==================== calc_sequencer_flat
==> calc_sequencer_flat/clocks.png <==
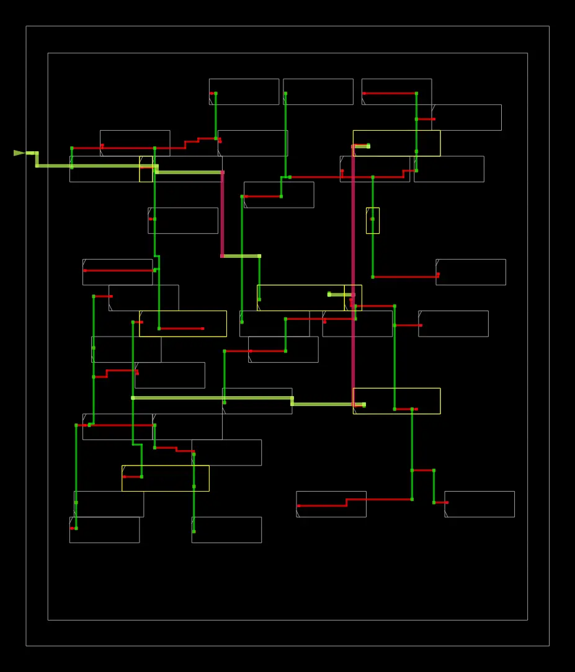

[config.mk]
export PLATFORM = sky130hd
export DESIGN_NAME = calc_sequencer_flat
export DESIGN_NICKNAME = d
export VERILOG_FILES = /design/src/rtl/calc_sequencer_pkg.sv /design/src/rtl/calc_sequencer_if.sv /design/src/rtl/calc_sequencer.sv /design/src/flat_wrapper.sv
export SDC_FILE = /design/constraint.sdc
export NUM_CORES = 1
export LEC_CHECK = 0
export CAP_MARGIN = 25
export CORE_ASPECT_RATIO = 1.2
export CORE_MARGIN = 2
export CORE_UTILIZATION = 41
export CTS_BUF_LIST = sky130_fd_sc_hd__clkbuf_16
export DETAILED_ROUTE_END_ITERATION = 7
export GPL_TIMING_DRIVEN = 0
export PLACE_DENSITY = 0.95
export SLEW_MARGIN = 20
export SYNTH_ARGS = -nofsm -noshare
export SYNTH_HDL_FRONTEND = slang
export SYNTH_SLANG_ARGS = --single-unit
[constraint.sdc]
create_clock -name Clk -period 4.15 [get_ports Clk]
set_clock_uncertainty 0.15 [all_clocks]
set_input_delay 0.415 -clock Clk [delete_from_list [all_inputs] [get_ports Clk]]
set_output_delay 0.415 -clock Clk [all_outputs]
set_load 0.01 [all_outputs]
[src/rtl/calc_sequencer_pkg.sv]
// Shared types and constants for the calculator instruction sequencer.
package calc_sequencer_pkg;

    localparam int unsigned INSTR_W    = 23;
    localparam int unsigned DATA_W     = 8;
    localparam int unsigned REG_IDX_W  = 3;
    localparam int unsigned CTRL_W     = 4;
    localparam int unsigned OP_CNT_W   = 16;
    localparam int unsigned DUMP_COUNT = 8;

    // Bit positions of the instruction word fields
    localparam int unsigned DUMP_BIT = 22;
    localparam int unsigned CTRL_LSB = 18;
    localparam int unsigned RW_LSB   = 15;
    localparam int unsigned RX_LSB   = 12;
    localparam int unsigned RY_LSB   = 9;
    localparam int unsigned SEL_BIT  = 8;
    localparam int unsigned IMM_LSB  = 0;

    typedef enum logic [1:0] {
        ST_IDLE  = 2'd0,
        ST_ISSUE = 2'd1,
        ST_DUMP  = 2'd2
    } state_e;

    typedef struct packed {
        logic                 dump;
        logic [CTRL_W-1:0]    ctrl;
        logic [REG_IDX_W-1:0] rw;
        logic [REG_IDX_W-1:0] rx;
        logic [REG_IDX_W-1:0] ry;
        logic                 sel;
        logic [DATA_W-1:0]    imm;
    } instr_t;

    // Split a raw instruction word into its fields
    function automatic instr_t decode_instr(input logic [INSTR_W-1:0] w);
        instr_t f;
        f.dump = w[DUMP_BIT];
        f.ctrl = w[CTRL_LSB +: CTRL_W];
        f.rw   = w[RW_LSB +: REG_IDX_W];
        f.rx   = w[RX_LSB +: REG_IDX_W];
        f.ry   = w[RY_LSB +: REG_IDX_W];
        f.sel  = w[SEL_BIT];
        f.imm  = w[IMM_LSB +: DATA_W];
        return f;
    endfunction

endpackage

[src/rtl/calc_sequencer_if.sv]
// Instruction, calculator-control and dump-stream signals of the sequencer.
// Optional carry_flag exists only when CALC_SEQ_CARRY_FLAG_EN is defined.
interface calc_sequencer_if;
    import calc_sequencer_pkg::*;

    logic                 instr_valid;
    logic [INSTR_W-1:0]   instr;
    logic                 instr_ready;
    logic                 WEN;
    logic [REG_IDX_W-1:0] RW;
    logic [REG_IDX_W-1:0] RX;
    logic [REG_IDX_W-1:0] RY;
    logic                 Sel;
    logic [CTRL_W-1:0]    Ctrl;
    logic [DATA_W-1:0]    DataIn;
    logic [DATA_W-1:0]    busY;
    logic                 Carry;
    logic                 dump_valid;
    logic [DATA_W-1:0]    dump_data;
    logic [REG_IDX_W-1:0] dump_idx;
    logic                 dump_ready;
`ifdef CALC_SEQ_CARRY_FLAG_EN
    logic                 carry_flag;
`endif

    // Environment side: upstream instructions, calculator, dump sink
    modport master (
        output instr_valid, instr, busY, Carry, dump_ready,
        input  instr_ready, WEN, RW, RX, RY, Sel, Ctrl, DataIn,
               dump_valid, dump_data, dump_idx
`ifdef CALC_SEQ_CARRY_FLAG_EN
        , input carry_flag
`endif
    );

    // Sequencer side
    modport slave (
        input  instr_valid, instr, busY, Carry, dump_ready,
        output instr_ready, WEN, RW, RX, RY, Sel, Ctrl, DataIn,
               dump_valid, dump_data, dump_idx
`ifdef CALC_SEQ_CARRY_FLAG_EN
        , output carry_flag
`endif
    );

endinterface

[src/rtl/calc_sequencer.sv]
// Calculator instruction sequencer: issues one ALU instruction per two cycles
// and streams the 8-entry register file out on request.
// Optional feature macro: CALC_SEQ_CARRY_FLAG_EN adds a registered carry_flag.
module calc_sequencer
    import calc_sequencer_pkg::*;
(
    input  logic            Clk,
    input  logic            Rst,
    calc_sequencer_if.slave bus
);

    state_e               state_q, state_d;
    logic [REG_IDX_W-1:0] idx_q, idx_d;
    logic [OP_CNT_W-1:0]  op_count_q, op_count_d;
    logic                 instr_ready_q, instr_ready_d;
    logic                 wen_q, wen_d;
    logic [REG_IDX_W-1:0] rw_q, rw_d;
    logic [REG_IDX_W-1:0] rx_q, rx_d;
    logic [REG_IDX_W-1:0] ry_q, ry_d;
    logic                 sel_q, sel_d;
    logic [CTRL_W-1:0]    ctrl_q, ctrl_d;
    logic [DATA_W-1:0]    data_in_q, data_in_d;
    logic                 dump_valid_q, dump_valid_d;
`ifdef CALC_SEQ_CARRY_FLAG_EN
    logic                 carry_flag_q, carry_flag_d;
`endif

    instr_t fields;
    logic   accept;
    logic   dump_hs;

    assign fields  = decode_instr(bus.instr);
    assign accept  = bus.instr_valid && instr_ready_q;
    assign dump_hs = dump_valid_q && bus.dump_ready;

    // Next-state and next-output logic for the IDLE/ISSUE/DUMP sequencer
    always_comb begin
        state_d      = state_q;
        idx_d        = idx_q;
        op_count_d   = op_count_q;
        wen_d        = 1'b0;
        rw_d         = rw_q;
        rx_d         = rx_q;
        ry_d         = ry_q;
        sel_d        = sel_q;
        ctrl_d       = ctrl_q;
        data_in_d    = data_in_q;
        dump_valid_d = dump_valid_q;
`ifdef CALC_SEQ_CARRY_FLAG_EN
        carry_flag_d = carry_flag_q;
`endif

        case (state_q)
            ST_IDLE: begin
                if (accept) begin
                    if (fields.dump) begin
                        state_d      = ST_DUMP;
                        idx_d        = '0;
                        ry_d         = '0;
                        dump_valid_d = 1'b1;
                    end else begin
                        state_d   = ST_ISSUE;
                        wen_d     = 1'b1;
                        rw_d      = fields.rw;
                        rx_d      = fields.rx;
                        ry_d      = fields.ry;
                        sel_d     = fields.sel;
                        ctrl_d    = fields.ctrl;
                        data_in_d = fields.imm;
                    end
                end
            end
            ST_ISSUE: begin
                state_d    = ST_IDLE;
                op_count_d = op_count_q + OP_CNT_W'(1);
`ifdef CALC_SEQ_CARRY_FLAG_EN
                carry_flag_d = bus.Carry;
`endif
            end
            ST_DUMP: begin
                if (dump_hs) begin
                    if (idx_q == REG_IDX_W'(DUMP_COUNT - 1)) begin
                        state_d      = ST_IDLE;
                        idx_d        = '0;
                        dump_valid_d = 1'b0;
                    end else begin
                        idx_d = idx_q + REG_IDX_W'(1);
                        ry_d  = idx_d;
                    end
                end
            end
            default: begin
                state_d      = ST_IDLE;
                dump_valid_d = 1'b0;
            end
        endcase

        instr_ready_d = (state_d == ST_IDLE);
    end

    // State and output registers; reset wins over any handshake
    always_ff @(posedge Clk) begin
        if (Rst) begin
            state_q       <= ST_IDLE;
            idx_q         <= '0;
            op_count_q    <= '0;
            instr_ready_q <= 1'b1;
            wen_q         <= 1'b0;
            rw_q          <= '0;
            rx_q          <= '0;
            ry_q          <= '0;
            sel_q         <= 1'b0;
            ctrl_q        <= '0;
            data_in_q     <= '0;
            dump_valid_q  <= 1'b0;
`ifdef CALC_SEQ_CARRY_FLAG_EN
            carry_flag_q  <= 1'b0;
`endif
        end else begin
            state_q       <= state_d;
            idx_q         <= idx_d;
            op_count_q    <= op_count_d;
            instr_ready_q <= instr_ready_d;
            wen_q         <= wen_d;
            rw_q          <= rw_d;
            rx_q          <= rx_d;
            ry_q          <= ry_d;
            sel_q         <= sel_d;
            ctrl_q        <= ctrl_d;
            data_in_q     <= data_in_d;
            dump_valid_q  <= dump_valid_d;
`ifdef CALC_SEQ_CARRY_FLAG_EN
            carry_flag_q  <= carry_flag_d;
`endif
        end
    end

    assign bus.instr_ready = instr_ready_q;
    assign bus.WEN         = wen_q;
    assign bus.RW          = rw_q;
    assign bus.RX          = rx_q;
    assign bus.RY          = ry_q;
    assign bus.Sel         = sel_q;
    assign bus.Ctrl        = ctrl_q;
    assign bus.DataIn      = data_in_q;
    assign bus.dump_valid  = dump_valid_q;
    assign bus.dump_idx    = idx_q;
    // Register-file read data passes straight through while a dump word is offered
    assign bus.dump_data   = dump_valid_q ? bus.busY : '0;
`ifdef CALC_SEQ_CARRY_FLAG_EN
    assign bus.carry_flag  = carry_flag_q;
`endif

endmodule
[src/flat_wrapper.sv]
// flat-port wrapper written by rule: the top's interface ports become plain ports
module calc_sequencer_flat import calc_sequencer_pkg::*;
  (Clk, Rst, bus_instr_valid, bus_instr, bus_busY, bus_Carry, bus_dump_ready, bus_instr_ready, bus_WEN, bus_RW, bus_RX, bus_RY, bus_Sel, bus_Ctrl, bus_DataIn, bus_dump_valid, bus_dump_data, bus_dump_idx);
  calc_sequencer_if bus_i ();
  input  logic Clk;
  input  logic Rst;
  input wire logic [$bits(bus_i.instr_valid)-1:0] bus_instr_valid;
  input wire logic [$bits(bus_i.instr)-1:0] bus_instr;
  input wire logic [$bits(bus_i.busY)-1:0] bus_busY;
  input wire logic [$bits(bus_i.Carry)-1:0] bus_Carry;
  input wire logic [$bits(bus_i.dump_ready)-1:0] bus_dump_ready;
  output wire logic [$bits(bus_i.instr_ready)-1:0] bus_instr_ready;
  output wire logic [$bits(bus_i.WEN)-1:0] bus_WEN;
  output wire logic [$bits(bus_i.RW)-1:0] bus_RW;
  output wire logic [$bits(bus_i.RX)-1:0] bus_RX;
  output wire logic [$bits(bus_i.RY)-1:0] bus_RY;
  output wire logic [$bits(bus_i.Sel)-1:0] bus_Sel;
  output wire logic [$bits(bus_i.Ctrl)-1:0] bus_Ctrl;
  output wire logic [$bits(bus_i.DataIn)-1:0] bus_DataIn;
  output wire logic [$bits(bus_i.dump_valid)-1:0] bus_dump_valid;
  output wire logic [$bits(bus_i.dump_data)-1:0] bus_dump_data;
  output wire logic [$bits(bus_i.dump_idx)-1:0] bus_dump_idx;
  assign bus_i.instr_valid = bus_instr_valid;
  assign bus_i.instr = bus_instr;
  assign bus_i.busY = bus_busY;
  assign bus_i.Carry = bus_Carry;
  assign bus_i.dump_ready = bus_dump_ready;
  assign bus_instr_ready = bus_i.instr_ready;
  assign bus_WEN = bus_i.WEN;
  assign bus_RW = bus_i.RW;
  assign bus_RX = bus_i.RX;
  assign bus_RY = bus_i.RY;
  assign bus_Sel = bus_i.Sel;
  assign bus_Ctrl = bus_i.Ctrl;
  assign bus_DataIn = bus_i.DataIn;
  assign bus_dump_valid = bus_i.dump_valid;
  assign bus_dump_data = bus_i.dump_data;
  assign bus_dump_idx = bus_i.dump_idx;
  calc_sequencer u_core (.Clk(Clk), .Rst(Rst), .bus(bus_i));
endmodule
==================== dh_sequencer
[src/rtl/dh_pkg.sv]
// Shared definitions for the Diffie-Hellman sequencer.
// - DhDefaultW / DhDefaultTimeoutCyc: default operand width and watchdog limit.
// - dh_state_e: 4-bit top-level sequencer state encoding.
// - dh_phase_e: sub-phase used inside each exponentiation state.
// - is_exp_state / next_exp_state: helpers for walking the four exponent states.
package dh_pkg;

  localparam int unsigned DhDefaultW          = 32;
  localparam int unsigned DhDefaultTimeoutCyc = 1024;

  typedef enum logic [3:0] {
    StIdle  = 4'd0,
    StCheck = 4'd1,
    StPubA  = 4'd2,
    StPubB  = 4'd3,
    StKeyA  = 4'd4,
    StKeyB  = 4'd5,
    StCmp   = 4'd6,
    StFin   = 4'd7,
    StFail  = 4'd8
  } dh_state_e;

  // Issue: start pulse cycle. Wait: request outstanding. Adv: result captured,
  // step to the next state on the following edge.
  typedef enum logic [1:0] {
    PhIssue = 2'd0,
    PhWait  = 2'd1,
    PhAdv   = 2'd2
  } dh_phase_e;

  function automatic logic is_exp_state(dh_state_e s);
    return (s == StPubA) || (s == StPubB) || (s == StKeyA) || (s == StKeyB);
  endfunction

  function automatic dh_state_e next_exp_state(dh_state_e s);
    dh_state_e n;
    case (s)
      StPubA:  n = StPubB;
      StPubB:  n = StKeyA;
      StKeyA:  n = StKeyB;
      default: n = StCmp;
    endcase
    return n;
  endfunction

endpackage

[src/rtl/dh_seq_wdog.sv]
// Per-exponentiation watchdog for the DH sequencer.
// Ports:
//   clk_i, rst_i  - clock and asynchronous active-high reset
//   clr_i         - clears the count (asserted on every issue cycle)
//   cnt_en_i      - one wait cycle elapsed without a completion strobe
//   expired_o     - high in the TimeoutCyc-th counted wait cycle
module dh_seq_wdog #(
  parameter int unsigned TimeoutCyc = 1024
) (
  input  logic clk_i,
  input  logic rst_i,
  input  logic clr_i,
  input  logic cnt_en_i,
  output logic expired_o
);

  localparam int unsigned CntW = (TimeoutCyc > 1) ? $clog2(TimeoutCyc) : 1;

  logic [CntW-1:0] cnt_q, cnt_d;

  always_comb begin
    cnt_d = cnt_q;
    if (clr_i) begin
      cnt_d = '0;
    end else if (cnt_en_i) begin
      cnt_d = cnt_q + CntW'(1);
    end
  end

  // Count holds the number of wait cycles already elapsed, so the limit is hit
  // in the cycle where it equals TimeoutCyc-1.
  assign expired_o = cnt_en_i && (cnt_q == CntW'(TimeoutCyc - 1));

  always_ff @(posedge clk_i or posedge rst_i) begin
    if (rst_i) begin
      cnt_q <= '0;
    end else begin
      cnt_q <= cnt_d;
    end
  end

endmodule

[src/rtl/dh_sequencer.sv]
// Diffie-Hellman key-agreement sequencer driving a shared modular-exponentiation
// unit: PUB_A = G^X, PUB_B = G^Y, then both keys, compared for agreement.
// Optional watchdog on each exponentiation when DH_SEQ_TIMEOUT_EN is defined.
// Ports:
//   CLK, RST                   - clock, asynchronous active-high reset
//   ST, G, P, X, Y             - start request and operands (latched on accept)
//   EXP_START/BASE/EXPO/MOD    - request to the exponentiation unit
//   EXP_DONE, EXP_RESULT       - completion strobe and result from that unit
//   BUSY, DONE, MATCH, ERR     - status; DONE is a one-cycle pulse
//   PUB_A, PUB_B, KEY          - public values and agreed key
module dh_sequencer import dh_pkg::*; #(
  parameter int unsigned W           = DhDefaultW,
  parameter int unsigned TIMEOUT_CYC = DhDefaultTimeoutCyc
) (
  input  logic         CLK,
  input  logic         RST,
  input  logic         ST,
  input  logic [W-1:0] G,
  input  logic [W-1:0] P,
  input  logic [W-1:0] X,
  input  logic [W-1:0] Y,
  output logic         EXP_START,
  output logic [W-1:0] EXP_BASE,
  output logic [W-1:0] EXP_EXPO,
  output logic [W-1:0] EXP_MOD,
  input  logic         EXP_DONE,
  input  logic [W-1:0] EXP_RESULT,
  output logic         BUSY,
  output logic         DONE,
  output logic         MATCH,
  output logic         ERR,
  output logic [W-1:0] PUB_A,
  output logic [W-1:0] PUB_B,
  output logic [W-1:0] KEY
);

  dh_state_e state_q, state_d;
  dh_phase_e phase_q, phase_d;

  logic [W-1:0] g_q, g_d, p_q, p_d, x_q, x_d, y_q, y_d;
  logic [W-1:0] pub_a_q, pub_a_d, pub_b_q, pub_b_d;
  logic [W-1:0] key_a_q, key_a_d, key_b_q, key_b_d, key_q, key_d;
  logic [W-1:0] base_q, base_d, expo_q, expo_d, mod_q, mod_d;
  logic         start_q, start_d, busy_q, busy_d, done_q, done_d;
  logic         match_q, match_d, err_q, err_d;
  logic         wait_idle, wdog_expired;

  // A counted wait cycle: request outstanding and no completion this cycle.
  assign wait_idle = is_exp_state(state_q) && (phase_q == PhWait) && !EXP_DONE;

`ifdef DH_SEQ_TIMEOUT_EN
  dh_seq_wdog #(
    .TimeoutCyc(TIMEOUT_CYC)
  ) u_wdog (
    .clk_i    (CLK),
    .rst_i    (RST),
    .clr_i    (start_q),
    .cnt_en_i (wait_idle),
    .expired_o(wdog_expired)
  );
`else
  logic unused_timeout;
  assign unused_timeout = wait_idle | (TIMEOUT_CYC == 0);
  assign wdog_expired   = 1'b0;
`endif

  always_comb begin
    state_d = state_q;
    phase_d = phase_q;
    g_d     = g_q;
    p_d     = p_q;
    x_d     = x_q;
    y_d     = y_q;
    pub_a_d = pub_a_q;
    pub_b_d = pub_b_q;
    key_a_d = key_a_q;
    key_b_d = key_b_q;
    key_d   = key_q;
    base_d  = base_q;
    expo_d  = expo_q;
    mod_d   = mod_q;
    match_d = match_q;
    err_d   = err_q;

    unique case (state_q)
      StIdle: begin
        if (ST) begin
          g_d     = G;
          p_d     = P;
          x_d     = X;
          y_d     = Y;
          err_d   = 1'b0;
          match_d = 1'b0;
          state_d = StCheck;
        end
      end
      StCheck: begin
        if ((p_q < W'(2)) || (x_q == '0) || (y_q == '0) || (g_q >= p_q)) begin
          state_d = StFail;
        end else begin
          state_d = StPubA;
          phase_d = PhIssue;
        end
      end
      StPubA, StPubB, StKeyA, StKeyB: begin
        unique case (phase_q)
          PhIssue, PhWait: begin
            // Completion in the issue cycle itself is a zero-latency response.
            if (EXP_DONE) begin
              unique case (state_q)
                StPubA:  pub_a_d = EXP_RESULT;
                StPubB:  pub_b_d = EXP_RESULT;
                StKeyA:  key_a_d = EXP_RESULT;
                default: key_b_d = EXP_RESULT;
              endcase
              phase_d = PhAdv;
            end else if (phase_q == PhIssue) begin
              phase_d = PhWait;
            end else if (wdog_expired) begin
              state_d = StFail;
            end
          end
          default: begin
            state_d = next_exp_state(state_q);
            phase_d = PhIssue;
          end
        endcase
      end
      StCmp: begin
        match_d = (key_a_q == key_b_q);
        key_d   = key_a_q;
        state_d = StFin;
      end
      default: state_d = StIdle;  // StFin, StFail
    endcase

    if (state_d == StFail) begin
      err_d   = 1'b1;
      match_d = 1'b0;
    end

    // Outputs are registered, so they are derived from the next state.
    start_d = is_exp_state(state_d) && (phase_d == PhIssue);
    busy_d  = !((state_d == StIdle) || (state_d == StFin) || (state_d == StFail));
    done_d  = (state_d == StFin) || (state_d == StFail);

    if (start_d) begin
      mod_d = p_q;
      unique case (state_d)
        StPubA: begin base_d = g_q;     expo_d = x_q; end
        StPubB: begin base_d = g_q;     expo_d = y_q; end
        StKeyA: begin base_d = pub_b_q; expo_d = x_q; end
        default: begin base_d = pub_a_q; expo_d = y_q; end
      endcase
    end
  end

  always_ff @(posedge CLK or posedge RST) begin
    if (RST) begin
      state_q <= StIdle;
      phase_q <= PhIssue;
      g_q     <= '0;
      p_q     <= '0;
      x_q     <= '0;
      y_q     <= '0;
      pub_a_q <= '0;
      pub_b_q <= '0;
      key_a_q <= '0;
      key_b_q <= '0;
      key_q   <= '0;
      base_q  <= '0;
      expo_q  <= '0;
      mod_q   <= '0;
      start_q <= 1'b0;
      busy_q  <= 1'b0;
      done_q  <= 1'b0;
      match_q <= 1'b0;
      err_q   <= 1'b0;
    end else begin
      state_q <= state_d;
      phase_q <= phase_d;
      g_q     <= g_d;
      p_q     <= p_d;
      x_q     <= x_d;
      y_q     <= y_d;
      pub_a_q <= pub_a_d;
      pub_b_q <= pub_b_d;
      key_a_q <= key_a_d;
      key_b_q <= key_b_d;
      key_q   <= key_d;
      base_q  <= base_d;
      expo_q  <= expo_d;
      mod_q   <= mod_d;
      start_q <= start_d;
      busy_q  <= busy_d;
      done_q  <= done_d;
      match_q <= match_d;
      err_q   <= err_d;
    end
  end

  assign EXP_START = start_q;
  assign EXP_BASE  = base_q;
  assign EXP_EXPO  = expo_q;
  assign EXP_MOD   = mod_q;
  assign BUSY      = busy_q;
  assign DONE      = done_q;
  assign MATCH     = match_q;
  assign ERR       = err_q;
  assign PUB_A     = pub_a_q;
  assign PUB_B     = pub_b_q;
  assign KEY       = key_q;

endmodule

[config.mk]
export PLATFORM = sky130hd
export DESIGN_NAME = dh_sequencer
export DESIGN_NICKNAME = d
export VERILOG_FILES = /design/src/rtl/dh_pkg.sv /design/src/rtl/dh_seq_wdog.sv /design/src/rtl/dh_sequencer.sv
export SDC_FILE = /design/constraint.sdc
export NUM_CORES = 1
export LEC_CHECK = 0
export CAP_MARGIN = 20
export CORE_MARGIN = 4
export CORE_UTILIZATION = 55
export DETAILED_ROUTE_END_ITERATION = 10
export PLACE_DENSITY = 0.95
export RECOVER_POWER = 100
export SYNTH_ARGS = -nofsm -noshare
export SYNTH_HDL_FRONTEND = slang
export SYNTH_SLANG_ARGS = --single-unit
[constraint.sdc]
create_clock -name CLK -period 29 [get_ports CLK]
set_clock_uncertainty 0.1 [all_clocks]
set_input_delay 7.25 -clock CLK [delete_from_list [all_inputs] [get_ports CLK]]
set_output_delay 7.25 -clock CLK [all_outputs]
set_load 0.02 [all_outputs]
==================== periph_bus_arbiter
`config.mk`:
```
export PLATFORM = sky130hd
export DESIGN_NAME = periph_bus_arbiter
export DESIGN_NICKNAME = d
export VERILOG_FILES = /design/src/rtl/periph_bus_arbiter_pkg.sv /design/src/rtl/periph_bus_arbiter_rr_arb2.sv /design/src/rtl/periph_bus_arbiter.sv
export SDC_FILE = /design/constraint.sdc
export NUM_CORES = 1
export LEC_CHECK = 0
export ABC_CLOCK_PERIOD_IN_PS = 3400
export CAP_MARGIN = 10
export CORE_AREA = 2 2 128 130
export DETAILED_ROUTE_END_ITERATION = 12
export DIE_AREA = 0 0 130 132
export PLACE_DENSITY = 0.79
export SYNTH_ARGS = -nofsm -noshare
export SYNTH_HDL_FRONTEND = slang
export SYNTH_SLANG_ARGS = --single-unit
export TNS_END_PERCENT = 10
```
`constraint.sdc`:
```
create_clock -name clk -period 3.4 [get_ports clk]
set_clock_uncertainty 0.2 [all_clocks]
set_input_delay 0.34 -clock clk [delete_from_list [all_inputs] [get_ports clk]]
set_output_delay 0.34 -clock clk [all_outputs]
set_load 0.005 [all_outputs]
```
`src/rtl/periph_bus_arbiter_pkg.sv`:
```
// Shared definitions for the peripheral bus arbiter: bus widths, FSM state
// encoding, timer register offsets and the two-way round-robin pick helper.
package periph_bus_arbiter_pkg;

  localparam int BUS_ADDR_W = 32;
  localparam int BUS_DATA_W = 32;

  // Two-bit state encoding; code 2'd3 is unused and recovers to ST_IDLE.
  typedef enum logic [1:0] {
    ST_IDLE  = 2'd0,
    ST_ISSUE = 2'd1,
    ST_RESP  = 2'd2
  } bus_state_t;

  // Register offsets of the timer peripheral living on this bus.
  localparam logic [31:0] TIMER_CNT_OFF  = 32'h0000_0000;
  localparam logic [31:0] TIMER_CTRL_OFF = 32'h0000_0004;

  // Pick the winner among two requesters; on contention the master that
  // did not own the last transaction wins.
  function automatic logic rr_pick(input logic [1:0] req, input logic last_grant);
    logic idx;
    case (req)
      2'b01:   idx = 1'b0;
      2'b10:   idx = 1'b1;
      2'b11:   idx = ~last_grant;
      default: idx = 1'b0;
    endcase
    return idx;
  endfunction

endpackage

```
`src/rtl/periph_bus_arbiter_rr_arb2.sv`:
```
// Combinational two-requester round-robin arbiter, shared with other fabrics.
module periph_bus_arbiter_rr_arb2
  import periph_bus_arbiter_pkg::*;
(
  input  logic [1:0] req,
  input  logic       last_grant,
  output logic       gnt_valid,
  output logic       gnt_idx
);

  // Decode request vector into a valid flag and the winning index.
  always_comb begin
    gnt_valid = 1'b0;
    gnt_idx   = 1'b0;
    if (req != 2'b00) begin
      gnt_valid = 1'b1;
      gnt_idx   = rr_pick(req, last_grant);
    end else begin
      gnt_valid = 1'b0;
      gnt_idx   = 1'b0;
    end
  end

endmodule

```
`src/rtl/periph_bus_arbiter.sv`:
```
// Two-master arbiter for the single-slave peripheral bus. A granted request
// is latched, driven onto the slave port for one cycle, and answered with a
// one-cycle ack; read data is registered and shared by both masters.
module periph_bus_arbiter
  import periph_bus_arbiter_pkg::*;
#(
  parameter int ADDR_W = BUS_ADDR_W,
  parameter int DATA_W = BUS_DATA_W
) (
  input  logic              clk,
  input  logic              n_rst,
  input  logic              m0_req,
  input  logic              m0_we,
  input  logic [ADDR_W-1:0] m0_addr,
  input  logic [DATA_W-1:0] m0_wdata,
  output logic              m0_ack,
  output logic [DATA_W-1:0] m0_rdata,
  input  logic              m1_req,
  input  logic              m1_we,
  input  logic [ADDR_W-1:0] m1_addr,
  input  logic [DATA_W-1:0] m1_wdata,
  output logic              m1_ack,
  output logic [DATA_W-1:0] m1_rdata,
  output logic              bus_r_en,
  output logic [ADDR_W-1:0] bus_r_addr,
  input  logic [DATA_W-1:0] bus_r_data,
  output logic              bus_w_en,
  output logic [ADDR_W-1:0] bus_w_addr,
  output logic [DATA_W-1:0] bus_w_data,
  output logic              grant
);

  logic              gnt_valid_s;
  logic              gnt_idx_s;
  logic              sel_we_s;
  logic [ADDR_W-1:0] sel_addr_s;
  logic [DATA_W-1:0] sel_wdata_s;

  bus_state_t        state_r;
  logic              owner_r;
  logic              we_r;
  logic              last_grant_r;
  logic              m0_ack_r;
  logic              m1_ack_r;
  logic [DATA_W-1:0] rdata_r;
  logic              bus_r_en_r;
  logic [ADDR_W-1:0] bus_r_addr_r;
  logic              bus_w_en_r;
  logic [ADDR_W-1:0] bus_w_addr_r;
  logic [DATA_W-1:0] bus_w_data_r;

  periph_bus_arbiter_rr_arb2 u_rr_arb2 (
    .req        ({m1_req, m0_req}),
    .last_grant (last_grant_r),
    .gnt_valid  (gnt_valid_s),
    .gnt_idx    (gnt_idx_s)
  );

  // Route the winning master's transaction fields toward the latch.
  always_comb begin
    sel_we_s    = 1'b0;
    sel_addr_s  = '0;
    sel_wdata_s = '0;
    if (gnt_idx_s) begin
      sel_we_s    = m1_we;
      sel_addr_s  = m1_addr;
      sel_wdata_s = m1_wdata;
    end else begin
      sel_we_s    = m0_we;
      sel_addr_s  = m0_addr;
      sel_wdata_s = m0_wdata;
    end
  end

  // Transaction FSM: latch the winner, strobe the slave once, then ack.
  always_ff @(posedge clk or negedge n_rst) begin
    if (!n_rst) begin
      state_r      <= ST_IDLE;
      owner_r      <= 1'b0;
      we_r         <= 1'b0;
      last_grant_r <= 1'b1;
      m0_ack_r     <= 1'b0;
      m1_ack_r     <= 1'b0;
      rdata_r      <= '0;
      bus_r_en_r   <= 1'b0;
      bus_r_addr_r <= '0;
      bus_w_en_r   <= 1'b0;
      bus_w_addr_r <= '0;
      bus_w_data_r <= '0;
    end else begin
      case (state_r)
        ST_IDLE: begin
          m0_ack_r <= 1'b0;
          m1_ack_r <= 1'b0;
          if (gnt_valid_s) begin
            owner_r      <= gnt_idx_s;
            we_r         <= sel_we_s;
            bus_w_en_r   <= sel_we_s;
            bus_r_en_r   <= ~sel_we_s;
            bus_w_addr_r <= sel_we_s ? sel_addr_s  : '0;
            bus_w_data_r <= sel_we_s ? sel_wdata_s : '0;
            bus_r_addr_r <= sel_we_s ? '0 : sel_addr_s;
            state_r      <= ST_ISSUE;
          end else begin
            bus_r_en_r   <= 1'b0;
            bus_r_addr_r <= '0;
            bus_w_en_r   <= 1'b0;
            bus_w_addr_r <= '0;
            bus_w_data_r <= '0;
            state_r      <= ST_IDLE;
          end
        end
        ST_ISSUE: begin
          // Slave read data is combinational, so it is valid on this edge.
          if (!we_r) begin
            rdata_r <= bus_r_data;
          end else begin
            rdata_r <= rdata_r;
          end
          bus_r_en_r   <= 1'b0;
          bus_r_addr_r <= '0;
          bus_w_en_r   <= 1'b0;
          bus_w_addr_r <= '0;
          bus_w_data_r <= '0;
          m0_ack_r     <= ~owner_r;
          m1_ack_r     <= owner_r;
          state_r      <= ST_RESP;
        end
        ST_RESP: begin
          m0_ack_r     <= 1'b0;
          m1_ack_r     <= 1'b0;
          last_grant_r <= owner_r;
          state_r      <= ST_IDLE;
        end
        default: begin
          m0_ack_r     <= 1'b0;
          m1_ack_r     <= 1'b0;
          bus_r_en_r   <= 1'b0;
          bus_r_addr_r <= '0;
          bus_w_en_r   <= 1'b0;
          bus_w_addr_r <= '0;
          bus_w_data_r <= '0;
          state_r      <= ST_IDLE;
        end
      endcase
    end
  end

  assign m0_ack     = m0_ack_r;
  assign m1_ack     = m1_ack_r;
  assign m0_rdata   = rdata_r;
  assign m1_rdata   = rdata_r;
  assign bus_r_en   = bus_r_en_r;
  assign bus_r_addr = bus_r_addr_r;
  assign bus_w_en   = bus_w_en_r;
  assign bus_w_addr = bus_w_addr_r;
  assign bus_w_data = bus_w_data_r;
  assign grant      = owner_r;

endmodule
```
==================== conv_window_gen
[config.mk]
export PLATFORM = sky130hd
export DESIGN_NAME = conv_window_gen
export DESIGN_NICKNAME = d
export VERILOG_FILES = /design/src/rtl/conv_window_gen.sv
export SDC_FILE = /design/constraint.sdc
export NUM_CORES = 1
export LEC_CHECK = 0
export CAP_MARGIN = 20
export CORE_MARGIN = 5
export CORE_UTILIZATION = 49
export DETAILED_ROUTE_END_ITERATION = 7
export PLACE_DENSITY_LB_ADDON = 0.12
export SETUP_SLACK_MARGIN = 0.5
export SLEW_MARGIN = 30
export SYNTH_ARGS = -nofsm -noshare
export SYNTH_HDL_FRONTEND = slang
export SYNTH_SLANG_ARGS = --single-unit
[constraint.sdc]
create_clock -name clk -period 2.79 [get_ports clk]
set_input_delay 0.4185 -clock clk [delete_from_list [all_inputs] [get_ports clk]]
set_output_delay 0.4185 -clock clk [all_outputs]
set_load 0.05 [all_outputs]
[src/rtl/conv_window_gen.sv]
`default_nettype none
// ============================================================================
// Module : conv_window_gen
// Streaming 3x3 sliding-window generator (two row line buffers, no padding).
// Optional synchronous frame restart input 'clear' when CONV_WIN_CLEAR_EN.
// Rev    : 1.0  initial release
// ============================================================================
module conv_window_gen #(
  parameter int IMG_W = 8,
  parameter int IMG_H = 8
) (
  input  logic       clk,
  input  logic       rst,
`ifdef CONV_WIN_CLEAR_EN
  input  logic       clear,
`endif
  input  logic [7:0] in_pix,
  input  logic       in_valid,
  output logic       in_ready,
  output logic [7:0] W0,
  output logic [7:0] W1,
  output logic [7:0] W2,
  output logic [7:0] W3,
  output logic [7:0] W4,
  output logic [7:0] W5,
  output logic [7:0] W6,
  output logic [7:0] W7,
  output logic [7:0] W8,
  output logic       out_valid,
  input  logic       out_ready,
  output logic       out_last
);

  localparam int c_col_w = $clog2(IMG_W);
  localparam int c_row_w = $clog2(IMG_H);

  logic [c_col_w-1:0]    r_col;
  logic [c_row_w-1:0]    r_row;
  logic [IMG_W-1:0][7:0] r_lb0;
  logic [IMG_W-1:0][7:0] r_lb1;
  logic [7:0]            r_win [9];
  logic                  r_out_valid;
  logic                  r_out_last;

  logic       w_clear;
  logic       w_accept;
  logic       w_pos_valid;
  logic       w_col_end;
  logic       w_row_end;
  logic [7:0] w_lb0_out;
  logic [7:0] w_lb1_out;

`ifdef CONV_WIN_CLEAR_EN
  assign w_clear = clear;
`else
  assign w_clear = 1'b0;
`endif

  assign in_ready    = rst && (!r_out_valid || out_ready);
  // A pixel arriving together with clear is dropped.
  assign w_accept    = in_valid && in_ready && !w_clear;
  assign w_col_end   = (r_col == c_col_w'(IMG_W - 1));
  assign w_row_end   = (r_row == c_row_w'(IMG_H - 1));
  assign w_pos_valid = (r_row >= c_row_w'(2)) && (r_col >= c_col_w'(2));
  assign w_lb0_out   = r_lb0[IMG_W-1];
  assign w_lb1_out   = r_lb1[IMG_W-1];

  always_ff @(posedge clk or negedge rst) begin
    if (!rst) begin
      r_col       <= '0;
      r_row       <= '0;
      r_out_valid <= 1'b0;
      r_out_last  <= 1'b0;
    end else if (w_clear) begin
      r_col       <= '0;
      r_row       <= '0;
      r_out_valid <= 1'b0;
      r_out_last  <= 1'b0;
    end else if (w_accept) begin
      r_out_valid <= w_pos_valid;
      r_out_last  <= w_pos_valid && w_row_end && w_col_end;
      if (w_col_end) begin
        r_col <= '0;
        r_row <= w_row_end ? '0 : r_row + c_row_w'(1);
      end else begin
        r_col <= r_col + c_col_w'(1);
      end
    end else if (out_ready) begin
      r_out_valid <= 1'b0;
      r_out_last  <= 1'b0;
    end
  end

  // Stale rows from a previous frame only occupy positions that the
  // row>=2 && col>=2 qualifier never exposes, so no reset is needed here.
  always_ff @(posedge clk) begin
    if (w_accept) begin
      r_lb1 <= {r_lb1[IMG_W-2:0], in_pix};
      r_lb0 <= {r_lb0[IMG_W-2:0], w_lb1_out};
    end
  end

  always_ff @(posedge clk or negedge rst) begin
    if (!rst) begin
      for (int i = 0; i < 9; i++) r_win[i] <= '0;
    end else if (w_accept) begin
      r_win[0] <= r_win[1];
      r_win[1] <= r_win[2];
      r_win[2] <= w_lb0_out;
      r_win[3] <= r_win[4];
      r_win[4] <= r_win[5];
      r_win[5] <= w_lb1_out;
      r_win[6] <= r_win[7];
      r_win[7] <= r_win[8];
      r_win[8] <= in_pix;
    end
  end

  assign W0        = r_win[0];
  assign W1        = r_win[1];
  assign W2        = r_win[2];
  assign W3        = r_win[3];
  assign W4        = r_win[4];
  assign W5        = r_win[5];
  assign W6        = r_win[6];
  assign W7        = r_win[7];
  assign W8        = r_win[8];
  assign out_valid = r_out_valid;
  assign out_last  = r_out_last;

endmodule
`default_nettype wire

==> dh_sequencer/placement_by_type.png <==
Scale: 2 px per um.
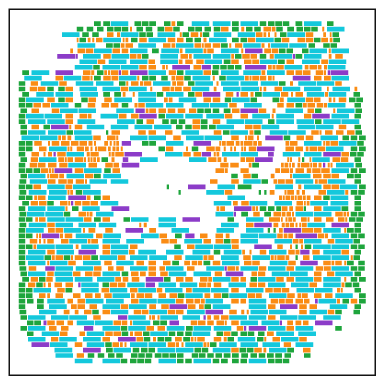
clock drivers and dummy loads -> purple  # cells 74, share of their area 6.4%
other buffers and delay cells -> green  # cells 373, share of their area 17%
combinational and other logic -> orange  # cells 760, share of their area 30%
flops -> cyan  # cells 395, share of their area 46%
flop share of the area: 45.0%
row count: 63
Post-Route Utilization: 73.7%

==> dh_sequencer/clocks.png <==
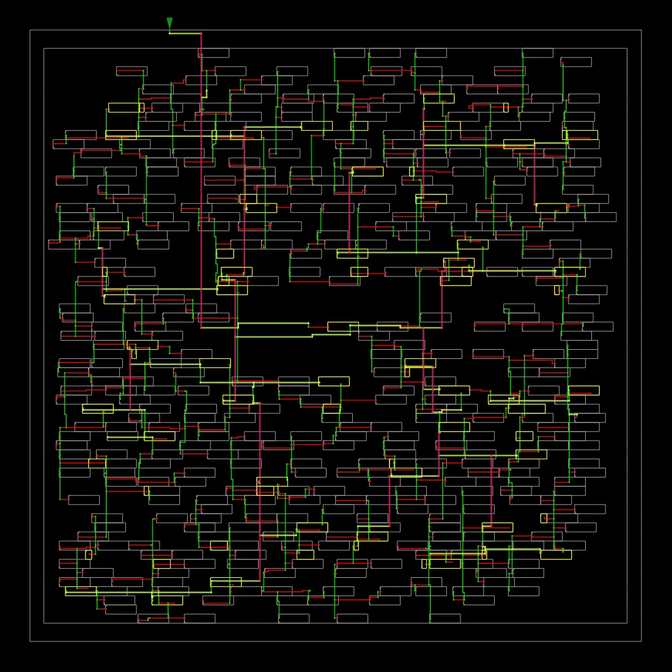
clk pwr: 0.000530 W
clock sink count: 395
# clk buffers: 68
seq_cells: 395
Latency at later pin: 0.53 ns

==> results_slide.txt, dh_sequencer <==
Key Metrics from the Run

Outcome
  – Status: finished with violations
  – Failing checks: capacitance limit, slew limit

Run
  – Max_cap viols: 11

Route
  – Remaining DRCs: 0
  – Top sig layer: met5
  – Met3 routed WL: between 3000 and 4000 um

CTS
  – TritonCTS clock tree: built
  – Setup bufs post-CTS: 0

Cells and area
  – Top cells excl fill/tap: dfrtp_1 (395), mux2_2 (314), dlygate4sd3_1 (200), clkdlybuf4s50_1 (160), a21oi_1 (82)
  – Layout Nets: between 1500 and 2000
  – Area delta synth->final: 31.5%
  – Layout Cells excl Fill: 1998

Synth
  – Simple-gate share of the synthesized area: approximately 5%
  – Post-synth top cells: dfrtp_1 (395), mux2_2 (320), a21oi_1 (83)
  – Yosys top cell by area: dfrtp_1
  – Top-count cell post-synth: dfrtp_1

Floorplanning
  – Ports: about 360
  – Die width: 182 um

Final timing
  – Final Max Slew Viols: ~640
  – Worst-Margin Slew: just under 6 ns

Min path
  – WHS Endpoint: ERR$_DFFE_PP0P_
  – Worst hold stages: 1

Critical path
  – Arr. time, crit path: approximately 14 ns
  – Worst EP required: about 29 ns

Power and ir drop
  – Internal: 0.00182 W
dh_sequencer: cell type report:
class / count / area [um2] / area share, %
inverters: 36 / 136 / 0.621
clock inverters: 6 / 87.6 / 0.399
well taps: 390 / 488 / 2.22
repair buffers: 373 / 3670 / 16.7
multi-input cells: 724 / 6410 / 29.2
diodes: 6 / 15.0 / 0.0683
flip-flops and latches: 395 / 9880 / 45.0
clock buffers: 68 / 1280 / 5.83
dh_sequencer: critical path, cell delays in order:
cell and delay (ns):
dlygate4sd3_1 0.55, clkinvlp_2 3.22, clkbuf_1 2.68
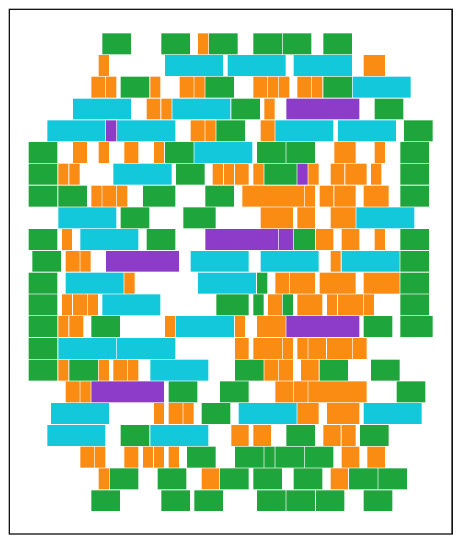
(calc_sequencer_flat/placement_by_type.png)
Scale: 8 px per um.
clock drivers and dummy loads -> purple  # cells 8, share of their area 6.5%
combinational and other logic -> orange  # cells 110, share of their area 29%
other buffers and delay cells -> green  # cells 79, share of their area 36%
flops -> cyan  # cells 30, share of their area 28%
Post-Route Utilization: 71.4%
Final Cell Area: 2160 um2
flop share of the area: 27.8%
core area: 3030 um2
row count: 22

About calc_sequencer_flat/clocks.png:
# clk buffers: 5
CTS Buf Count: 5
clock sink count: 30

==> results_slide.txt, calc_sequencer_flat <==
Key Metrics from the Run

Power and ir drop
  – Cell Pwr Density: between 300 and 400 nW/um2
  – Power Combinational: ~0.00014 W
  – Sw Ratio: 23.5%
  – Worst VDD drop: around 0.00032 V

Floorplanning
  – Die Ht: 65.4 um

Outcome
  – Status: finished, final reports clean

Critical path
  – FF-to-FF Start: u_core.bus.dump_idx[0]$_SDFFE_PP0P_
  – Arr. time, crit path: about 1.6 ns
  – Critical path fanouts, max: 10
  – FF-to-FF setup slack: 2.20 ns

Route
  – Vias per Instance: between 4 and 5
  – Met3 routed WL: roughly 170 um

Synth
  – Yosys top cell by area: dfxtp_1
  – Top_reg_cell synth: dfxtp_1

Run
  – Max_cap viols: 0

Final timing
  – Final Max Slew Viols: 0

Cells and area
  – Top cells excl fill/tap: clkdlybuf4s50_1 (69), nand2_1 (40), dfxtp_1 (30), a21oi_1 (26), and2_1 (8)
## calc_sequencer_flat: sequential cells by signal, indices dropped and copies added, names as in the netlist
name,count
u_core.bus.instr_ready,1
u_core.state_q,2
u_core.bus.RY,3
u_core.bus.Sel,1
u_core.bus.dump_idx,3
u_core.bus.Ctrl,4
u_core.bus.RW,3
u_core.bus.DataIn,8
u_core.bus.WEN,1
u_core.bus.RX,3
u_core.bus.dump_valid,1
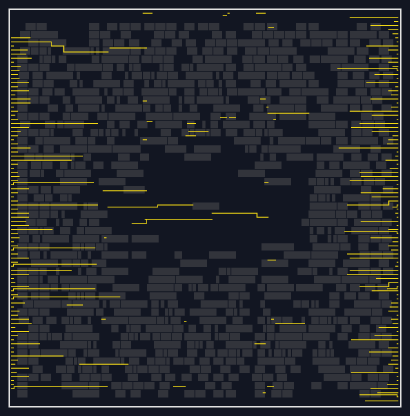
(periph_bus_arbiter/layer_met3.png)
Scale: 3 px per um. Cells faint in the background.
share of all routed wire = 7.6%
nets with wire on the layer = 196
wire length on this layer = 1360 um
main direction = horizontal
routed vias: 5123
GR Layer Usage met3: 6.21%
Total Wirelength: 17900 um

==> periph_bus_arbiter/clocks.png <==
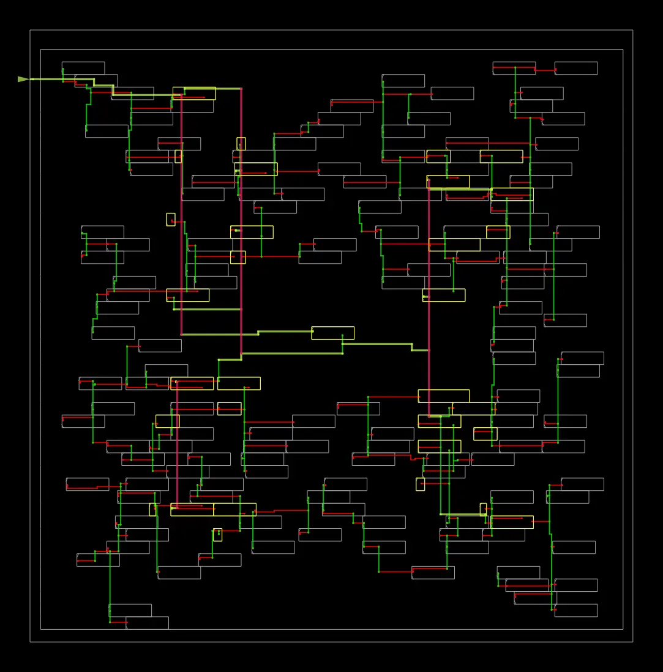
seq_cells: 137
Latency at later pin: 0.40 ns
CTS Buf Count: 17
# clk buffers: 25

==> results_slide.txt, periph_bus_arbiter <==
Key Metrics from the Run

Outcome
  – Status: finished, final reports clean

Synth
  – Top_reg_cell synth: dfrtp_1
  – Simple-gate share of the synthesized area: 6.58%
  – Register share after synthesis: a little under three fifths
  – Syn Nets: around 700

Route
  – ANT nets after route: 0
  – Vias per Instance: ~5

Placed design
  – Dpl cell area: around 9400 um2

Critical path
  – Critical path fanouts, max: 34
  – Cells along the critical path: clkdlybuf4s50_1 -> a21boi_4 -> mux2_2 -> mux2_2
  – FF-to-FF Start: last_grant_r$_DFFE_PN1N_

Global routing
  – GR Overflow Total: 0

Final timing
  – Worst slew margin: approximately a third
  – Worst hold slack: around 0.27 ns
  – RSZ-0062 raised after global routing: false

Floorplanning
  – Core area: ~16000 um2

Power and ir drop
  – Worst VDD drop: roughly 0.00032 V
  – Combinational Power Share: between 40% and 50%
  – Pwr top: combinational logic

Cells and area
  – Flop area: 3430 um2
  – Signal buffers share of area: 34.4%

Min path
  – Hold crit path type: reg2reg

CTS
  – Setup bufs post-CTS: 0
[periph_bus_arbiter: worst max path at each step]
stage,start,end,slack [ns],depth (start not counted)
after detailed placement,m1_req,we_r$_DFFE_PN0P_,0.73,4
after global routing,m1_req,bus_r_addr[23]$_DFFE_PN0P_,1.05,4
after CTS,m1_req,we_r$_DFFE_PN0P_,1.17,4
after floorplan,last_grant_r$_DFFE_PN1N_,bus_r_addr[11]$_DFFE_PN0P_,1.74,4
after global placement,m1_req,we_r$_DFFE_PN0P_,0.78,4
final,m1_req,we_r$_DFFE_PN0P_,1.16,4
==> conv_window_gen/sizes.png <==
Scale: 2 px per um.
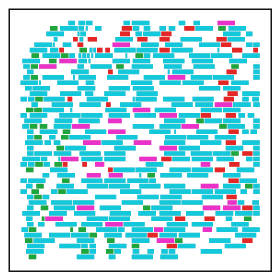
_6 and larger -> magenta  # cells 31
_2 cells -> green  # cells 48
_3 and _4 cells -> red  # cells 43
_0 and _1 cells -> cyan  # cells 323
Final Cell Area: 8900 um2
final worst setup slack: 0.662 ns
area delta synth->final: 25.6%
Non-clk bufs: 97

==> results_slide.txt, conv_window_gen <==
Key Metrics from the Run

Synth
  – Top_reg_cell synth: edfxtp_1
  – Yosys synthesis chip area: roughly 7000 um2
  – Syn Nets: about 330
  – Dominant kind of combinational cell: multiplexers

Critical path
  – Worst Setup EP: W4[3]
  – Arr. time, crit path: 1.71 ns

Power and ir drop
  – Clk pwr: between 0.002 and 0.003 W
  – Internal: 0.00652 W

CTS
  – Clock sink count: between 200 and 250
  – Latency at later pin: roughly 0.48 ns

Placed design
  – Gp weighted congestion: 0.701
  – Placed cells: 589

Global routing
  – Most used routing layer: met1
  – Met2 Use GR: 17.8%

Outcome
  – Status: finished, final reports clean

Route
  – Top sig layer: met4

Final timing
  – Worst-Margin Slew: 0.698 ns
## conv_window_gen: cell type report
class                   count  area, um2  area share, %
clock buffers              36        674           7.58
clock inverters             4       21.3          0.239
inverters                   3       11.3          0.127
multi-input cells          97       1140           12.8
flip-flops and latches    208       5850           65.7
well taps                 184        230           2.59
repair buffers             97        977           11.0
## conv_window_gen: state kept, by name, indices dropped and copies added (netlist names)
register	cells
r_lb0	56
r_lb1	56
W0	8
W1	8
W2	8
W3	8
W4	8
W5	8
W6	8
W7	8
W8	8
w_lb0_out	8
w_lb1_out	8
r_col	3
r_row	3
out_last	1
out_valid	1

==================== vsc8541_smi_ctrl
===== src/rtl/vsc8541_smi_ctrl.sv =====
// VSC8541 SMI command sequencer: READ/WRITE/RMW commands in, one or two
// MDIO frames out via the frame engine, timed by MDC falling edges.
module vsc8541_smi_ctrl #(
  parameter int STARTUP_EDGES = 6,
  parameter int FRAME_EDGES   = 33
) (
  input  logic        clk,
  input  logic        i_reset,
  input  logic        i_mdc,
  input  logic        i_cmd_valid,
  output logic        o_cmd_ready,
  input  logic [1:0]  i_cmd_op,
  input  logic [4:0]  i_cmd_phy,
  input  logic [4:0]  i_cmd_reg,
  input  logic [15:0] i_cmd_data,
  input  logic [15:0] i_cmd_mask,
  output logic        o_rsp_valid,
  input  logic        i_rsp_ready,
  output logic [15:0] o_rsp_data,
  output logic        o_rsp_err,
  output logic        o_smi_mode,
  output logic        o_smi_en,
  output logic [4:0]  o_smi_phy_addr,
  output logic [4:0]  o_smi_reg_addr,
  output logic [15:0] o_smi_data,
  input  logic        i_smi_dv,
  input  logic [15:0] i_smi_data
);

  localparam logic [1:0] OP_READ  = 2'b00;
  localparam logic [1:0] OP_WRITE = 2'b01;
  localparam logic [1:0] OP_RMW   = 2'b10;

  localparam logic [5:0] SU_LAST = 6'(STARTUP_EDGES - 1);
  localparam logic [5:0] FR_LAST = 6'(FRAME_EDGES - 1);

  typedef enum logic [2:0] {
    ST_STARTUP,
    ST_IDLE,
    ST_LAUNCH,
    ST_RUN,
    ST_RESP
  } state_t;

  state_t      state_q, state_d;
  logic        prev_mdc;
  logic        fall;
  logic [5:0]  cnt_q, cnt_d;
  logic [1:0]  op_q, op_d;
  logic [15:0] data_q, data_d;
  logic [15:0] mask_q, mask_d;
  logic        phase_q, phase_d;
  logic        mode_q, mode_d;
  logic [4:0]  phy_q, phy_d;
  logic [4:0]  reg_q, reg_d;
  logic [15:0] wdat_q, wdat_d;
  logic [15:0] rdat_q, rdat_d;
  logic        err_q, err_d;
  logic [15:0] merged;

  // Engine data-valid fires before the last read bit, so timing uses MDC only.
  logic unused_dv;
  assign unused_dv = i_smi_dv;

  assign fall   = prev_mdc & ~i_mdc;
  assign merged = (i_smi_data & ~mask_q) | (data_q & mask_q);

  assign o_cmd_ready    = (state_q == ST_IDLE);
  assign o_smi_en       = (state_q == ST_LAUNCH);
  assign o_rsp_valid    = (state_q == ST_RESP);
  assign o_smi_mode     = mode_q;
  assign o_smi_phy_addr = phy_q;
  assign o_smi_reg_addr = reg_q;
  assign o_smi_data     = wdat_q;
  assign o_rsp_data     = rdat_q;
  assign o_rsp_err      = err_q;

  // Next-state and datapath updates.
  always_comb begin
    state_d = state_q;
    cnt_d   = cnt_q;
    op_d    = op_q;
    data_d  = data_q;
    mask_d  = mask_q;
    phase_d = phase_q;
    mode_d  = mode_q;
    phy_d   = phy_q;
    reg_d   = reg_q;
    wdat_d  = wdat_q;
    rdat_d  = rdat_q;
    err_d   = err_q;
    unique case (state_q)
      ST_STARTUP: begin
        if (fall) begin
          if (cnt_q == SU_LAST) begin
            state_d = ST_IDLE;
            cnt_d   = '0;
          end else begin
            cnt_d = cnt_q + 6'd1;
          end
        end
      end
      ST_IDLE: begin
        if (i_cmd_valid) begin
          op_d   = i_cmd_op;
          phy_d  = i_cmd_phy;
          reg_d  = i_cmd_reg;
          data_d = i_cmd_data;
          mask_d = i_cmd_mask;
          cnt_d  = '0;
          err_d  = 1'b0;
          unique case (1'b1)
            (i_cmd_op == OP_READ),
            (i_cmd_op == OP_RMW): begin
              mode_d  = 1'b0;
              phase_d = 1'b0;
              state_d = ST_LAUNCH;
            end
            (i_cmd_op == OP_WRITE): begin
              mode_d  = 1'b1;
              wdat_d  = i_cmd_data;
              phase_d = 1'b1;
              state_d = ST_LAUNCH;
            end
            default: begin
              err_d   = 1'b1;
              rdat_d  = '0;
              state_d = ST_RESP;
            end
          endcase
        end
      end
      ST_LAUNCH: begin
        cnt_d   = '0;
        state_d = ST_RUN;
      end
      ST_RUN: begin
        if (fall) begin
          if (cnt_q == FR_LAST) begin
            cnt_d = '0;
            if (!phase_q) begin
              if (op_q == OP_RMW) begin
                wdat_d  = merged;
                rdat_d  = merged;
                mode_d  = 1'b1;
                phase_d = 1'b1;
                state_d = ST_LAUNCH;
              end else begin
                rdat_d  = i_smi_data;
                state_d = ST_RESP;
              end
            end else begin
              if (op_q == OP_WRITE) rdat_d = wdat_q;
              state_d = ST_RESP;
            end
          end else begin
            cnt_d = cnt_q + 6'd1;
          end
        end
      end
      ST_RESP: begin
        if (i_rsp_ready) state_d = ST_IDLE;
      end
      default: state_d = ST_STARTUP;
    endcase
  end

  // State, edge detector and datapath registers.
  always_ff @(posedge clk) begin
    if (i_reset) begin
      state_q  <= ST_STARTUP;
      prev_mdc <= 1'b0;
      cnt_q    <= '0;
      op_q     <= '0;
      data_q   <= '0;
      mask_q   <= '0;
      phase_q  <= 1'b0;
      mode_q   <= 1'b0;
      phy_q    <= '0;
      reg_q    <= '0;
      wdat_q   <= '0;
      rdat_q   <= '0;
      err_q    <= 1'b0;
    end else begin
      state_q  <= state_d;
      prev_mdc <= i_mdc;
      cnt_q    <= cnt_d;
      op_q     <= op_d;
      data_q   <= data_d;
      mask_q   <= mask_d;
      phase_q  <= phase_d;
      mode_q   <= mode_d;
      phy_q    <= phy_d;
      reg_q    <= reg_d;
      wdat_q   <= wdat_d;
      rdat_q   <= rdat_d;
      err_q    <= err_d;
    end
  end

endmodule

===== config.mk =====
export PLATFORM = sky130hd
export DESIGN_NAME = vsc8541_smi_ctrl
export DESIGN_NICKNAME = d
export VERILOG_FILES = /design/src/rtl/vsc8541_smi_ctrl.sv
export SDC_FILE = /design/constraint.sdc
export NUM_CORES = 1
export LEC_CHECK = 0
export ABC_AREA = 0
export CAP_MARGIN = 20
export CORE_AREA = 2 2 86 109
export DETAILED_ROUTE_END_ITERATION = 10
export DIE_AREA = 0 0 88 111
export PLACE_DENSITY = 0.87
export RECOVER_POWER = 25
export SETUP_SLACK_MARGIN = 0.4
export SYNTH_ARGS = -nofsm -noshare
export SYNTH_HDL_FRONTEND = slang
export SYNTH_SLANG_ARGS = --single-unit

===== constraint.sdc =====
create_clock -name clk -period 5.32 [get_ports clk]
set_clock_uncertainty 0.15 [all_clocks]
set_input_delay 1.596 -clock clk [delete_from_list [all_inputs] [get_ports clk]]
set_output_delay 1.596 -clock clk [all_outputs]
set_load 0.05 [all_outputs]

==================== puf_challenge_ctrl_flat
File: src/rtl/puf_challenge_ctrl_if.sv
// Challenge/response bundle between a PUF run controller and its requester.
// Latency: n/a (wires only).
// Backpressure: none; start is a level request sampled by the controller when idle or done.
//   start, seed, puf_response  : requester/PUF -> controller
//   challenge, exciteL/R, busy, done, resp_word : controller -> PUF/requester
interface puf_challenge_ctrl_if #(
  parameter int RESP_BITS = 32
);
  logic                 start;
  logic [31:0]          seed;
  logic                 puf_response;
  logic [31:0]          challenge;
  logic                 exciteL;
  logic                 exciteR;
  logic                 busy;
  logic                 done;
  logic [RESP_BITS-1:0] resp_word;

  modport master (
    output start, seed, puf_response,
    input  challenge, exciteL, exciteR, busy, done, resp_word
  );

  modport slave (
    input  start, seed, puf_response,
    output challenge, exciteL, exciteR, busy, done, resp_word
  );
endinterface

File: src/rtl/puf_challenge_ctrl.sv
// Drives a delay PUF: holds a challenge, fires both excitation edges, samples one response bit per challenge.
// Latency: 1 + RESP_BITS*(2*SETTLE_CYCLES+1) cycles from start acceptance to done.
// Backpressure: start is ignored while busy; accepted in IDLE or DONE only.
//   clk, rst : single clock, synchronous active-high reset
//   bus      : slave side of puf_challenge_ctrl_if (start/seed/puf_response in,
//              challenge/exciteL/exciteR/busy/done/resp_word out)
module puf_challenge_ctrl #(
  parameter int SETTLE_CYCLES = 8,
  parameter int RESP_BITS     = 32
) (
  input  logic                    clk,
  input  logic                    rst,
  puf_challenge_ctrl_if.slave     bus
);

  typedef enum logic [2:0] {
    IDLE   = 3'd0,
    ARM    = 3'd1,
    FIRE   = 3'd2,
    SAMPLE = 3'd3,
    DONE   = 3'd4
  } state_t;

  localparam logic [7:0] CNT_RELOAD = 8'(SETTLE_CYCLES - 1);
  localparam logic [5:0] LAST_BIT   = 6'(RESP_BITS - 1);

  state_t               state, state_nxt;
  logic [7:0]           cnt, cnt_nxt;
  logic [5:0]           bit_cnt, bit_nxt;
  logic [31:0]          chal, chal_nxt;
  logic [RESP_BITS-1:0] resp, resp_nxt;
  logic                 sync1, sync2;
  logic                 excite;
  logic                 busy_q, done_q;

  // Shift-left feedback is invertible, so a non-zero challenge never steps to zero.
  function automatic logic [31:0] lfsr_step(input logic [31:0] c);
    return {c[30:0], c[31] ^ c[21] ^ c[1] ^ c[0]};
  endfunction

  always_comb begin
    state_nxt = state;
    cnt_nxt   = cnt;
    bit_nxt   = bit_cnt;
    chal_nxt  = chal;
    resp_nxt  = resp;
    case (state)
      IDLE, DONE: begin
        if (bus.start) begin
          chal_nxt  = (bus.seed == 32'd0) ? 32'h0000_0001 : bus.seed;
          bit_nxt   = 6'd0;
          resp_nxt  = '0;
          cnt_nxt   = CNT_RELOAD;
          state_nxt = ARM;
        end
      end
      ARM: begin
        if (cnt == 8'd0) begin
          cnt_nxt   = CNT_RELOAD;
          state_nxt = FIRE;
        end else begin
          cnt_nxt = cnt - 8'd1;
        end
      end
      FIRE: begin
        if (cnt == 8'd0) begin
          state_nxt = SAMPLE;
        end else begin
          cnt_nxt = cnt - 8'd1;
        end
      end
      SAMPLE: begin
        // Shift form also covers RESP_BITS==1 (the old bit is shifted out).
        resp_nxt = (resp << 1) | RESP_BITS'(sync2);
        bit_nxt  = bit_cnt + 6'd1;
        if (bit_cnt == LAST_BIT) begin
          state_nxt = DONE;
        end else begin
          chal_nxt  = lfsr_step(chal);
          cnt_nxt   = CNT_RELOAD;
          state_nxt = ARM;
        end
      end
      default: state_nxt = IDLE;
    endcase
  end

  always_ff @(posedge clk) begin
    if (rst) begin
      state   <= IDLE;
      cnt     <= 8'd0;
      bit_cnt <= 6'd0;
      chal    <= 32'd0;
      resp    <= '0;
      sync1   <= 1'b0;
      sync2   <= 1'b0;
      excite  <= 1'b0;
      busy_q  <= 1'b0;
      done_q  <= 1'b0;
    end else begin
      state   <= state_nxt;
      cnt     <= cnt_nxt;
      bit_cnt <= bit_nxt;
      chal    <= chal_nxt;
      resp    <= resp_nxt;
      sync1   <= bus.puf_response;
      sync2   <= sync1;
      // Status flops decode the next state so they change on the same edge as the state.
      excite  <= (state_nxt == FIRE);
      busy_q  <= (state_nxt == ARM) || (state_nxt == FIRE) || (state_nxt == SAMPLE);
      done_q  <= (state_nxt == DONE);
    end
  end

  // One flop feeds both edges so left and right launch from the same clock edge.
  assign bus.exciteL   = excite;
  assign bus.exciteR   = excite;
  assign bus.challenge = chal;
  assign bus.resp_word = resp;
  assign bus.busy      = busy_q;
  assign bus.done      = done_q;

endmodule
File: src/flat_wrapper.sv
// flat-port wrapper written by rule: the top's interface ports become plain ports
module puf_challenge_ctrl_flat 
#(
  parameter int SETTLE_CYCLES = 8,
  parameter int RESP_BITS     = 32
)
  (clk, rst, bus_start, bus_seed, bus_puf_response, bus_challenge, bus_exciteL, bus_exciteR, bus_busy, bus_done, bus_resp_word);
  puf_challenge_ctrl_if #(.RESP_BITS(RESP_BITS)) bus_i ();
  input  logic clk;
  input  logic rst;
  input wire logic [$bits(bus_i.start)-1:0] bus_start;
  input wire logic [$bits(bus_i.seed)-1:0] bus_seed;
  input wire logic [$bits(bus_i.puf_response)-1:0] bus_puf_response;
  output wire logic [$bits(bus_i.challenge)-1:0] bus_challenge;
  output wire logic [$bits(bus_i.exciteL)-1:0] bus_exciteL;
  output wire logic [$bits(bus_i.exciteR)-1:0] bus_exciteR;
  output wire logic [$bits(bus_i.busy)-1:0] bus_busy;
  output wire logic [$bits(bus_i.done)-1:0] bus_done;
  output wire logic [$bits(bus_i.resp_word)-1:0] bus_resp_word;
  assign bus_i.start = bus_start;
  assign bus_i.seed = bus_seed;
  assign bus_i.puf_response = bus_puf_response;
  assign bus_challenge = bus_i.challenge;
  assign bus_exciteL = bus_i.exciteL;
  assign bus_exciteR = bus_i.exciteR;
  assign bus_busy = bus_i.busy;
  assign bus_done = bus_i.done;
  assign bus_resp_word = bus_i.resp_word;
  puf_challenge_ctrl #(.SETTLE_CYCLES(SETTLE_CYCLES), .RESP_BITS(RESP_BITS)) u_core (.clk(clk), .rst(rst), .bus(bus_i));
endmodule
File: config.mk
export PLATFORM = sky130hd
export DESIGN_NAME = puf_challenge_ctrl_flat
export DESIGN_NICKNAME = d
export VERILOG_FILES = /design/src/rtl/puf_challenge_ctrl_if.sv /design/src/rtl/puf_challenge_ctrl.sv /design/src/flat_wrapper.sv
export SDC_FILE = /design/constraint.sdc
export NUM_CORES = 1
export LEC_CHECK = 0
export CORE_MARGIN = 1
export CORE_UTILIZATION = 45
export CTS_CLUSTER_DIAMETER = 40
export CTS_CLUSTER_SIZE = 16
export DETAILED_ROUTE_END_ITERATION = 8
export MAX_ROUTING_LAYER = met4
export PLACE_DENSITY = 0.74
export SLEW_MARGIN = 40
export SYNTH_ARGS = -nofsm -noshare
export SYNTH_HDL_FRONTEND = slang
export SYNTH_SLANG_ARGS = --single-unit
export TNS_END_PERCENT = 10
File: constraint.sdc
create_clock -name clk -period 4.1 [get_ports clk]
set_clock_uncertainty 0.05 [all_clocks]
set_input_delay 0.82 -clock clk [delete_from_list [all_inputs] [get_ports clk]]
set_output_delay 0.82 -clock clk [all_outputs]
set_load 0.005 [all_outputs]
==================== multy_serializer
==> config.mk <==
export PLATFORM = sky130hd
export DESIGN_NAME = multy_serializer
export DESIGN_NICKNAME = d
export VERILOG_FILES = /design/src/rtl/multy_serializer.sv
export SDC_FILE = /design/constraint.sdc
export NUM_CORES = 1
export LEC_CHECK = 0
export CAP_MARGIN = 20
export CORE_MARGIN = 2
export CORE_UTILIZATION = 52
export CTS_BUF_LIST = sky130_fd_sc_hd__clkbuf_2 sky130_fd_sc_hd__clkbuf_4 sky130_fd_sc_hd__clkbuf_8
export DETAILED_ROUTE_END_ITERATION = 8
export MAX_ROUTING_LAYER = met4
export PLACE_DENSITY = 0.87
export SLEW_MARGIN = 20
export SYNTH_ARGS = -nofsm -noshare
export SYNTH_HDL_FRONTEND = slang
export SYNTH_SLANG_ARGS = --single-unit
==> constraint.sdc <==
create_clock -name clk -period 2.35 [get_ports clk]
set_clock_uncertainty 0.15 [all_clocks]
set_input_delay 0.3525 -clock clk [delete_from_list [all_inputs] [get_ports clk]]
set_output_delay 0.3525 -clock clk [all_outputs]
set_load 0.02 [all_outputs]
==> src/rtl/multy_serializer.sv <==
// multy_serializer
//   Accepts a WIDTH-bit word over a valid/ready load handshake and shifts it
//   out MSB first, holding each bit on ser_out for DIV clock cycles.
//
//   Optional feature (macro MULTY_SERIALIZER_PARITY_EN): after the last data
//   bit an extra DIV-cycle period carries the even parity (XOR) of the word.
//
//   Handshake: a word is taken at a rising edge where load_valid && load_ready.
//   load_ready is decoded from registered state only, so it never depends
//   combinationally on load_valid; load_valid while load_ready is low is ignored.
//
//   Ports:
//     clk        - system clock, rising edge
//     rst        - synchronous active-low reset
//     load_valid - data_in holds a word to serialize
//     load_ready - a word can be accepted this cycle
//     data_in    - parallel word, captured on handshake
//     ser_out    - current serial bit (registered)
//     ser_valid  - a data/parity bit is being driven (registered)
//     ser_strobe - last cycle of each bit period (decoded)
//     ser_last   - whole period of the word's final bit (registered)
//     busy       - word in progress, equals ser_valid (registered)
module multy_serializer #(
    parameter int WIDTH = 64,
    parameter int DIV   = 4
) (
    input  logic             clk,
    input  logic             rst,
    input  logic             load_valid,
    output logic             load_ready,
    input  logic [WIDTH-1:0] data_in,
    output logic             ser_out,
    output logic             ser_valid,
    output logic             ser_strobe,
    output logic             ser_last,
    output logic             busy
);

    localparam int DIV_W = (DIV > 1) ? $clog2(DIV) : 1;
    localparam int BIT_W = $clog2(WIDTH + 1);

`ifdef MULTY_SERIALIZER_PARITY_EN
    typedef enum logic [1:0] {IDLE, SHIFT, PARITY} state_t;
    logic parity;
`else
    typedef enum logic [1:0] {IDLE, SHIFT} state_t;
`endif

    state_t             state;
    logic [WIDTH-1:0]   shreg;
    logic [DIV_W-1:0]   div_cnt;
    logic [BIT_W-1:0]   bit_cnt;

    logic div_end;
    logic last_bit;
    logic word_end;
    logic accept;

    assign div_end  = (state != IDLE) && (div_cnt == DIV_W'(DIV - 1));
    assign last_bit = (bit_cnt == BIT_W'(WIDTH - 1));

    // Final cycle of the word: the only busy cycle in which a new word may load.
`ifdef MULTY_SERIALIZER_PARITY_EN
    assign word_end = (state == PARITY) && div_end;
`else
    assign word_end = (state == SHIFT) && last_bit && div_end;
`endif

    assign ser_strobe = div_end;
    assign load_ready = (state == IDLE) || word_end;
    assign accept     = load_valid && load_ready;

    always_ff @(posedge clk) begin
        if (!rst) begin
            state     <= IDLE;
            shreg     <= '0;
            div_cnt   <= '0;
            bit_cnt   <= '0;
            ser_out   <= 1'b0;
            ser_valid <= 1'b0;
            ser_last  <= 1'b0;
            busy      <= 1'b0;
`ifdef MULTY_SERIALIZER_PARITY_EN
            parity    <= 1'b0;
`endif
        end else if (accept) begin
            // Also covers back-to-back: counters restart with no idle gap.
            state     <= SHIFT;
            shreg     <= data_in;
            div_cnt   <= '0;
            bit_cnt   <= '0;
            ser_out   <= data_in[WIDTH-1];
            ser_valid <= 1'b1;
            ser_last  <= 1'b0;
            busy      <= 1'b1;
`ifdef MULTY_SERIALIZER_PARITY_EN
            parity    <= ^data_in;
`endif
        end else if (word_end) begin
            state     <= IDLE;
            div_cnt   <= '0;
            bit_cnt   <= '0;
            ser_out   <= 1'b0;
            ser_valid <= 1'b0;
            ser_last  <= 1'b0;
            busy      <= 1'b0;
        end else if (state != IDLE) begin
            if (!div_end) begin
                div_cnt <= div_cnt + DIV_W'(1);
            end else begin
                div_cnt <= '0;
`ifdef MULTY_SERIALIZER_PARITY_EN
                if (state == SHIFT && last_bit) begin
                    state    <= PARITY;
                    ser_out  <= parity;
                    ser_last <= 1'b1;
                end else begin
                    shreg   <= shreg << 1;
                    ser_out <= shreg[WIDTH-2];
                    bit_cnt <= bit_cnt + BIT_W'(1);
                end
`else
                // Not the last bit here: the last bit's final cycle is word_end.
                shreg    <= shreg << 1;
                ser_out  <= shreg[WIDTH-2];
                bit_cnt  <= bit_cnt + BIT_W'(1);
                ser_last <= (bit_cnt == BIT_W'(WIDTH - 2));
`endif
            end
        end
    end

endmodule

==================== fp_clock_ctrl_flat
File: config.mk
export PLATFORM = sky130hd
export DESIGN_NAME = fp_clock_ctrl_flat
export DESIGN_NICKNAME = d
export VERILOG_FILES = /design/src/rtl/fp_clock_ctrl_if.sv /design/src/rtl/fp_clock_ctrl.sv /design/src/flat_wrapper.sv
export SDC_FILE = /design/constraint.sdc
export NUM_CORES = 1
export LEC_CHECK = 0
export ABC_CLOCK_PERIOD_IN_PS = 1350
export CAP_MARGIN = 10
export CORE_ASPECT_RATIO = 0.9
export CORE_MARGIN = 8
export CORE_UTILIZATION = 49
export DETAILED_ROUTE_END_ITERATION = 12
export HOLD_SLACK_MARGIN = 0.05
export PLACE_DENSITY = 0.81
export SLEW_MARGIN = 0
export SYNTH_ARGS = -nofsm -noshare
export SYNTH_HDL_FRONTEND = slang
export SYNTH_SLANG_ARGS = --single-unit
File: constraint.sdc
create_clock -name clk -period 1.35 [get_ports clk]
set_input_delay 0.27 -clock clk [delete_from_list [all_inputs] [get_ports clk]]
set_output_delay 0.27 -clock clk [all_outputs]
set_load 0.02 [all_outputs]
File: src/rtl/fp_clock_ctrl_if.sv
// fp_clock_ctrl_if: front-panel bundle between the panel/CPU side and the clock controller
interface fp_clock_ctrl_if #(
  parameter int N_BTN   = 8,
  parameter int BURST_W = 8
);
  logic [N_BTN-1:0]   btn_raw;
  logic [1:0]         mode;
  logic [BURST_W-1:0] burst_len;
  logic               hlt;
  logic               tick;
  logic [N_BTN-1:0]   btn_level;
  logic [N_BTN-1:0]   btn_rise;
  logic               cpu_ce;
  logic               busy;
  modport master (output btn_raw, mode, burst_len, hlt, input tick, btn_level, btn_rise, cpu_ce, busy);
  modport slave  (input btn_raw, mode, burst_len, hlt, output tick, btn_level, btn_rise, cpu_ce, busy);
endinterface

File: src/rtl/fp_clock_ctrl.sv
// fp_clock_ctrl: panel debounce and single-cycle CPU clock-enable (run/step/burst/hold); FP_BURST_EN enables burst mode
module fp_clock_ctrl #(
  parameter int N_BTN     = 8,
  parameter int DIV       = 100000,
  parameter int DEB_TICKS = 4,
  parameter int STEP_IDX  = 0,
  parameter int BURST_W   = 8
) (
  input logic            clk,
  input logic            clr_n,
  fp_clock_ctrl_if.slave fp
);
  localparam int CW = $clog2(DIV);
  localparam int DW = $clog2(DEB_TICKS + 1);
  logic [CW-1:0]    div_cnt;
  logic [DW-1:0]    deb_cnt [N_BTN];
  logic [N_BTN-1:0] meta, sync, level, level_q;
  logic [1:0]       mode_q;
  logic             tick, ce, ce_n, step, abort, brst;
  always_ff @(posedge clk or negedge clr_n)
    if (!clr_n) begin
      div_cnt <= '0;
      tick    <= 1'b0;
      meta    <= '0;
      sync    <= '0;
      level   <= '0;
      level_q <= '0;
      mode_q  <= '0;
      ce      <= 1'b0;
      for (int i = 0; i < N_BTN; i++) deb_cnt[i] <= '0;
    end else begin
      div_cnt <= (div_cnt == CW'(DIV - 1)) ? '0 : div_cnt + 1'b1;
      tick    <= div_cnt == CW'(DIV - 2);
      meta    <= fp.btn_raw;
      sync    <= meta;
      level_q <= level;
      mode_q  <= fp.mode;
      ce      <= ce_n;
      // any cycle where the input agrees with the held level discards partial evidence
      for (int i = 0; i < N_BTN; i++)
        if (sync[i] == level[i]) deb_cnt[i] <= '0;
        else if (tick && deb_cnt[i] == DW'(DEB_TICKS - 1)) begin
          level[i]   <= sync[i];
          deb_cnt[i] <= '0;
        end else if (tick) deb_cnt[i] <= deb_cnt[i] + 1'b1;
    end
  assign step  = level[STEP_IDX] & ~level_q[STEP_IDX];
  assign abort = fp.hlt | (fp.mode != mode_q);
  always_comb
    ce_n = !abort && (fp.mode == 2'b00 ? tick : fp.mode == 2'b01 ? step : fp.mode == 2'b10 ? brst : 1'b0);
`ifdef FP_BURST_EN
  typedef enum logic {IDLE, BURST} state_t;
  state_t             state, state_n;
  logic [BURST_W-1:0] bcnt, bcnt_n;
  always_ff @(posedge clk or negedge clr_n)
    if (!clr_n) begin
      state <= IDLE;
      bcnt  <= '0;
    end else begin
      state <= state_n;
      bcnt  <= bcnt_n;
    end
  always_comb begin
    state_n = state;
    bcnt_n  = bcnt;
    if (abort || fp.mode != 2'b10) begin
      state_n = IDLE;
      bcnt_n  = '0;
    end else if (state == IDLE) begin
      if (step && fp.burst_len != '0) begin
        state_n = BURST;
        bcnt_n  = fp.burst_len;
      end
    end else if (tick) begin
      bcnt_n  = bcnt - 1'b1;
      state_n = (bcnt == BURST_W'(1)) ? IDLE : BURST;
    end
  end
  assign brst    = (state == BURST) & tick;
  assign fp.busy = state == BURST;
`else
  logic unused_burst_len;
  assign unused_burst_len = ^fp.burst_len;
  assign brst             = step;
  assign fp.busy          = 1'b0;
`endif
  assign fp.tick      = tick;
  assign fp.btn_level = level;
  assign fp.btn_rise  = level & ~level_q;
  assign fp.cpu_ce    = ce;
endmodule

File: src/flat_wrapper.sv
// flat-port wrapper written by rule: the top's interface ports become plain ports
module fp_clock_ctrl_flat 
#(
  parameter int N_BTN     = 8,
  parameter int DIV       = 100000,
  parameter int DEB_TICKS = 4,
  parameter int STEP_IDX  = 0,
  parameter int BURST_W   = 8
)
  (clk, clr_n, fp_btn_raw, fp_mode, fp_burst_len, fp_hlt, fp_tick, fp_btn_level, fp_btn_rise, fp_cpu_ce, fp_busy);
  fp_clock_ctrl_if #(.N_BTN(N_BTN), .BURST_W(BURST_W)) fp_i ();
  input logic clk;
  input logic clr_n;
  input wire logic [$bits(fp_i.btn_raw)-1:0] fp_btn_raw;
  input wire logic [$bits(fp_i.mode)-1:0] fp_mode;
  input wire logic [$bits(fp_i.burst_len)-1:0] fp_burst_len;
  input wire logic [$bits(fp_i.hlt)-1:0] fp_hlt;
  output wire logic [$bits(fp_i.tick)-1:0] fp_tick;
  output wire logic [$bits(fp_i.btn_level)-1:0] fp_btn_level;
  output wire logic [$bits(fp_i.btn_rise)-1:0] fp_btn_rise;
  output wire logic [$bits(fp_i.cpu_ce)-1:0] fp_cpu_ce;
  output wire logic [$bits(fp_i.busy)-1:0] fp_busy;
  assign fp_i.btn_raw = fp_btn_raw;
  assign fp_i.mode = fp_mode;
  assign fp_i.burst_len = fp_burst_len;
  assign fp_i.hlt = fp_hlt;
  assign fp_tick = fp_i.tick;
  assign fp_btn_level = fp_i.btn_level;
  assign fp_btn_rise = fp_i.btn_rise;
  assign fp_cpu_ce = fp_i.cpu_ce;
  assign fp_busy = fp_i.busy;
  fp_clock_ctrl #(.N_BTN(N_BTN), .DIV(DIV), .DEB_TICKS(DEB_TICKS), .STEP_IDX(STEP_IDX), .BURST_W(BURST_W)) u_core (.clk(clk), .clr_n(clr_n), .fp(fp_i));
endmodule
==================== div16u_seq
===== src/rtl/div16u_seq.sv =====
// Sequential 16/8 unsigned restoring divider, one quotient bit per cycle,
// with valid/ready handshakes on request and result sides.
`timescale 1ns/1ps
module div16u_seq (
  input  logic        clk,
  input  logic        rst,
  input  logic        in_valid,
  output logic        in_ready,
  input  logic [15:0] A,
  input  logic [7:0]  B,
  output logic        out_valid,
  input  logic        out_ready,
  output logic [15:0] Q,
  output logic [7:0]  R,
  output logic        dz
);

  typedef enum logic [1:0] {IDLE, BUSY, DONE} state_t;

  state_t      state, state_nxt;
  logic [15:0] dvd;
  logic [7:0]  dvs;
  logic [7:0]  p;
  logic [3:0]  cnt;
  logic [8:0]  t;
  logic        qbit;
  logic [7:0]  p_nxt;

  // The compare is done on 9 bits, but the remainder after a successful
  // subtract is always below the divisor, so the low 8 bits suffice.
  always_comb begin
    t     = {p, dvd[15]};
    qbit  = (t >= {1'b0, dvs});
    p_nxt = qbit ? (t[7:0] - dvs) : t[7:0];
  end

  always_comb begin
    state_nxt = state;
    case (state)
      IDLE: if (in_valid) state_nxt = (B == 8'd0) ? DONE : BUSY;
      BUSY: if (cnt == 4'd0) state_nxt = DONE;
      DONE: if (out_ready) state_nxt = IDLE;
      default: state_nxt = IDLE;
    endcase
  end

  assign in_ready  = (state == IDLE);
  assign out_valid = (state == DONE);

  always_ff @(posedge clk or posedge rst) begin
    if (rst) state <= IDLE;
    else     state <= state_nxt;
  end

  always_ff @(posedge clk or posedge rst) begin
    if (rst) begin
      dvd <= '0;
      dvs <= '0;
      p   <= '0;
      cnt <= '0;
      Q   <= '0;
      R   <= '0;
      dz  <= 1'b0;
    end else begin
      case (state)
        IDLE: begin
          if (in_valid) begin
            dvd <= A;
            dvs <= B;
            p   <= '0;
            cnt <= 4'd15;
            if (B == 8'd0) begin
              Q  <= '1;
              R  <= A[7:0];
              dz <= 1'b1;
            end
          end
        end
        BUSY: begin
          p   <= p_nxt;
          dvd <= {dvd[14:0], qbit};
          cnt <= cnt - 4'd1;
          if (cnt == 4'd0) begin
            Q  <= {dvd[14:0], qbit};
            R  <= p_nxt;
            dz <= 1'b0;
          end
        end
        default: ;
      endcase
    end
  end

endmodule


===== config.mk =====
export PLATFORM = sky130hd
export DESIGN_NAME = div16u_seq
export DESIGN_NICKNAME = d
export VERILOG_FILES = /design/src/rtl/div16u_seq.sv
export SDC_FILE = /design/constraint.sdc
export NUM_CORES = 1
export LEC_CHECK = 0
export CAP_MARGIN = 20
export CORE_MARGIN = 5
export CORE_UTILIZATION = 54
export CTS_BUF_LIST = sky130_fd_sc_hd__clkbuf_4 sky130_fd_sc_hd__clkbuf_8
export DETAILED_ROUTE_END_ITERATION = 10
export GPL_TIMING_DRIVEN = 0
export PLACE_DENSITY = 0.89
export SLEW_MARGIN = 30
export SYNTH_ARGS = -nofsm -noshare
export SYNTH_HDL_FRONTEND = slang
export SYNTH_SLANG_ARGS = --single-unit
export TNS_END_PERCENT = 1

===== constraint.sdc =====
create_clock -name clk -period 2.4 [get_ports clk]
set_input_delay 0.36 -clock clk [delete_from_list [all_inputs] [get_ports clk]]
set_output_delay 0.36 -clock clk [all_outputs]
set_load 0.02 [all_outputs]

==> fp_clock_ctrl_flat/clocks.png <==
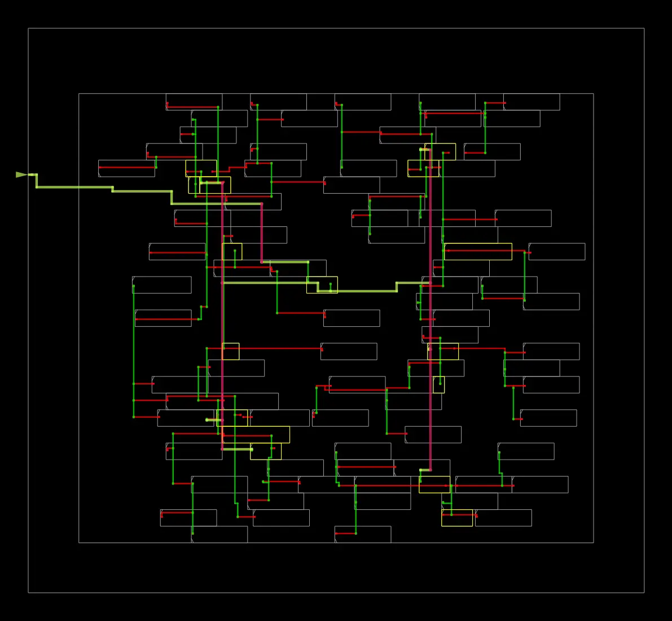
clock sink count: 77
skew final: 0.0120 ns

==> results_slide.txt, fp_clock_ctrl_flat <==
Key Metrics from the Run

Cells and area
  – Inverters excl. clock: 9
  – Layout Cells excl Fill: roughly 450
  – Clock buf/inv share: 5.26%
  – Area delta synth->final: 34.4%
  – Top cells excl fill/tap: dfrtp_1 (75), buf_4 (47), nor2_1 (32), xnor2_1 (20), nand2_1 (18)

CTS
  – CTS H-tree depth: 3

Outcome
  – Failing checks: setup timing
  – Status: finished with violations

Placed design
  – Dpl cell area: a little under 4000 um2
  – Dpl ws: -0.158 ns

Critical path
  – Worst Setup Path Type: reg2reg
  – Worst Setup SP: u_core.div_cnt[0]$_DFF_PN0_

Floorplanning
  – Die Ht: around 90 um

Synth
  – Synth Register Bits: 77
  – Synth top area share: about three fifths

Final timing
  – # setup viols final: 14
  – Fin crit period: around 1.5 ns
  – Final worst setup slack: -0.182 ns
  – Hold Violations, Final: 0

Power and ir drop
  – LEAKAGE: 2.02 nW

Global routing
  – Initial antenna violation count: 0
fp_clock_ctrl_flat: registers in the layout, indices dropped and copies added, names as in the netlist:
register             cells
u_core.fp.btn_level      8
u_core.level_q           8
u_core.sync              8
u_core.fp.cpu_ce         1
u_core.deb_cnt          24
u_core.meta              8
u_core.fp.tick           1
u_core.mode_q            2
u_core.div_cnt          17
fp_clock_ctrl_flat: timing repair:
action                                 in CTS  in global routing
setup endpoints to repair                  32                 26
gates resized                              60                 32
setup buffers                               4                  4
endpoints found under the hold margin      17                  0
hold buffers                                1                  0
pin swaps                                  14                  6
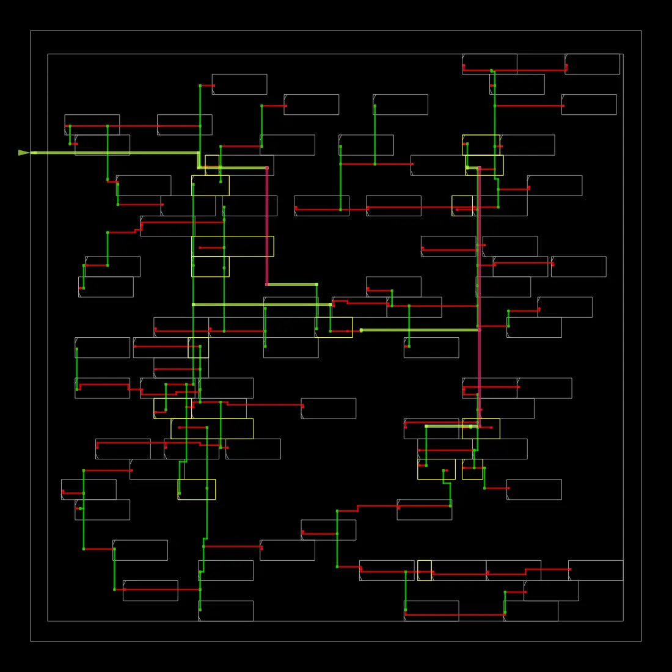
(multy_serializer/clocks.png)
seq_cells: 75
clock sink count: 75
Latency at later pin: 0.33 ns

==> results_slide.txt, multy_serializer <==
Key Metrics from the Run

Final timing
  – Final worst setup slack: 0.122 ns
  – Sum Neg Setup Slack: 0 ns

Route
  – Top sig layer: met4
  – Total Wirelength: 7000 um
  – Met3 routed WL: 379 um

Synth
  – Adders+Majority by Area: 1.19%
  – Yosys top cell by area: dfxtp_1
  – Top_reg_cell synth: dfxtp_1
  – Post-synth top cells: nor2_1 (114), dfxtp_1 (75), o221ai_1 (62)
  – Post-Synth AOI/OAI Area: between 20% and 30%
  – Synth Register Bits: roughly 75
  – Area fraction in mux cells: less than 1%

CTS
  – CTS H-tree depth: 3
  – Hold Buf Count CTS: 0
  – CTS resizes: 3

Cells and area
  – Flop share of the area: ~37%
  – Regs by FF count: shreg (63), bit_cnt (7), div_cnt (2)
  – Post-Route Utilization: 69.9%
  – Inverters excl. clock: 6
  – Area delta synth->final: 29.9%
  – Top class by area: registers
  – Flop area: about 1500 um2

Outcome
  – Status: finished, final reports clean

Placed design
  – Detail Placement HPWL: between 4000 and 5000 um

Power and ir drop
  – Clk pwr: 0.00107 W

Critical path
  – Worst path buffer plus inverter count: 2
  – Largest stage delay on the critical path: roughly 0.37 ns
  – Worst EP required: 1.85 ns
==> multy_serializer: path summary, 6_finish.rpt <==
kind	endpoint	slack (ns)	cells past startpoint
setup / recovery	ser_strobe	0.12	4
hold / removal	ser_last$_SDFFE_PP0P_	0.31	2
setup reg to reg	shreg[35]$_SDFFE_PN0P_	0.18	6
hold reg to reg	ser_last$_SDFFE_PP0P_	0.31	2
==> multy_serializer: routing by layer <==
metal | up-vias | track usage (%)
met4 | 0 | 8.17
met5 | - | -
met3 | 7 | 5.05
met2 | 76 | 39.8
met1 | 1314 | 24.2
li1 | 1384 | -
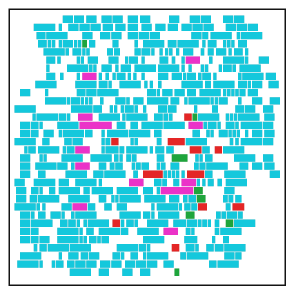
(puf_challenge_ctrl_flat/sizes.png)
Scale: 3 px per um.
_0 and _1 cells -> cyan  # cells 485
_6 and larger -> magenta  # cells 12
_3 and _4 cells -> red  # cells 11
_2 cells -> green  # cells 8
Non-clk bufs: 108
area delta synth->final: 35.4%

==> results_slide.txt, puf_challenge_ctrl_flat <==
Key Metrics from the Run

Outcome
  – Status: finished, final reports clean

Cells and area
  – Clock buf/inv share: about 4.4%
  – Inverters excl. clock: 5

Global routing
  – Most used routing layer: met2
  – GR Layer Usage met3: approximately 4%
  – First-pass GRT wire length: ~14000 um
  – Met2 Use GR: 33.8%

Critical path
  – Arr. time, crit path: roughly 2.7 ns
  – Worst Setup SP: bus_start
  – Worst Setup Path Type: in2reg
  – Critical path fanouts, max: approximately 50
  – Worst Setup EP: u_core.bus.challenge[0]$_SDFFE_PP0P_

Floorplanning
  – Core area: around 7700 um2
  – FP Core Util: roughly 47%

Route
  – Routed len/inst: ~14 um

Placed design
  – Dpl ws: about 1.4 ns

Final timing
  – Fin crit period: 2.43 ns
  – # setup viols final: 0
  – Worst-Margin Slew: 0.758 ns

Power and ir drop
  – Sw Ratio: 28.2%
  – Seq pwr: roughly 0.00096 W
  – Clk pwr share: approximately 31%
  – Flop pwr share: a little under half

Min path
  – Worst hold stages: 1
  – Hold crit path type: reg2reg

CTS
  – CTS Buf Count: 9

Synth
  – YS warnings: 0
  – Simple-gate share of the synthesized area: 22.6%
  – Top-count cell post-synth: dfxtp_1

Run
  – Max_cap viols: 0
[puf_challenge_ctrl_flat: layout by cell type, fill, tap and decap left out, drive strengths merged, types with 3 or more instances in the layout]
master         instances
a32o                   5
inv                    5
ha                     3
clkbuf                12
nor3                   8
a21oi                  9
nand2                 70
nor2b                  7
nor4                  11
a22oi                 34
nor2                  81
dfxtp                 86
o21ai                 10
buf                    6
a311oi                32
a211oi                 3
clkdlybuf4s50        102
[puf_challenge_ctrl_flat: critical path, stage by stage]
cell	delay (ns)
clkdlybuf4s50_1	0.55
nand2_1	0.18
o21ai_4	0.20
buf_4	0.49
o311ai_0	0.22
a21oi_1	0.17
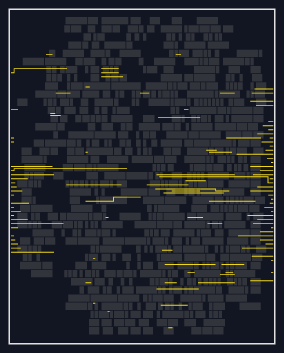
(vsc8541_smi_ctrl/layer_met3.png)
Scale: 3 px per um. Cells faint in the background.
nets with wire on the layer = 88
share of all routed wire = 5.5%
main direction = horizontal
longest straight run = 37.5 um
wire length on this layer = 677 um
GR Layer Usage met3: 4.10%
routed vias: 4233

==> vsc8541_smi_ctrl/sizes.png <==
Scale: 2 px per um.
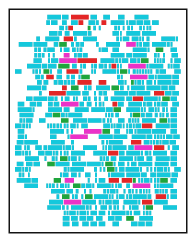
_6 and larger -> magenta  # cells 12
_2 cells -> green  # cells 30
_0 and _1 cells -> cyan  # cells 583
_3 and _4 cells -> red  # cells 24
area delta synth->final: 30.9%
Non-clk bufs: 116
Final Cell Area: 5900 um2
final worst setup slack: 0.992 ns

==> results_slide.txt, vsc8541_smi_ctrl <==
Key Metrics from the Run

Outcome
  – Status: finished with violations
  – Failing checks: capacitance limit, slew limit

Route
  – Total Wirelength: about 12000 um
  – Met3 routed WL: ~680 um
  – Remaining DRCs: 0
  – Post-Route M1 WL: 5090 um
  – Drt first pass iters: 4

CTS
  – Latency at later pin: between 0.3 and 0.4 ns
  – Clk slew on worst S/H paths: 0.06 ns
  – CTS Root Cell: clkbuf_16

Final timing
  – Fin crit period: 4.33 ns
  – Final Max Slew Viols: slightly below 100

Synth
  – Dominant kind of combinational cell: simple AND/OR/NAND/NOR gates
  – Adders+Majority by Area: less than 1%
  – Synthesized instance count: around 560
  – # Cells Yosys: 558
  – Synth Register Bits: approximately 90

Cells and area
  – Flop area: 1780 um2
  – Gate Area: 2440 um2
  – Fillcell total: ~700
  – Layout Cells excl Fill: a little under 800

Power and ir drop
  – LEAKAGE: 2.03 nW
  – Combinational Power Share: between 7 and 8%

Critical path
  – Worst Setup EP: o_rsp_valid
  – Critical path fanouts, max: 25
  – Worst Setup Path Type: reg2out
  – FF-to-FF setup slack: about 2.2 ns

Run
  – Max_cap viols: 1

Placed design
  – Placed cells: roughly 760
  – Dpl ws: 1.36 ns
## vsc8541_smi_ctrl: sequential cells by signal, summed over array words and instances (netlist names)
signal,count
cnt_q,6
data_q,16
mask_q,16
o_rsp_data,16
o_rsp_err,1
o_smi_data,16
o_smi_mode,1
o_smi_phy_addr,5
o_smi_reg_addr,5
op_q,2
phase_q,1
prev_mdc,1
state_q,3
==> div16u_seq/clocks.png <==
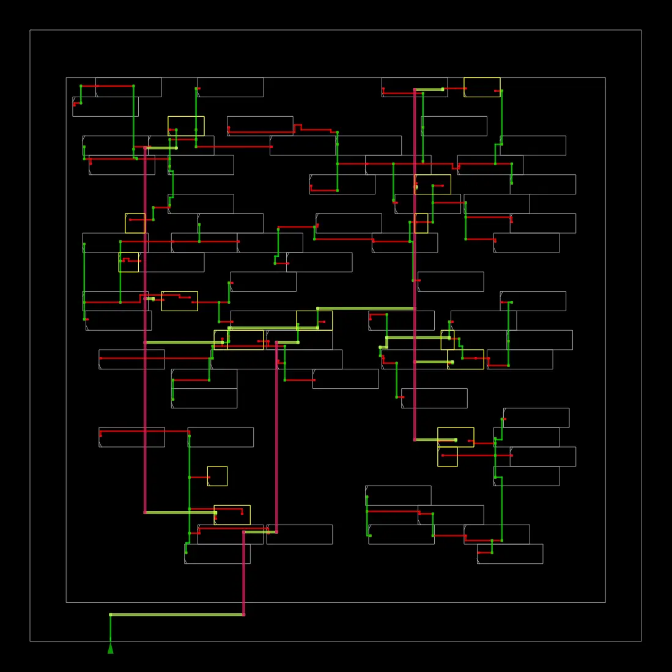
skew final: 0.00948 ns
CTS Buf Count: 9
clock sink count: 63

==> results_slide.txt, div16u_seq <==
Key Metrics from the Run

Outcome
  – Status: finished, final reports clean

Global routing
  – GRT Overall Usage: about a quarter
  – Vias in the first global route: approximately 2800

Synth
  – Syn Nets: between 300 and 400
  – Register share after synthesis: about half
  – Top_reg_cell synth: dfrtp_1

Power and ir drop
  – Sw power: ~0.0028 W
  – Combinational Power Share: 56.8%
  – Worst VDD drop: around 0.00086 V
  – LEAKAGE: around 1.7 nW

Route
  – Initial DRC Count: between 200 and 250
  – Vias per Instance: just under 6
  – ANT nets after route: 0

Final timing
  – Sum Neg Setup Slack: 0 ns
  – # setup viols final: 0
  – Final period utilization: between 90% and 100%
  – Worst slew margin: 64.6%
  – RSZ-0062 raised after global routing: false

CTS
  – TritonCTS clock tree: built

Placed design
  – Detail Placement HPWL: ~5800 um

Critical path
  – Worst Setup SP: dvd[15]$_DFFE_PP0P_
  – FF-to-FF setup slack: 0.11 ns

Floorplanning
  – Ports: 55
  – Die width: 85.5 um

Cells and area
  – Regs by FF count: Q (16), dvd (16)
div16u_seq: cell type report:
type	instances	area (um2)
Buffer	17	96.3
Clock buffer	12	146
Clock inverter	4	22.5
Fill cell	410	1640
Inverter	18	70.1
Multi-Input combinational cell	231	1340
Sequential cell	63	1580
Tap cell	72	90.1
Timing Repair Buffer	55	561
div16u_seq: metal layers:
metal  track usage, %  wire length, um  share of wire (%)  vias up
met2             37.2             3860                 49      107
met1             29.8             3310                 42     1336
met4             13.1              272                3.4        0
li1                 -                -                  -     1267
met5                0                0                  0        -
met3             4.32              490                6.2       31

## Gallery

Placement by cell class.
shot_01.png
Scale: 6 px per um.
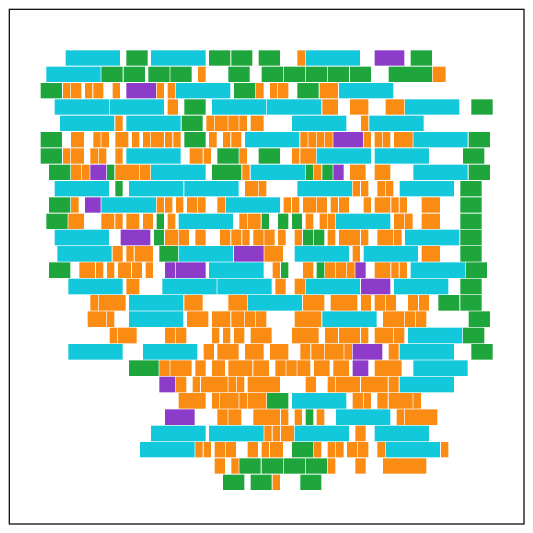
shot_02.png
Scale: 6 px per um.
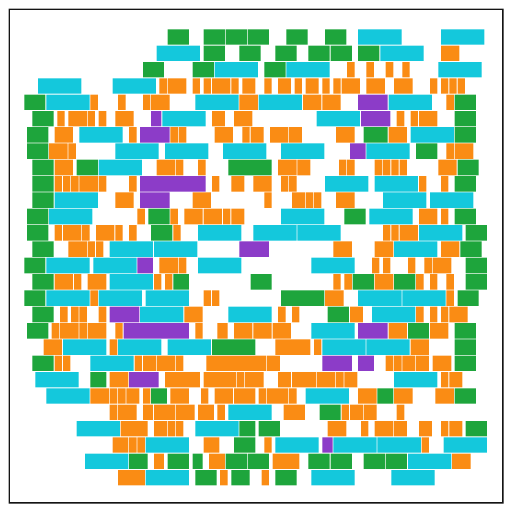
shot_03.png
Scale: 4 px per um.
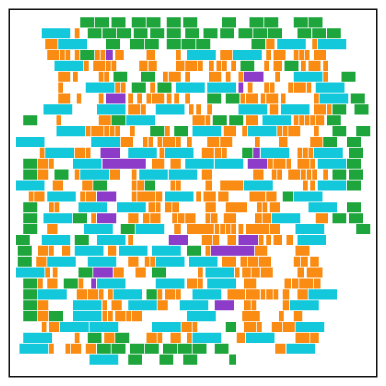
shot_04.png
Scale: 4 px per um.
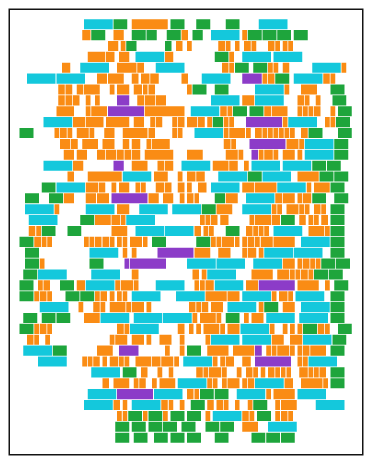
shot_05.png
Scale: 4 px per um.
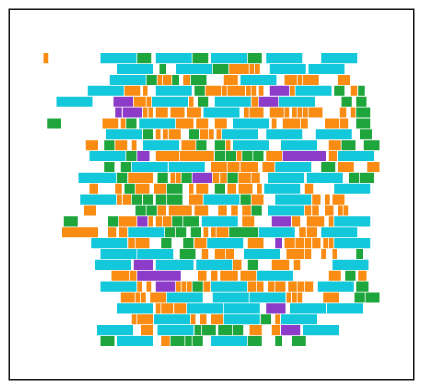
shot_02.png -> multy_serializer
shot_03.png -> puf_challenge_ctrl_flat
shot_04.png -> vsc8541_smi_ctrl
shot_05.png -> fp_clock_ctrl_flat
shot_01.png -> div16u_seq
Of these, most cells: shot_04.png


==================== pipe_hazard_ctrl
==> pipe_hazard_ctrl/placement_by_type.png <==
Scale: 4 px per um.
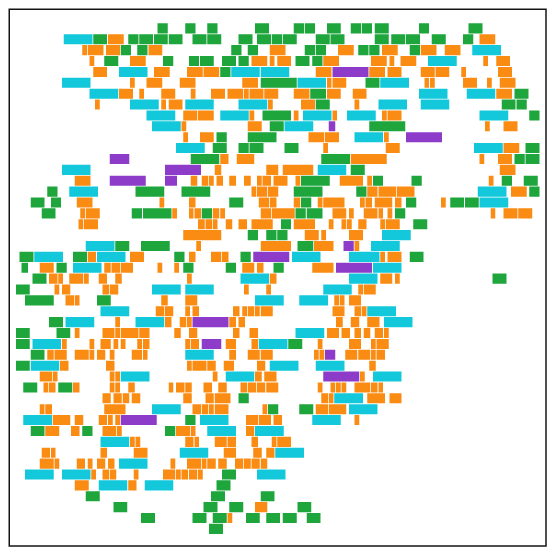

--- config.mk ---
export PLATFORM = sky130hd
export DESIGN_NAME = pipe_hazard_ctrl
export DESIGN_NICKNAME = d
export VERILOG_FILES = /design/src/rtl/pipe_hazard_ctrl.sv
export SDC_FILE = /design/constraint.sdc
export NUM_CORES = 1
export LEC_CHECK = 0
export CAP_MARGIN = 30
export CORE_UTILIZATION = 25
export DETAILED_ROUTE_END_ITERATION = 6
export PLACE_DENSITY_LB_ADDON = 0.25
export SYNTH_ARGS = -nofsm -noshare
export SYNTH_HDL_FRONTEND = slang
export SYNTH_SLANG_ARGS = --single-unit
--- constraint.sdc ---
create_clock -name clk -period 3.9 [get_ports clk]
set_input_delay 0.39 -clock clk [delete_from_list [all_inputs] [get_ports clk]]
set_output_delay 0.39 -clock clk [all_outputs]
set_load 0.05 [all_outputs]
--- src/rtl/pipe_hazard_ctrl.sv ---
`default_nettype none
// ============================================================================
//  Module   : pipe_hazard_ctrl
//  Purpose  : Per-stage stall/flush decode, deferred PC redirect, stall
//             watchdog and stall-cycle counter for the in-order pipeline.
//  Revision : 1.0  initial release
// ============================================================================
module pipe_hazard_ctrl #(
    parameter int NSTAGE  = 6,
    parameter int SRC_W   = 3,
    parameter int PC_W    = 32,
    parameter int CNT_W   = 32,
    parameter int TIMEOUT = 1024
) (
    input  logic              clk,
    input  logic              rst,
    input  logic [NSTAGE-1:0] stall_req,
    input  logic              flush_req,
    input  logic [SRC_W-1:0]  flush_src,
    input  logic [PC_W-1:0]   flush_pc,
    input  logic              cnt_clr,
    output logic [NSTAGE-1:0] stall,
    output logic [NSTAGE-1:0] flush,
    output logic              redirect,
    output logic [PC_W-1:0]   redirect_pc,
    output logic              pending,
    output logic [CNT_W-1:0]  stall_cycles,
    output logic              timeout
);

    localparam int                 c_RUN_W   = $clog2(TIMEOUT + 1);
    localparam logic [c_RUN_W-1:0] c_TIMEOUT = c_RUN_W'(TIMEOUT);
    localparam logic [SRC_W:0]     c_NSTAGE  = (SRC_W + 1)'(NSTAGE);

    logic                r_pend_valid;
    logic [SRC_W-1:0]    r_pend_src;
    logic [PC_W-1:0]     r_pend_pc;
    logic [c_RUN_W-1:0]  r_run;
    logic                r_timeout;
    logic [CNT_W-1:0]    r_cnt;

    logic                w_any;
    logic [SRC_W-1:0]    w_top;
    logic                w_new_ok;
    logic                w_take_new;
    logic                w_have_cand;
    logic [SRC_W-1:0]    w_cand_src;
    logic [PC_W-1:0]     w_cand_pc;
    logic                w_apply;
    logic [NSTAGE-1:0]   w_stall;
    logic [NSTAGE-1:0]   w_flush;

    assign w_any       = |stall_req;
    assign w_new_ok    = flush_req && (flush_src != '0) && ({1'b0, flush_src} < c_NSTAGE);
    // Older instruction (larger stage index) wins; a tie goes to the new request.
    assign w_take_new  = w_new_ok && (!r_pend_valid || (flush_src >= r_pend_src));
    assign w_have_cand = r_pend_valid || w_new_ok;
    assign w_cand_src  = w_take_new ? flush_src : r_pend_src;
    assign w_cand_pc   = w_take_new ? flush_pc  : r_pend_pc;
    assign w_apply     = w_have_cand && ((stall_req >> w_cand_src) == '0);

    always_comb begin
        w_top   = '0;
        w_stall = '0;
        w_flush = '0;
        for (int i = 0; i < NSTAGE; i++) begin
            if (stall_req[i]) w_top = SRC_W'(i);
        end
        if (!rst) begin
            if (w_apply) begin
                for (int k = 0; k < NSTAGE; k++) begin
                    w_flush[k] = (k >= 1) && (k < int'(w_cand_src));
                end
            end else if (w_any) begin
                for (int k = 0; k < NSTAGE; k++) begin
                    w_stall[k] = (k <= int'(w_top));
                    w_flush[k] = (k == int'(w_top) + 1);
                end
            end
        end
    end

    assign stall        = w_stall;
    assign flush        = w_flush;
    assign redirect     = !rst && w_apply;
    assign redirect_pc  = (!rst && w_apply) ? w_cand_pc : r_pend_pc;
    assign pending      = r_pend_valid;
    assign stall_cycles = r_cnt;
    assign timeout      = r_timeout;

    // A held redirect is only displaced by a strictly older source.
    always_ff @(posedge clk) begin
        if (rst) begin
            r_pend_valid <= 1'b0;
            r_pend_src   <= '0;
            r_pend_pc    <= '0;
        end else if (w_apply) begin
            r_pend_valid <= 1'b0;
        end else if (w_new_ok && (!r_pend_valid || (flush_src > r_pend_src))) begin
            r_pend_valid <= 1'b1;
            r_pend_src   <= flush_src;
            r_pend_pc    <= flush_pc;
        end
    end

    always_ff @(posedge clk) begin
        if (rst) begin
            r_run     <= '0;
            r_timeout <= 1'b0;
        end else begin
            if (w_any) begin
                if (r_run != c_TIMEOUT) r_run <= r_run + 1'b1;
                if (r_run == c_TIMEOUT - 1'b1) r_timeout <= 1'b1;
            end else begin
                r_run <= '0;
            end
        end
    end

    always_ff @(posedge clk) begin
        if (rst || cnt_clr) begin
            r_cnt <= '0;
        end else if (w_stall[0] && (r_cnt != '1)) begin
            r_cnt <= r_cnt + 1'b1;
        end
    end

endmodule
`default_nettype wire

==================== timer_array_flat
$ cat src/rtl/timer_array_if.sv
// ---------------------------------------------------------------------------
// timer_array_if
// Memory-mapped slave bus used by the timer_array peripheral.
//   address     : word address, [AW-1:2] channel, [1:0] register
//   writedata   : 32-bit write data
//   write/read  : strobes, only meaningful while chipselect is high
//   chipselect  : slave select
//   readdata    : registered read data, valid the cycle after a read strobe
//   waitrequest : always low, the slave never stalls
// The master modport is the bus owner (core / testbench); the slave modport
// is the peripheral side.
// ---------------------------------------------------------------------------
interface timer_array_if #(
  parameter int AW = 5
);
  logic [AW-1:0] address;
  logic [31:0]   writedata;
  logic          write;
  logic          read;
  logic          chipselect;
  logic [31:0]   readdata;
  logic          waitrequest;

  modport master (
    output address, writedata, write, read, chipselect,
    input  readdata, waitrequest
  );

  modport slave (
    input  address, writedata, write, read, chipselect,
    output readdata, waitrequest
  );
endinterface

$ cat src/rtl/timer_array.sv
// ---------------------------------------------------------------------------
// timer_array
// Multi-channel up-counting timer. Every channel has a power-of-two
// prescaler, a compare register, periodic or one-shot mode, a sticky MATCH
// flag and an interrupt enable. Per-channel register map (address[1:0]):
//   0 CTRL    [0] EN, [1] PERIODIC, [2] IRQ_EN, [7:4] PS
//   1 COUNT
//   2 COMPARE
//   3 STATUS  [0] MATCH, write 1 to clear
// Ports:
//   clock  : single clock
//   resetn : asynchronous active-low reset
//   bus    : slave side of timer_array_if
//   irq    : OR over channels of MATCH & IRQ_EN
// ---------------------------------------------------------------------------
module timer_array #(
  parameter int NUM_CH = 4,
  parameter int WIDTH  = 32,
  parameter int AW     = 5
) (
  input  logic         clock,
  input  logic         resetn,
  timer_array_if.slave bus,
  output logic         irq
);

  localparam int CW = AW - 2;

  localparam logic [1:0] REG_CTRL    = 2'd0;
  localparam logic [1:0] REG_COUNT   = 2'd1;
  localparam logic [1:0] REG_COMPARE = 2'd2;
  localparam logic [1:0] REG_STATUS  = 2'd3;

  logic             en       [NUM_CH];
  logic             periodic [NUM_CH];
  logic             irq_en   [NUM_CH];
  logic [3:0]       ps       [NUM_CH];
  logic [15:0]      pre      [NUM_CH];
  logic [WIDTH-1:0] count    [NUM_CH];
  logic [WIDTH-1:0] compare  [NUM_CH];
  logic             match    [NUM_CH];

  logic [CW-1:0] ch_sel;
  logic [1:0]    reg_sel;
  logic          wr_en;
  logic          rd_en;
  logic [31:0]   rd_value;
  logic [31:0]   rd_data;

  logic [NUM_CH-1:0] ctrl_wr;
  logic [NUM_CH-1:0] count_wr;
  logic [NUM_CH-1:0] compare_wr;
  logic [NUM_CH-1:0] status_clr;
  logic [NUM_CH-1:0] tick;
  logic [NUM_CH-1:0] match_evt;

  assign ch_sel          = bus.address[AW-1:2];
  assign reg_sel         = bus.address[1:0];
  assign wr_en           = bus.write & bus.chipselect;
  assign rd_en           = bus.read & bus.chipselect;
  assign bus.readdata    = rd_data;
  assign bus.waitrequest = 1'b0;

  // Per-channel decode of bus writes and of the prescaler tick. Channel
  // numbers at or above NUM_CH never match, so those writes fall away.
  // A CTRL write restarts the prescaler and swallows a coincident tick; a
  // COUNT write overrides whatever the tick would have done, so in both
  // cases no match is evaluated.
  always_comb begin
    for (int c = 0; c < NUM_CH; c++) begin
      ctrl_wr[c]    = wr_en && (ch_sel == CW'(c)) && (reg_sel == REG_CTRL);
      count_wr[c]   = wr_en && (ch_sel == CW'(c)) && (reg_sel == REG_COUNT);
      compare_wr[c] = wr_en && (ch_sel == CW'(c)) && (reg_sel == REG_COMPARE);
      status_clr[c] = wr_en && (ch_sel == CW'(c)) && (reg_sel == REG_STATUS)
                      && bus.writedata[0];
      tick[c]       = en[c] && (pre[c] == ((16'h1 << ps[c]) - 16'h1));
      match_evt[c]  = tick[c] && !ctrl_wr[c] && !count_wr[c]
                      && (count[c] == compare[c]);
    end
  end

  // Channel state. The MATCH set is placed after the write-1-clear so a
  // match in the same cycle as a clear leaves the flag high. COMPARE is
  // written with a non-blocking assignment, so a coincident match still
  // compares against the old value.
  always_ff @(posedge clock or negedge resetn) begin
    if (!resetn) begin
      for (int c = 0; c < NUM_CH; c++) begin
        en[c]       <= 1'b0;
        periodic[c] <= 1'b0;
        irq_en[c]   <= 1'b0;
        ps[c]       <= 4'd0;
        pre[c]      <= 16'd0;
        count[c]    <= '0;
        compare[c]  <= '0;
        match[c]    <= 1'b0;
      end
    end else begin
      for (int c = 0; c < NUM_CH; c++) begin
        if (ctrl_wr[c]) begin
          en[c]       <= bus.writedata[0];
          periodic[c] <= bus.writedata[1];
          irq_en[c]   <= bus.writedata[2];
          ps[c]       <= bus.writedata[7:4];
          pre[c]      <= 16'd0;
        end else if (en[c]) begin
          pre[c] <= tick[c] ? 16'd0 : pre[c] + 16'd1;
        end

        if (count_wr[c]) begin
          count[c] <= bus.writedata[WIDTH-1:0];
        end else if (tick[c] && !ctrl_wr[c]) begin
          if (match_evt[c]) begin
            if (periodic[c]) begin
              count[c] <= '0;
            end else begin
              en[c] <= 1'b0;
            end
          end else begin
            count[c] <= count[c] + WIDTH'(1);
          end
        end

        if (compare_wr[c]) begin
          compare[c] <= bus.writedata[WIDTH-1:0];
        end

        if (status_clr[c]) begin
          match[c] <= 1'b0;
        end
        if (match_evt[c]) begin
          match[c] <= 1'b1;
        end
      end
    end
  end

  // Read mux over the current register contents, so a read in the same
  // cycle as a write or tick returns the value before that edge.
  always_comb begin
    rd_value = 32'd0;
    for (int c = 0; c < NUM_CH; c++) begin
      if (ch_sel == CW'(c)) begin
        case (reg_sel)
          REG_CTRL:    rd_value = {24'd0, ps[c], 1'b0, irq_en[c], periodic[c], en[c]};
          REG_COUNT:   rd_value = 32'(count[c]);
          REG_COMPARE: rd_value = 32'(compare[c]);
          default:     rd_value = {31'd0, match[c]};
        endcase
      end
    end
  end

  // Registered read data, held between reads.
  always_ff @(posedge clock or negedge resetn) begin
    if (!resetn) begin
      rd_data <= 32'd0;
    end else if (rd_en) begin
      rd_data <= rd_value;
    end
  end

  // Level interrupt: any channel with its flag set and interrupts enabled.
  always_comb begin
    irq = 1'b0;
    for (int c = 0; c < NUM_CH; c++) begin
      irq = irq | (match[c] & irq_en[c]);
    end
  end

endmodule

$ cat src/flat_wrapper.sv
// flat-port wrapper written by rule: the top's interface ports become plain ports
module timer_array_flat 
#(
  parameter int NUM_CH = 4,
  parameter int WIDTH  = 32,
  parameter int AW     = 5
)
  (clock, resetn, irq, bus_address, bus_writedata, bus_write, bus_read, bus_chipselect, bus_readdata, bus_waitrequest);
  timer_array_if #(.AW(AW)) bus_i ();
  input  logic clock;
  input  logic resetn;
  output logic irq;
  input wire logic [$bits(bus_i.address)-1:0] bus_address;
  input wire logic [$bits(bus_i.writedata)-1:0] bus_writedata;
  input wire logic [$bits(bus_i.write)-1:0] bus_write;
  input wire logic [$bits(bus_i.read)-1:0] bus_read;
  input wire logic [$bits(bus_i.chipselect)-1:0] bus_chipselect;
  output wire logic [$bits(bus_i.readdata)-1:0] bus_readdata;
  output wire logic [$bits(bus_i.waitrequest)-1:0] bus_waitrequest;
  assign bus_i.address = bus_address;
  assign bus_i.writedata = bus_writedata;
  assign bus_i.write = bus_write;
  assign bus_i.read = bus_read;
  assign bus_i.chipselect = bus_chipselect;
  assign bus_readdata = bus_i.readdata;
  assign bus_waitrequest = bus_i.waitrequest;
  timer_array #(.NUM_CH(NUM_CH), .WIDTH(WIDTH), .AW(AW)) u_core (.clock(clock), .resetn(resetn), .bus(bus_i), .irq(irq));
endmodule
$ cat config.mk
export PLATFORM = sky130hd
export DESIGN_NAME = timer_array_flat
export DESIGN_NICKNAME = d
export VERILOG_FILES = /design/src/rtl/timer_array_if.sv /design/src/rtl/timer_array.sv /design/src/flat_wrapper.sv
export SDC_FILE = /design/constraint.sdc
export NUM_CORES = 1
export LEC_CHECK = 0
export CAP_MARGIN = 20
export CORE_ASPECT_RATIO = 1.2
export CORE_MARGIN = 5
export CORE_UTILIZATION = 57
export DETAILED_ROUTE_END_ITERATION = 6
export PLACE_DENSITY = 0.8
export SLEW_MARGIN = 20
export SYNTH_ARGS = -nofsm -noshare
export SYNTH_HDL_FRONTEND = slang
export SYNTH_SLANG_ARGS = --single-unit
$ cat constraint.sdc
create_clock -name clock -period 3.6 [get_ports clock]
set_clock_uncertainty 0.1 [all_clocks]
set_input_delay 0.54 -clock clock [delete_from_list [all_inputs] [get_ports clock]]
set_output_delay 0.54 -clock clock [all_outputs]
set_load 0.05 [all_outputs]

==> layout pictures side by side <==
Wire density map.
Plate I
Scale: 1.5 px per um. 20 x 24 tiles, from dark purple (low) to yellow (high), scaled to the fullest tile. Values are wire area over tile area, all layers added.
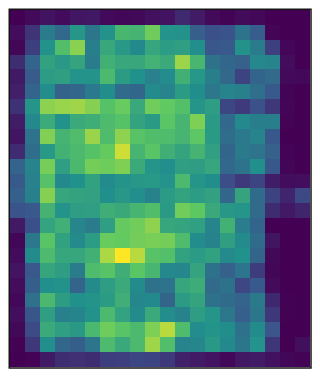
Plate II
Scale: 3 px per um. 27 x 27 tiles, from dark purple (low) to yellow (high), scaled to the fullest tile. Values are wire area over tile area, all layers added.
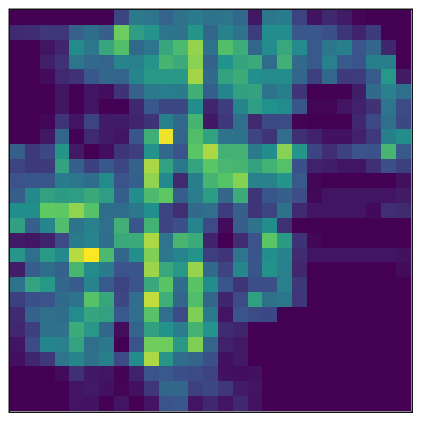
- Plate II = pipe_hazard_ctrl
- Plate I = timer_array_flat
- largest die: Plate I

Key to Plate II:
mean over tiles = 0.12
nearly empty tiles = 24%
emptiest ninth of the die = south-east
fullest tile = 0.45
tiles over half the peak = 17%

==> timer_array_flat/layer_met3.png <==
Scale: 1.5 px per um. Cells faint in the background.
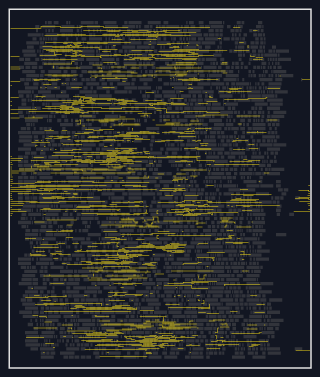
wire length on this layer = 8380 um
nets with wire on the layer = 539
share of all routed wire = 9.6%
GR Layer Usage met3: 6.23%
Total Wirelength: 87100 um
routed vias: 24317

==> timer_array_flat/placement_by_type.png <==
Scale: 2 px per um.
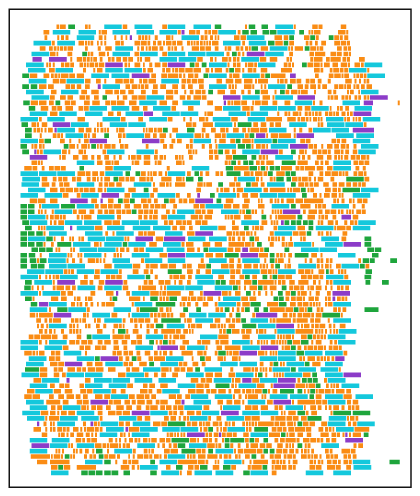
clock drivers and dummy loads -> purple  # cells 79, share of their area 5.1%
combinational and other logic -> orange  # cells 2208, share of their area 52%
flops -> cyan  # cells 384, share of their area 33%
other buffers and delay cells -> green  # cells 275, share of their area 9.5%
Post-Route Utilization: 68.9%
Final Cell Area: 29600 um2

==> results_slide.txt, timer_array_flat <==
Key Metrics from the Run

Global routing
  – Vias in the first global route: 22702

Cells and area
  – Layout Cells excl Fill: 3498

Synth
  – Adders+Majority by Area: less than 1%
  – EDFF count, synth: 0
  – # Cells Yosys: roughly 2800

Final timing
  – Hold Violations, Final: 18
  – Final worst setup slack: -0.0907 ns
  – # setup viols final: 29
  – Worst hold slack: -0.0722 ns

Outcome
  – Failing checks: hold timing, setup timing
  – Status: finished with violations

Run
  – Max_cap viols: 0

Power and ir drop
  – Flop pwr share: between 30 and 40%
  – Seq pwr: approximately 0.0055 W
  – Internal: a little over 0.009 W
  – LEAKAGE: approximately 13 nW

Critical path
  – Worst EP required: 3.98 ns

CTS
  – CTS Root Cell: clkbuf_16
timer_array_flat: routing by layer:
metal	up-vias	wire, um	global-route usage (%)
li1	10585	-	-
met1	11790	33900	45.3
met2	1571	38400	52.0
met3	371	8380	6.23
met4	0	6390	20.3
met5	-	0	0
timer_array_flat: sequential cells by signal (all words and copies together) (netlist names):
register and cells:
u_core.match 4, u_core.pre 64, u_core.compare 128, u_core.en 4
u_core.irq_en 4, u_core.ps 16, u_core.count 128, u_core.periodic 4
u_core.bus.readdata 32
==> pipe_hazard_ctrl/clocks.png <==
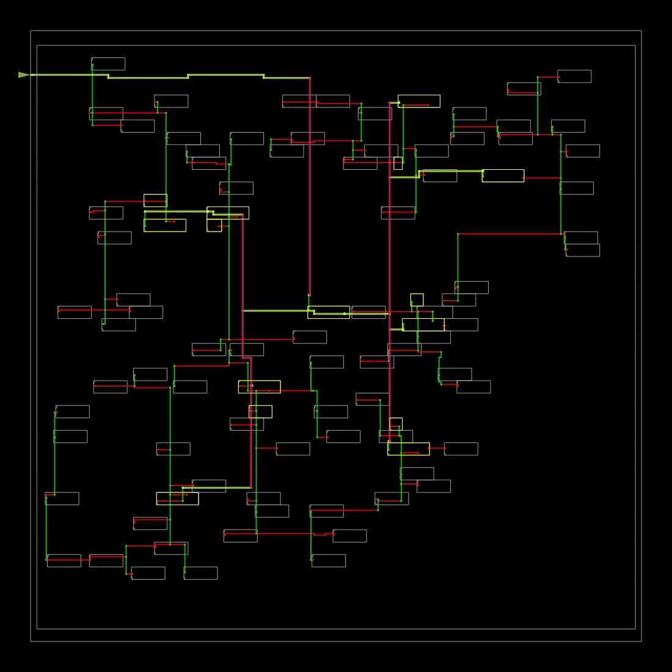
# clk buffers: 11
clk pwr: 0.000820 W
clock sink count: 80
Latency at later pin: 0.35 ns
seq_cells: 80

About pipe_hazard_ctrl/placement_by_type.png:
flops -> cyan  # cells 80, share of their area 26%
clock drivers and dummy loads -> purple  # cells 15, share of their area 4.6%
combinational and other logic -> orange  # cells 393, share of their area 44%
other buffers and delay cells -> green  # cells 152, share of their area 25%
Final Cell Area: 6380 um2
core area: 16800 um2
row count: 47
flop share of the area: 25.1%
Post-Route Utilization: 38.1%

==> results_slide.txt, pipe_hazard_ctrl <==
Key Metrics from the Run

Outcome
  – Status: finished, final reports clean

Min path
  – Hold crit path type: in2reg
  – HP Start: rst

Global routing
  – GR Overflow Total: 0
  – Initial antenna violation count: 0
  – GRT Overall Usage: 14.6%
  – Vias in the first global route: 4040

Synth
  – Simple-gate share of the synthesized area: roughly 23%
  – Synthesized area: about 4300 um2
  – Top-count cell post-synth: dfxtp_1
  – Adders+Majority by Area: about 1.7%
  – Area fraction in mux cells: between 10% and 20%

CTS
  – Hold Buf Count CTS: 0

Route
  – Post-Route M1 WL: around 6100 um

Placed design
  – Gp weighted congestion: 0.788

Power and ir drop
  – Power Combinational: between 0.0005 and 0.0006 W

Critical path
  – Largest stage delay on the critical path: approximately 0.53 ns
pipe_hazard_ctrl: worst reg2reg max path, stage by stage (launching register included):
cell and delay (ns):
dfxtp_1 0.40, inv_1 0.06, ha_1 0.30, nand3b_1 0.10, nand2_1 0.11, o21ai_4 0.24
buf_6 0.17, mux2i_2 0.31, o211ai_1 0.22, and3_2 0.32, buf_4 0.21, buf_4 0.17
or4_4 0.53, mux2i_1 0.13


==> gallery <==
Wire density map.
(a)
Scale: 2 px per um. 36 x 36 tiles, from dark purple (low) to yellow (high), scaled to the fullest tile. Values are wire area over tile area, all layers added.
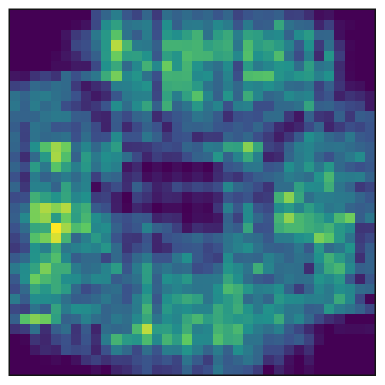
(b)
Scale: 4 px per um. 18 x 18 tiles, from dark purple (low) to yellow (high), scaled to the fullest tile. Values are wire area over tile area, all layers added.
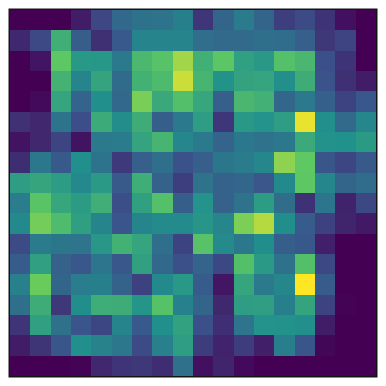
(c)
Scale: 4 px per um. 16 x 16 tiles, from dark purple (low) to yellow (high), scaled to the fullest tile. Values are wire area over tile area, all layers added.
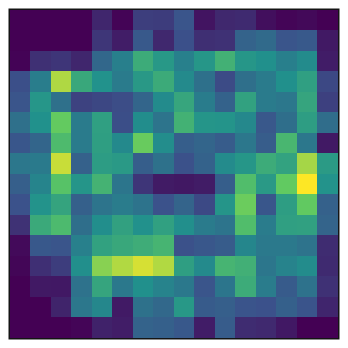
(d)
Scale: 3 px per um. 26 x 26 tiles, from dark purple (low) to yellow (high), scaled to the fullest tile. Values are wire area over tile area, all layers added.
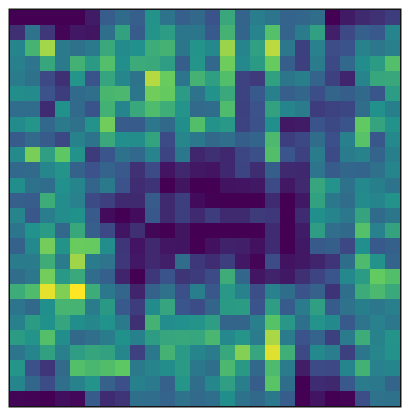
(e)
Scale: 3 px per um. 18 x 22 tiles, from dark purple (low) to yellow (high), scaled to the fullest tile. Values are wire area over tile area, all layers added.
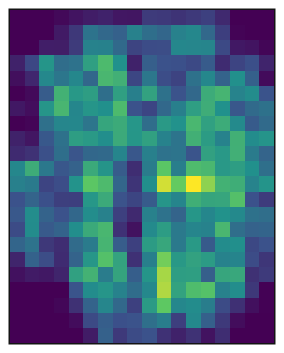
(f)
Scale: 4 px per um. 17 x 17 tiles, from dark purple (low) to yellow (high), scaled to the fullest tile. Values are wire area over tile area, all layers added.
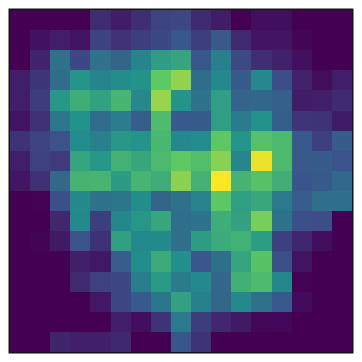
| from | picture |
|---|---|
| periph_bus_arbiter | (d) |
| div16u_seq | (f) |
| multy_serializer | (c) |
| vsc8541_smi_ctrl | (e) |
| dh_sequencer | (a) |
| puf_challenge_ctrl_flat | (b) |


==> gallery <==
Wire density map.
panel A
Scale: 6 px per um. 11 x 13 tiles, from dark purple (low) to yellow (high), scaled to the fullest tile. Values are wire area over tile area, all layers added.
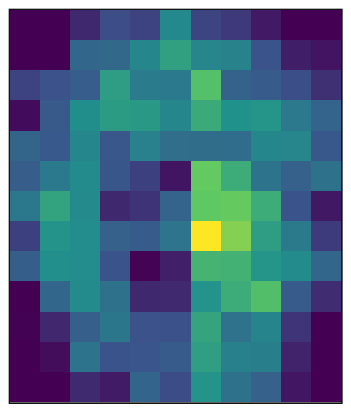
panel B
Scale: 4 px per um. 20 x 18 tiles, from dark purple (low) to yellow (high), scaled to the fullest tile. Values are wire area over tile area, all layers added.
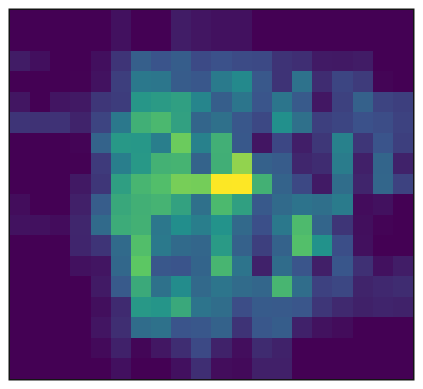
panel C
Scale: 3 px per um. 26 x 26 tiles, from dark purple (low) to yellow (high), scaled to the fullest tile. Values are wire area over tile area, all layers added.
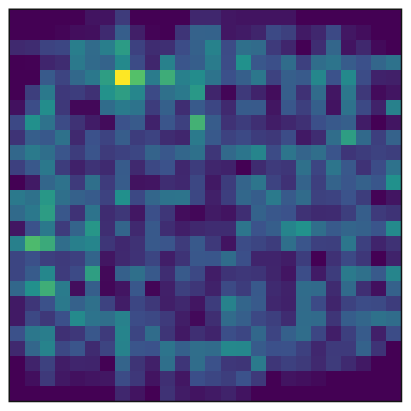
fp_clock_ctrl_flat: panel B
conv_window_gen: panel C
calc_sequencer_flat: panel A
Of these, smallest die: panel A
Of these, largest die: panel C

Key to panel C:
densest ninth of the die = west
mean over tiles = 0.096
fullest tile = 0.45
nearly empty tiles = 11%
tiles over half the peak = 2.8%

Power figures rest on the tool's default switching activity, not on a simulated workload.
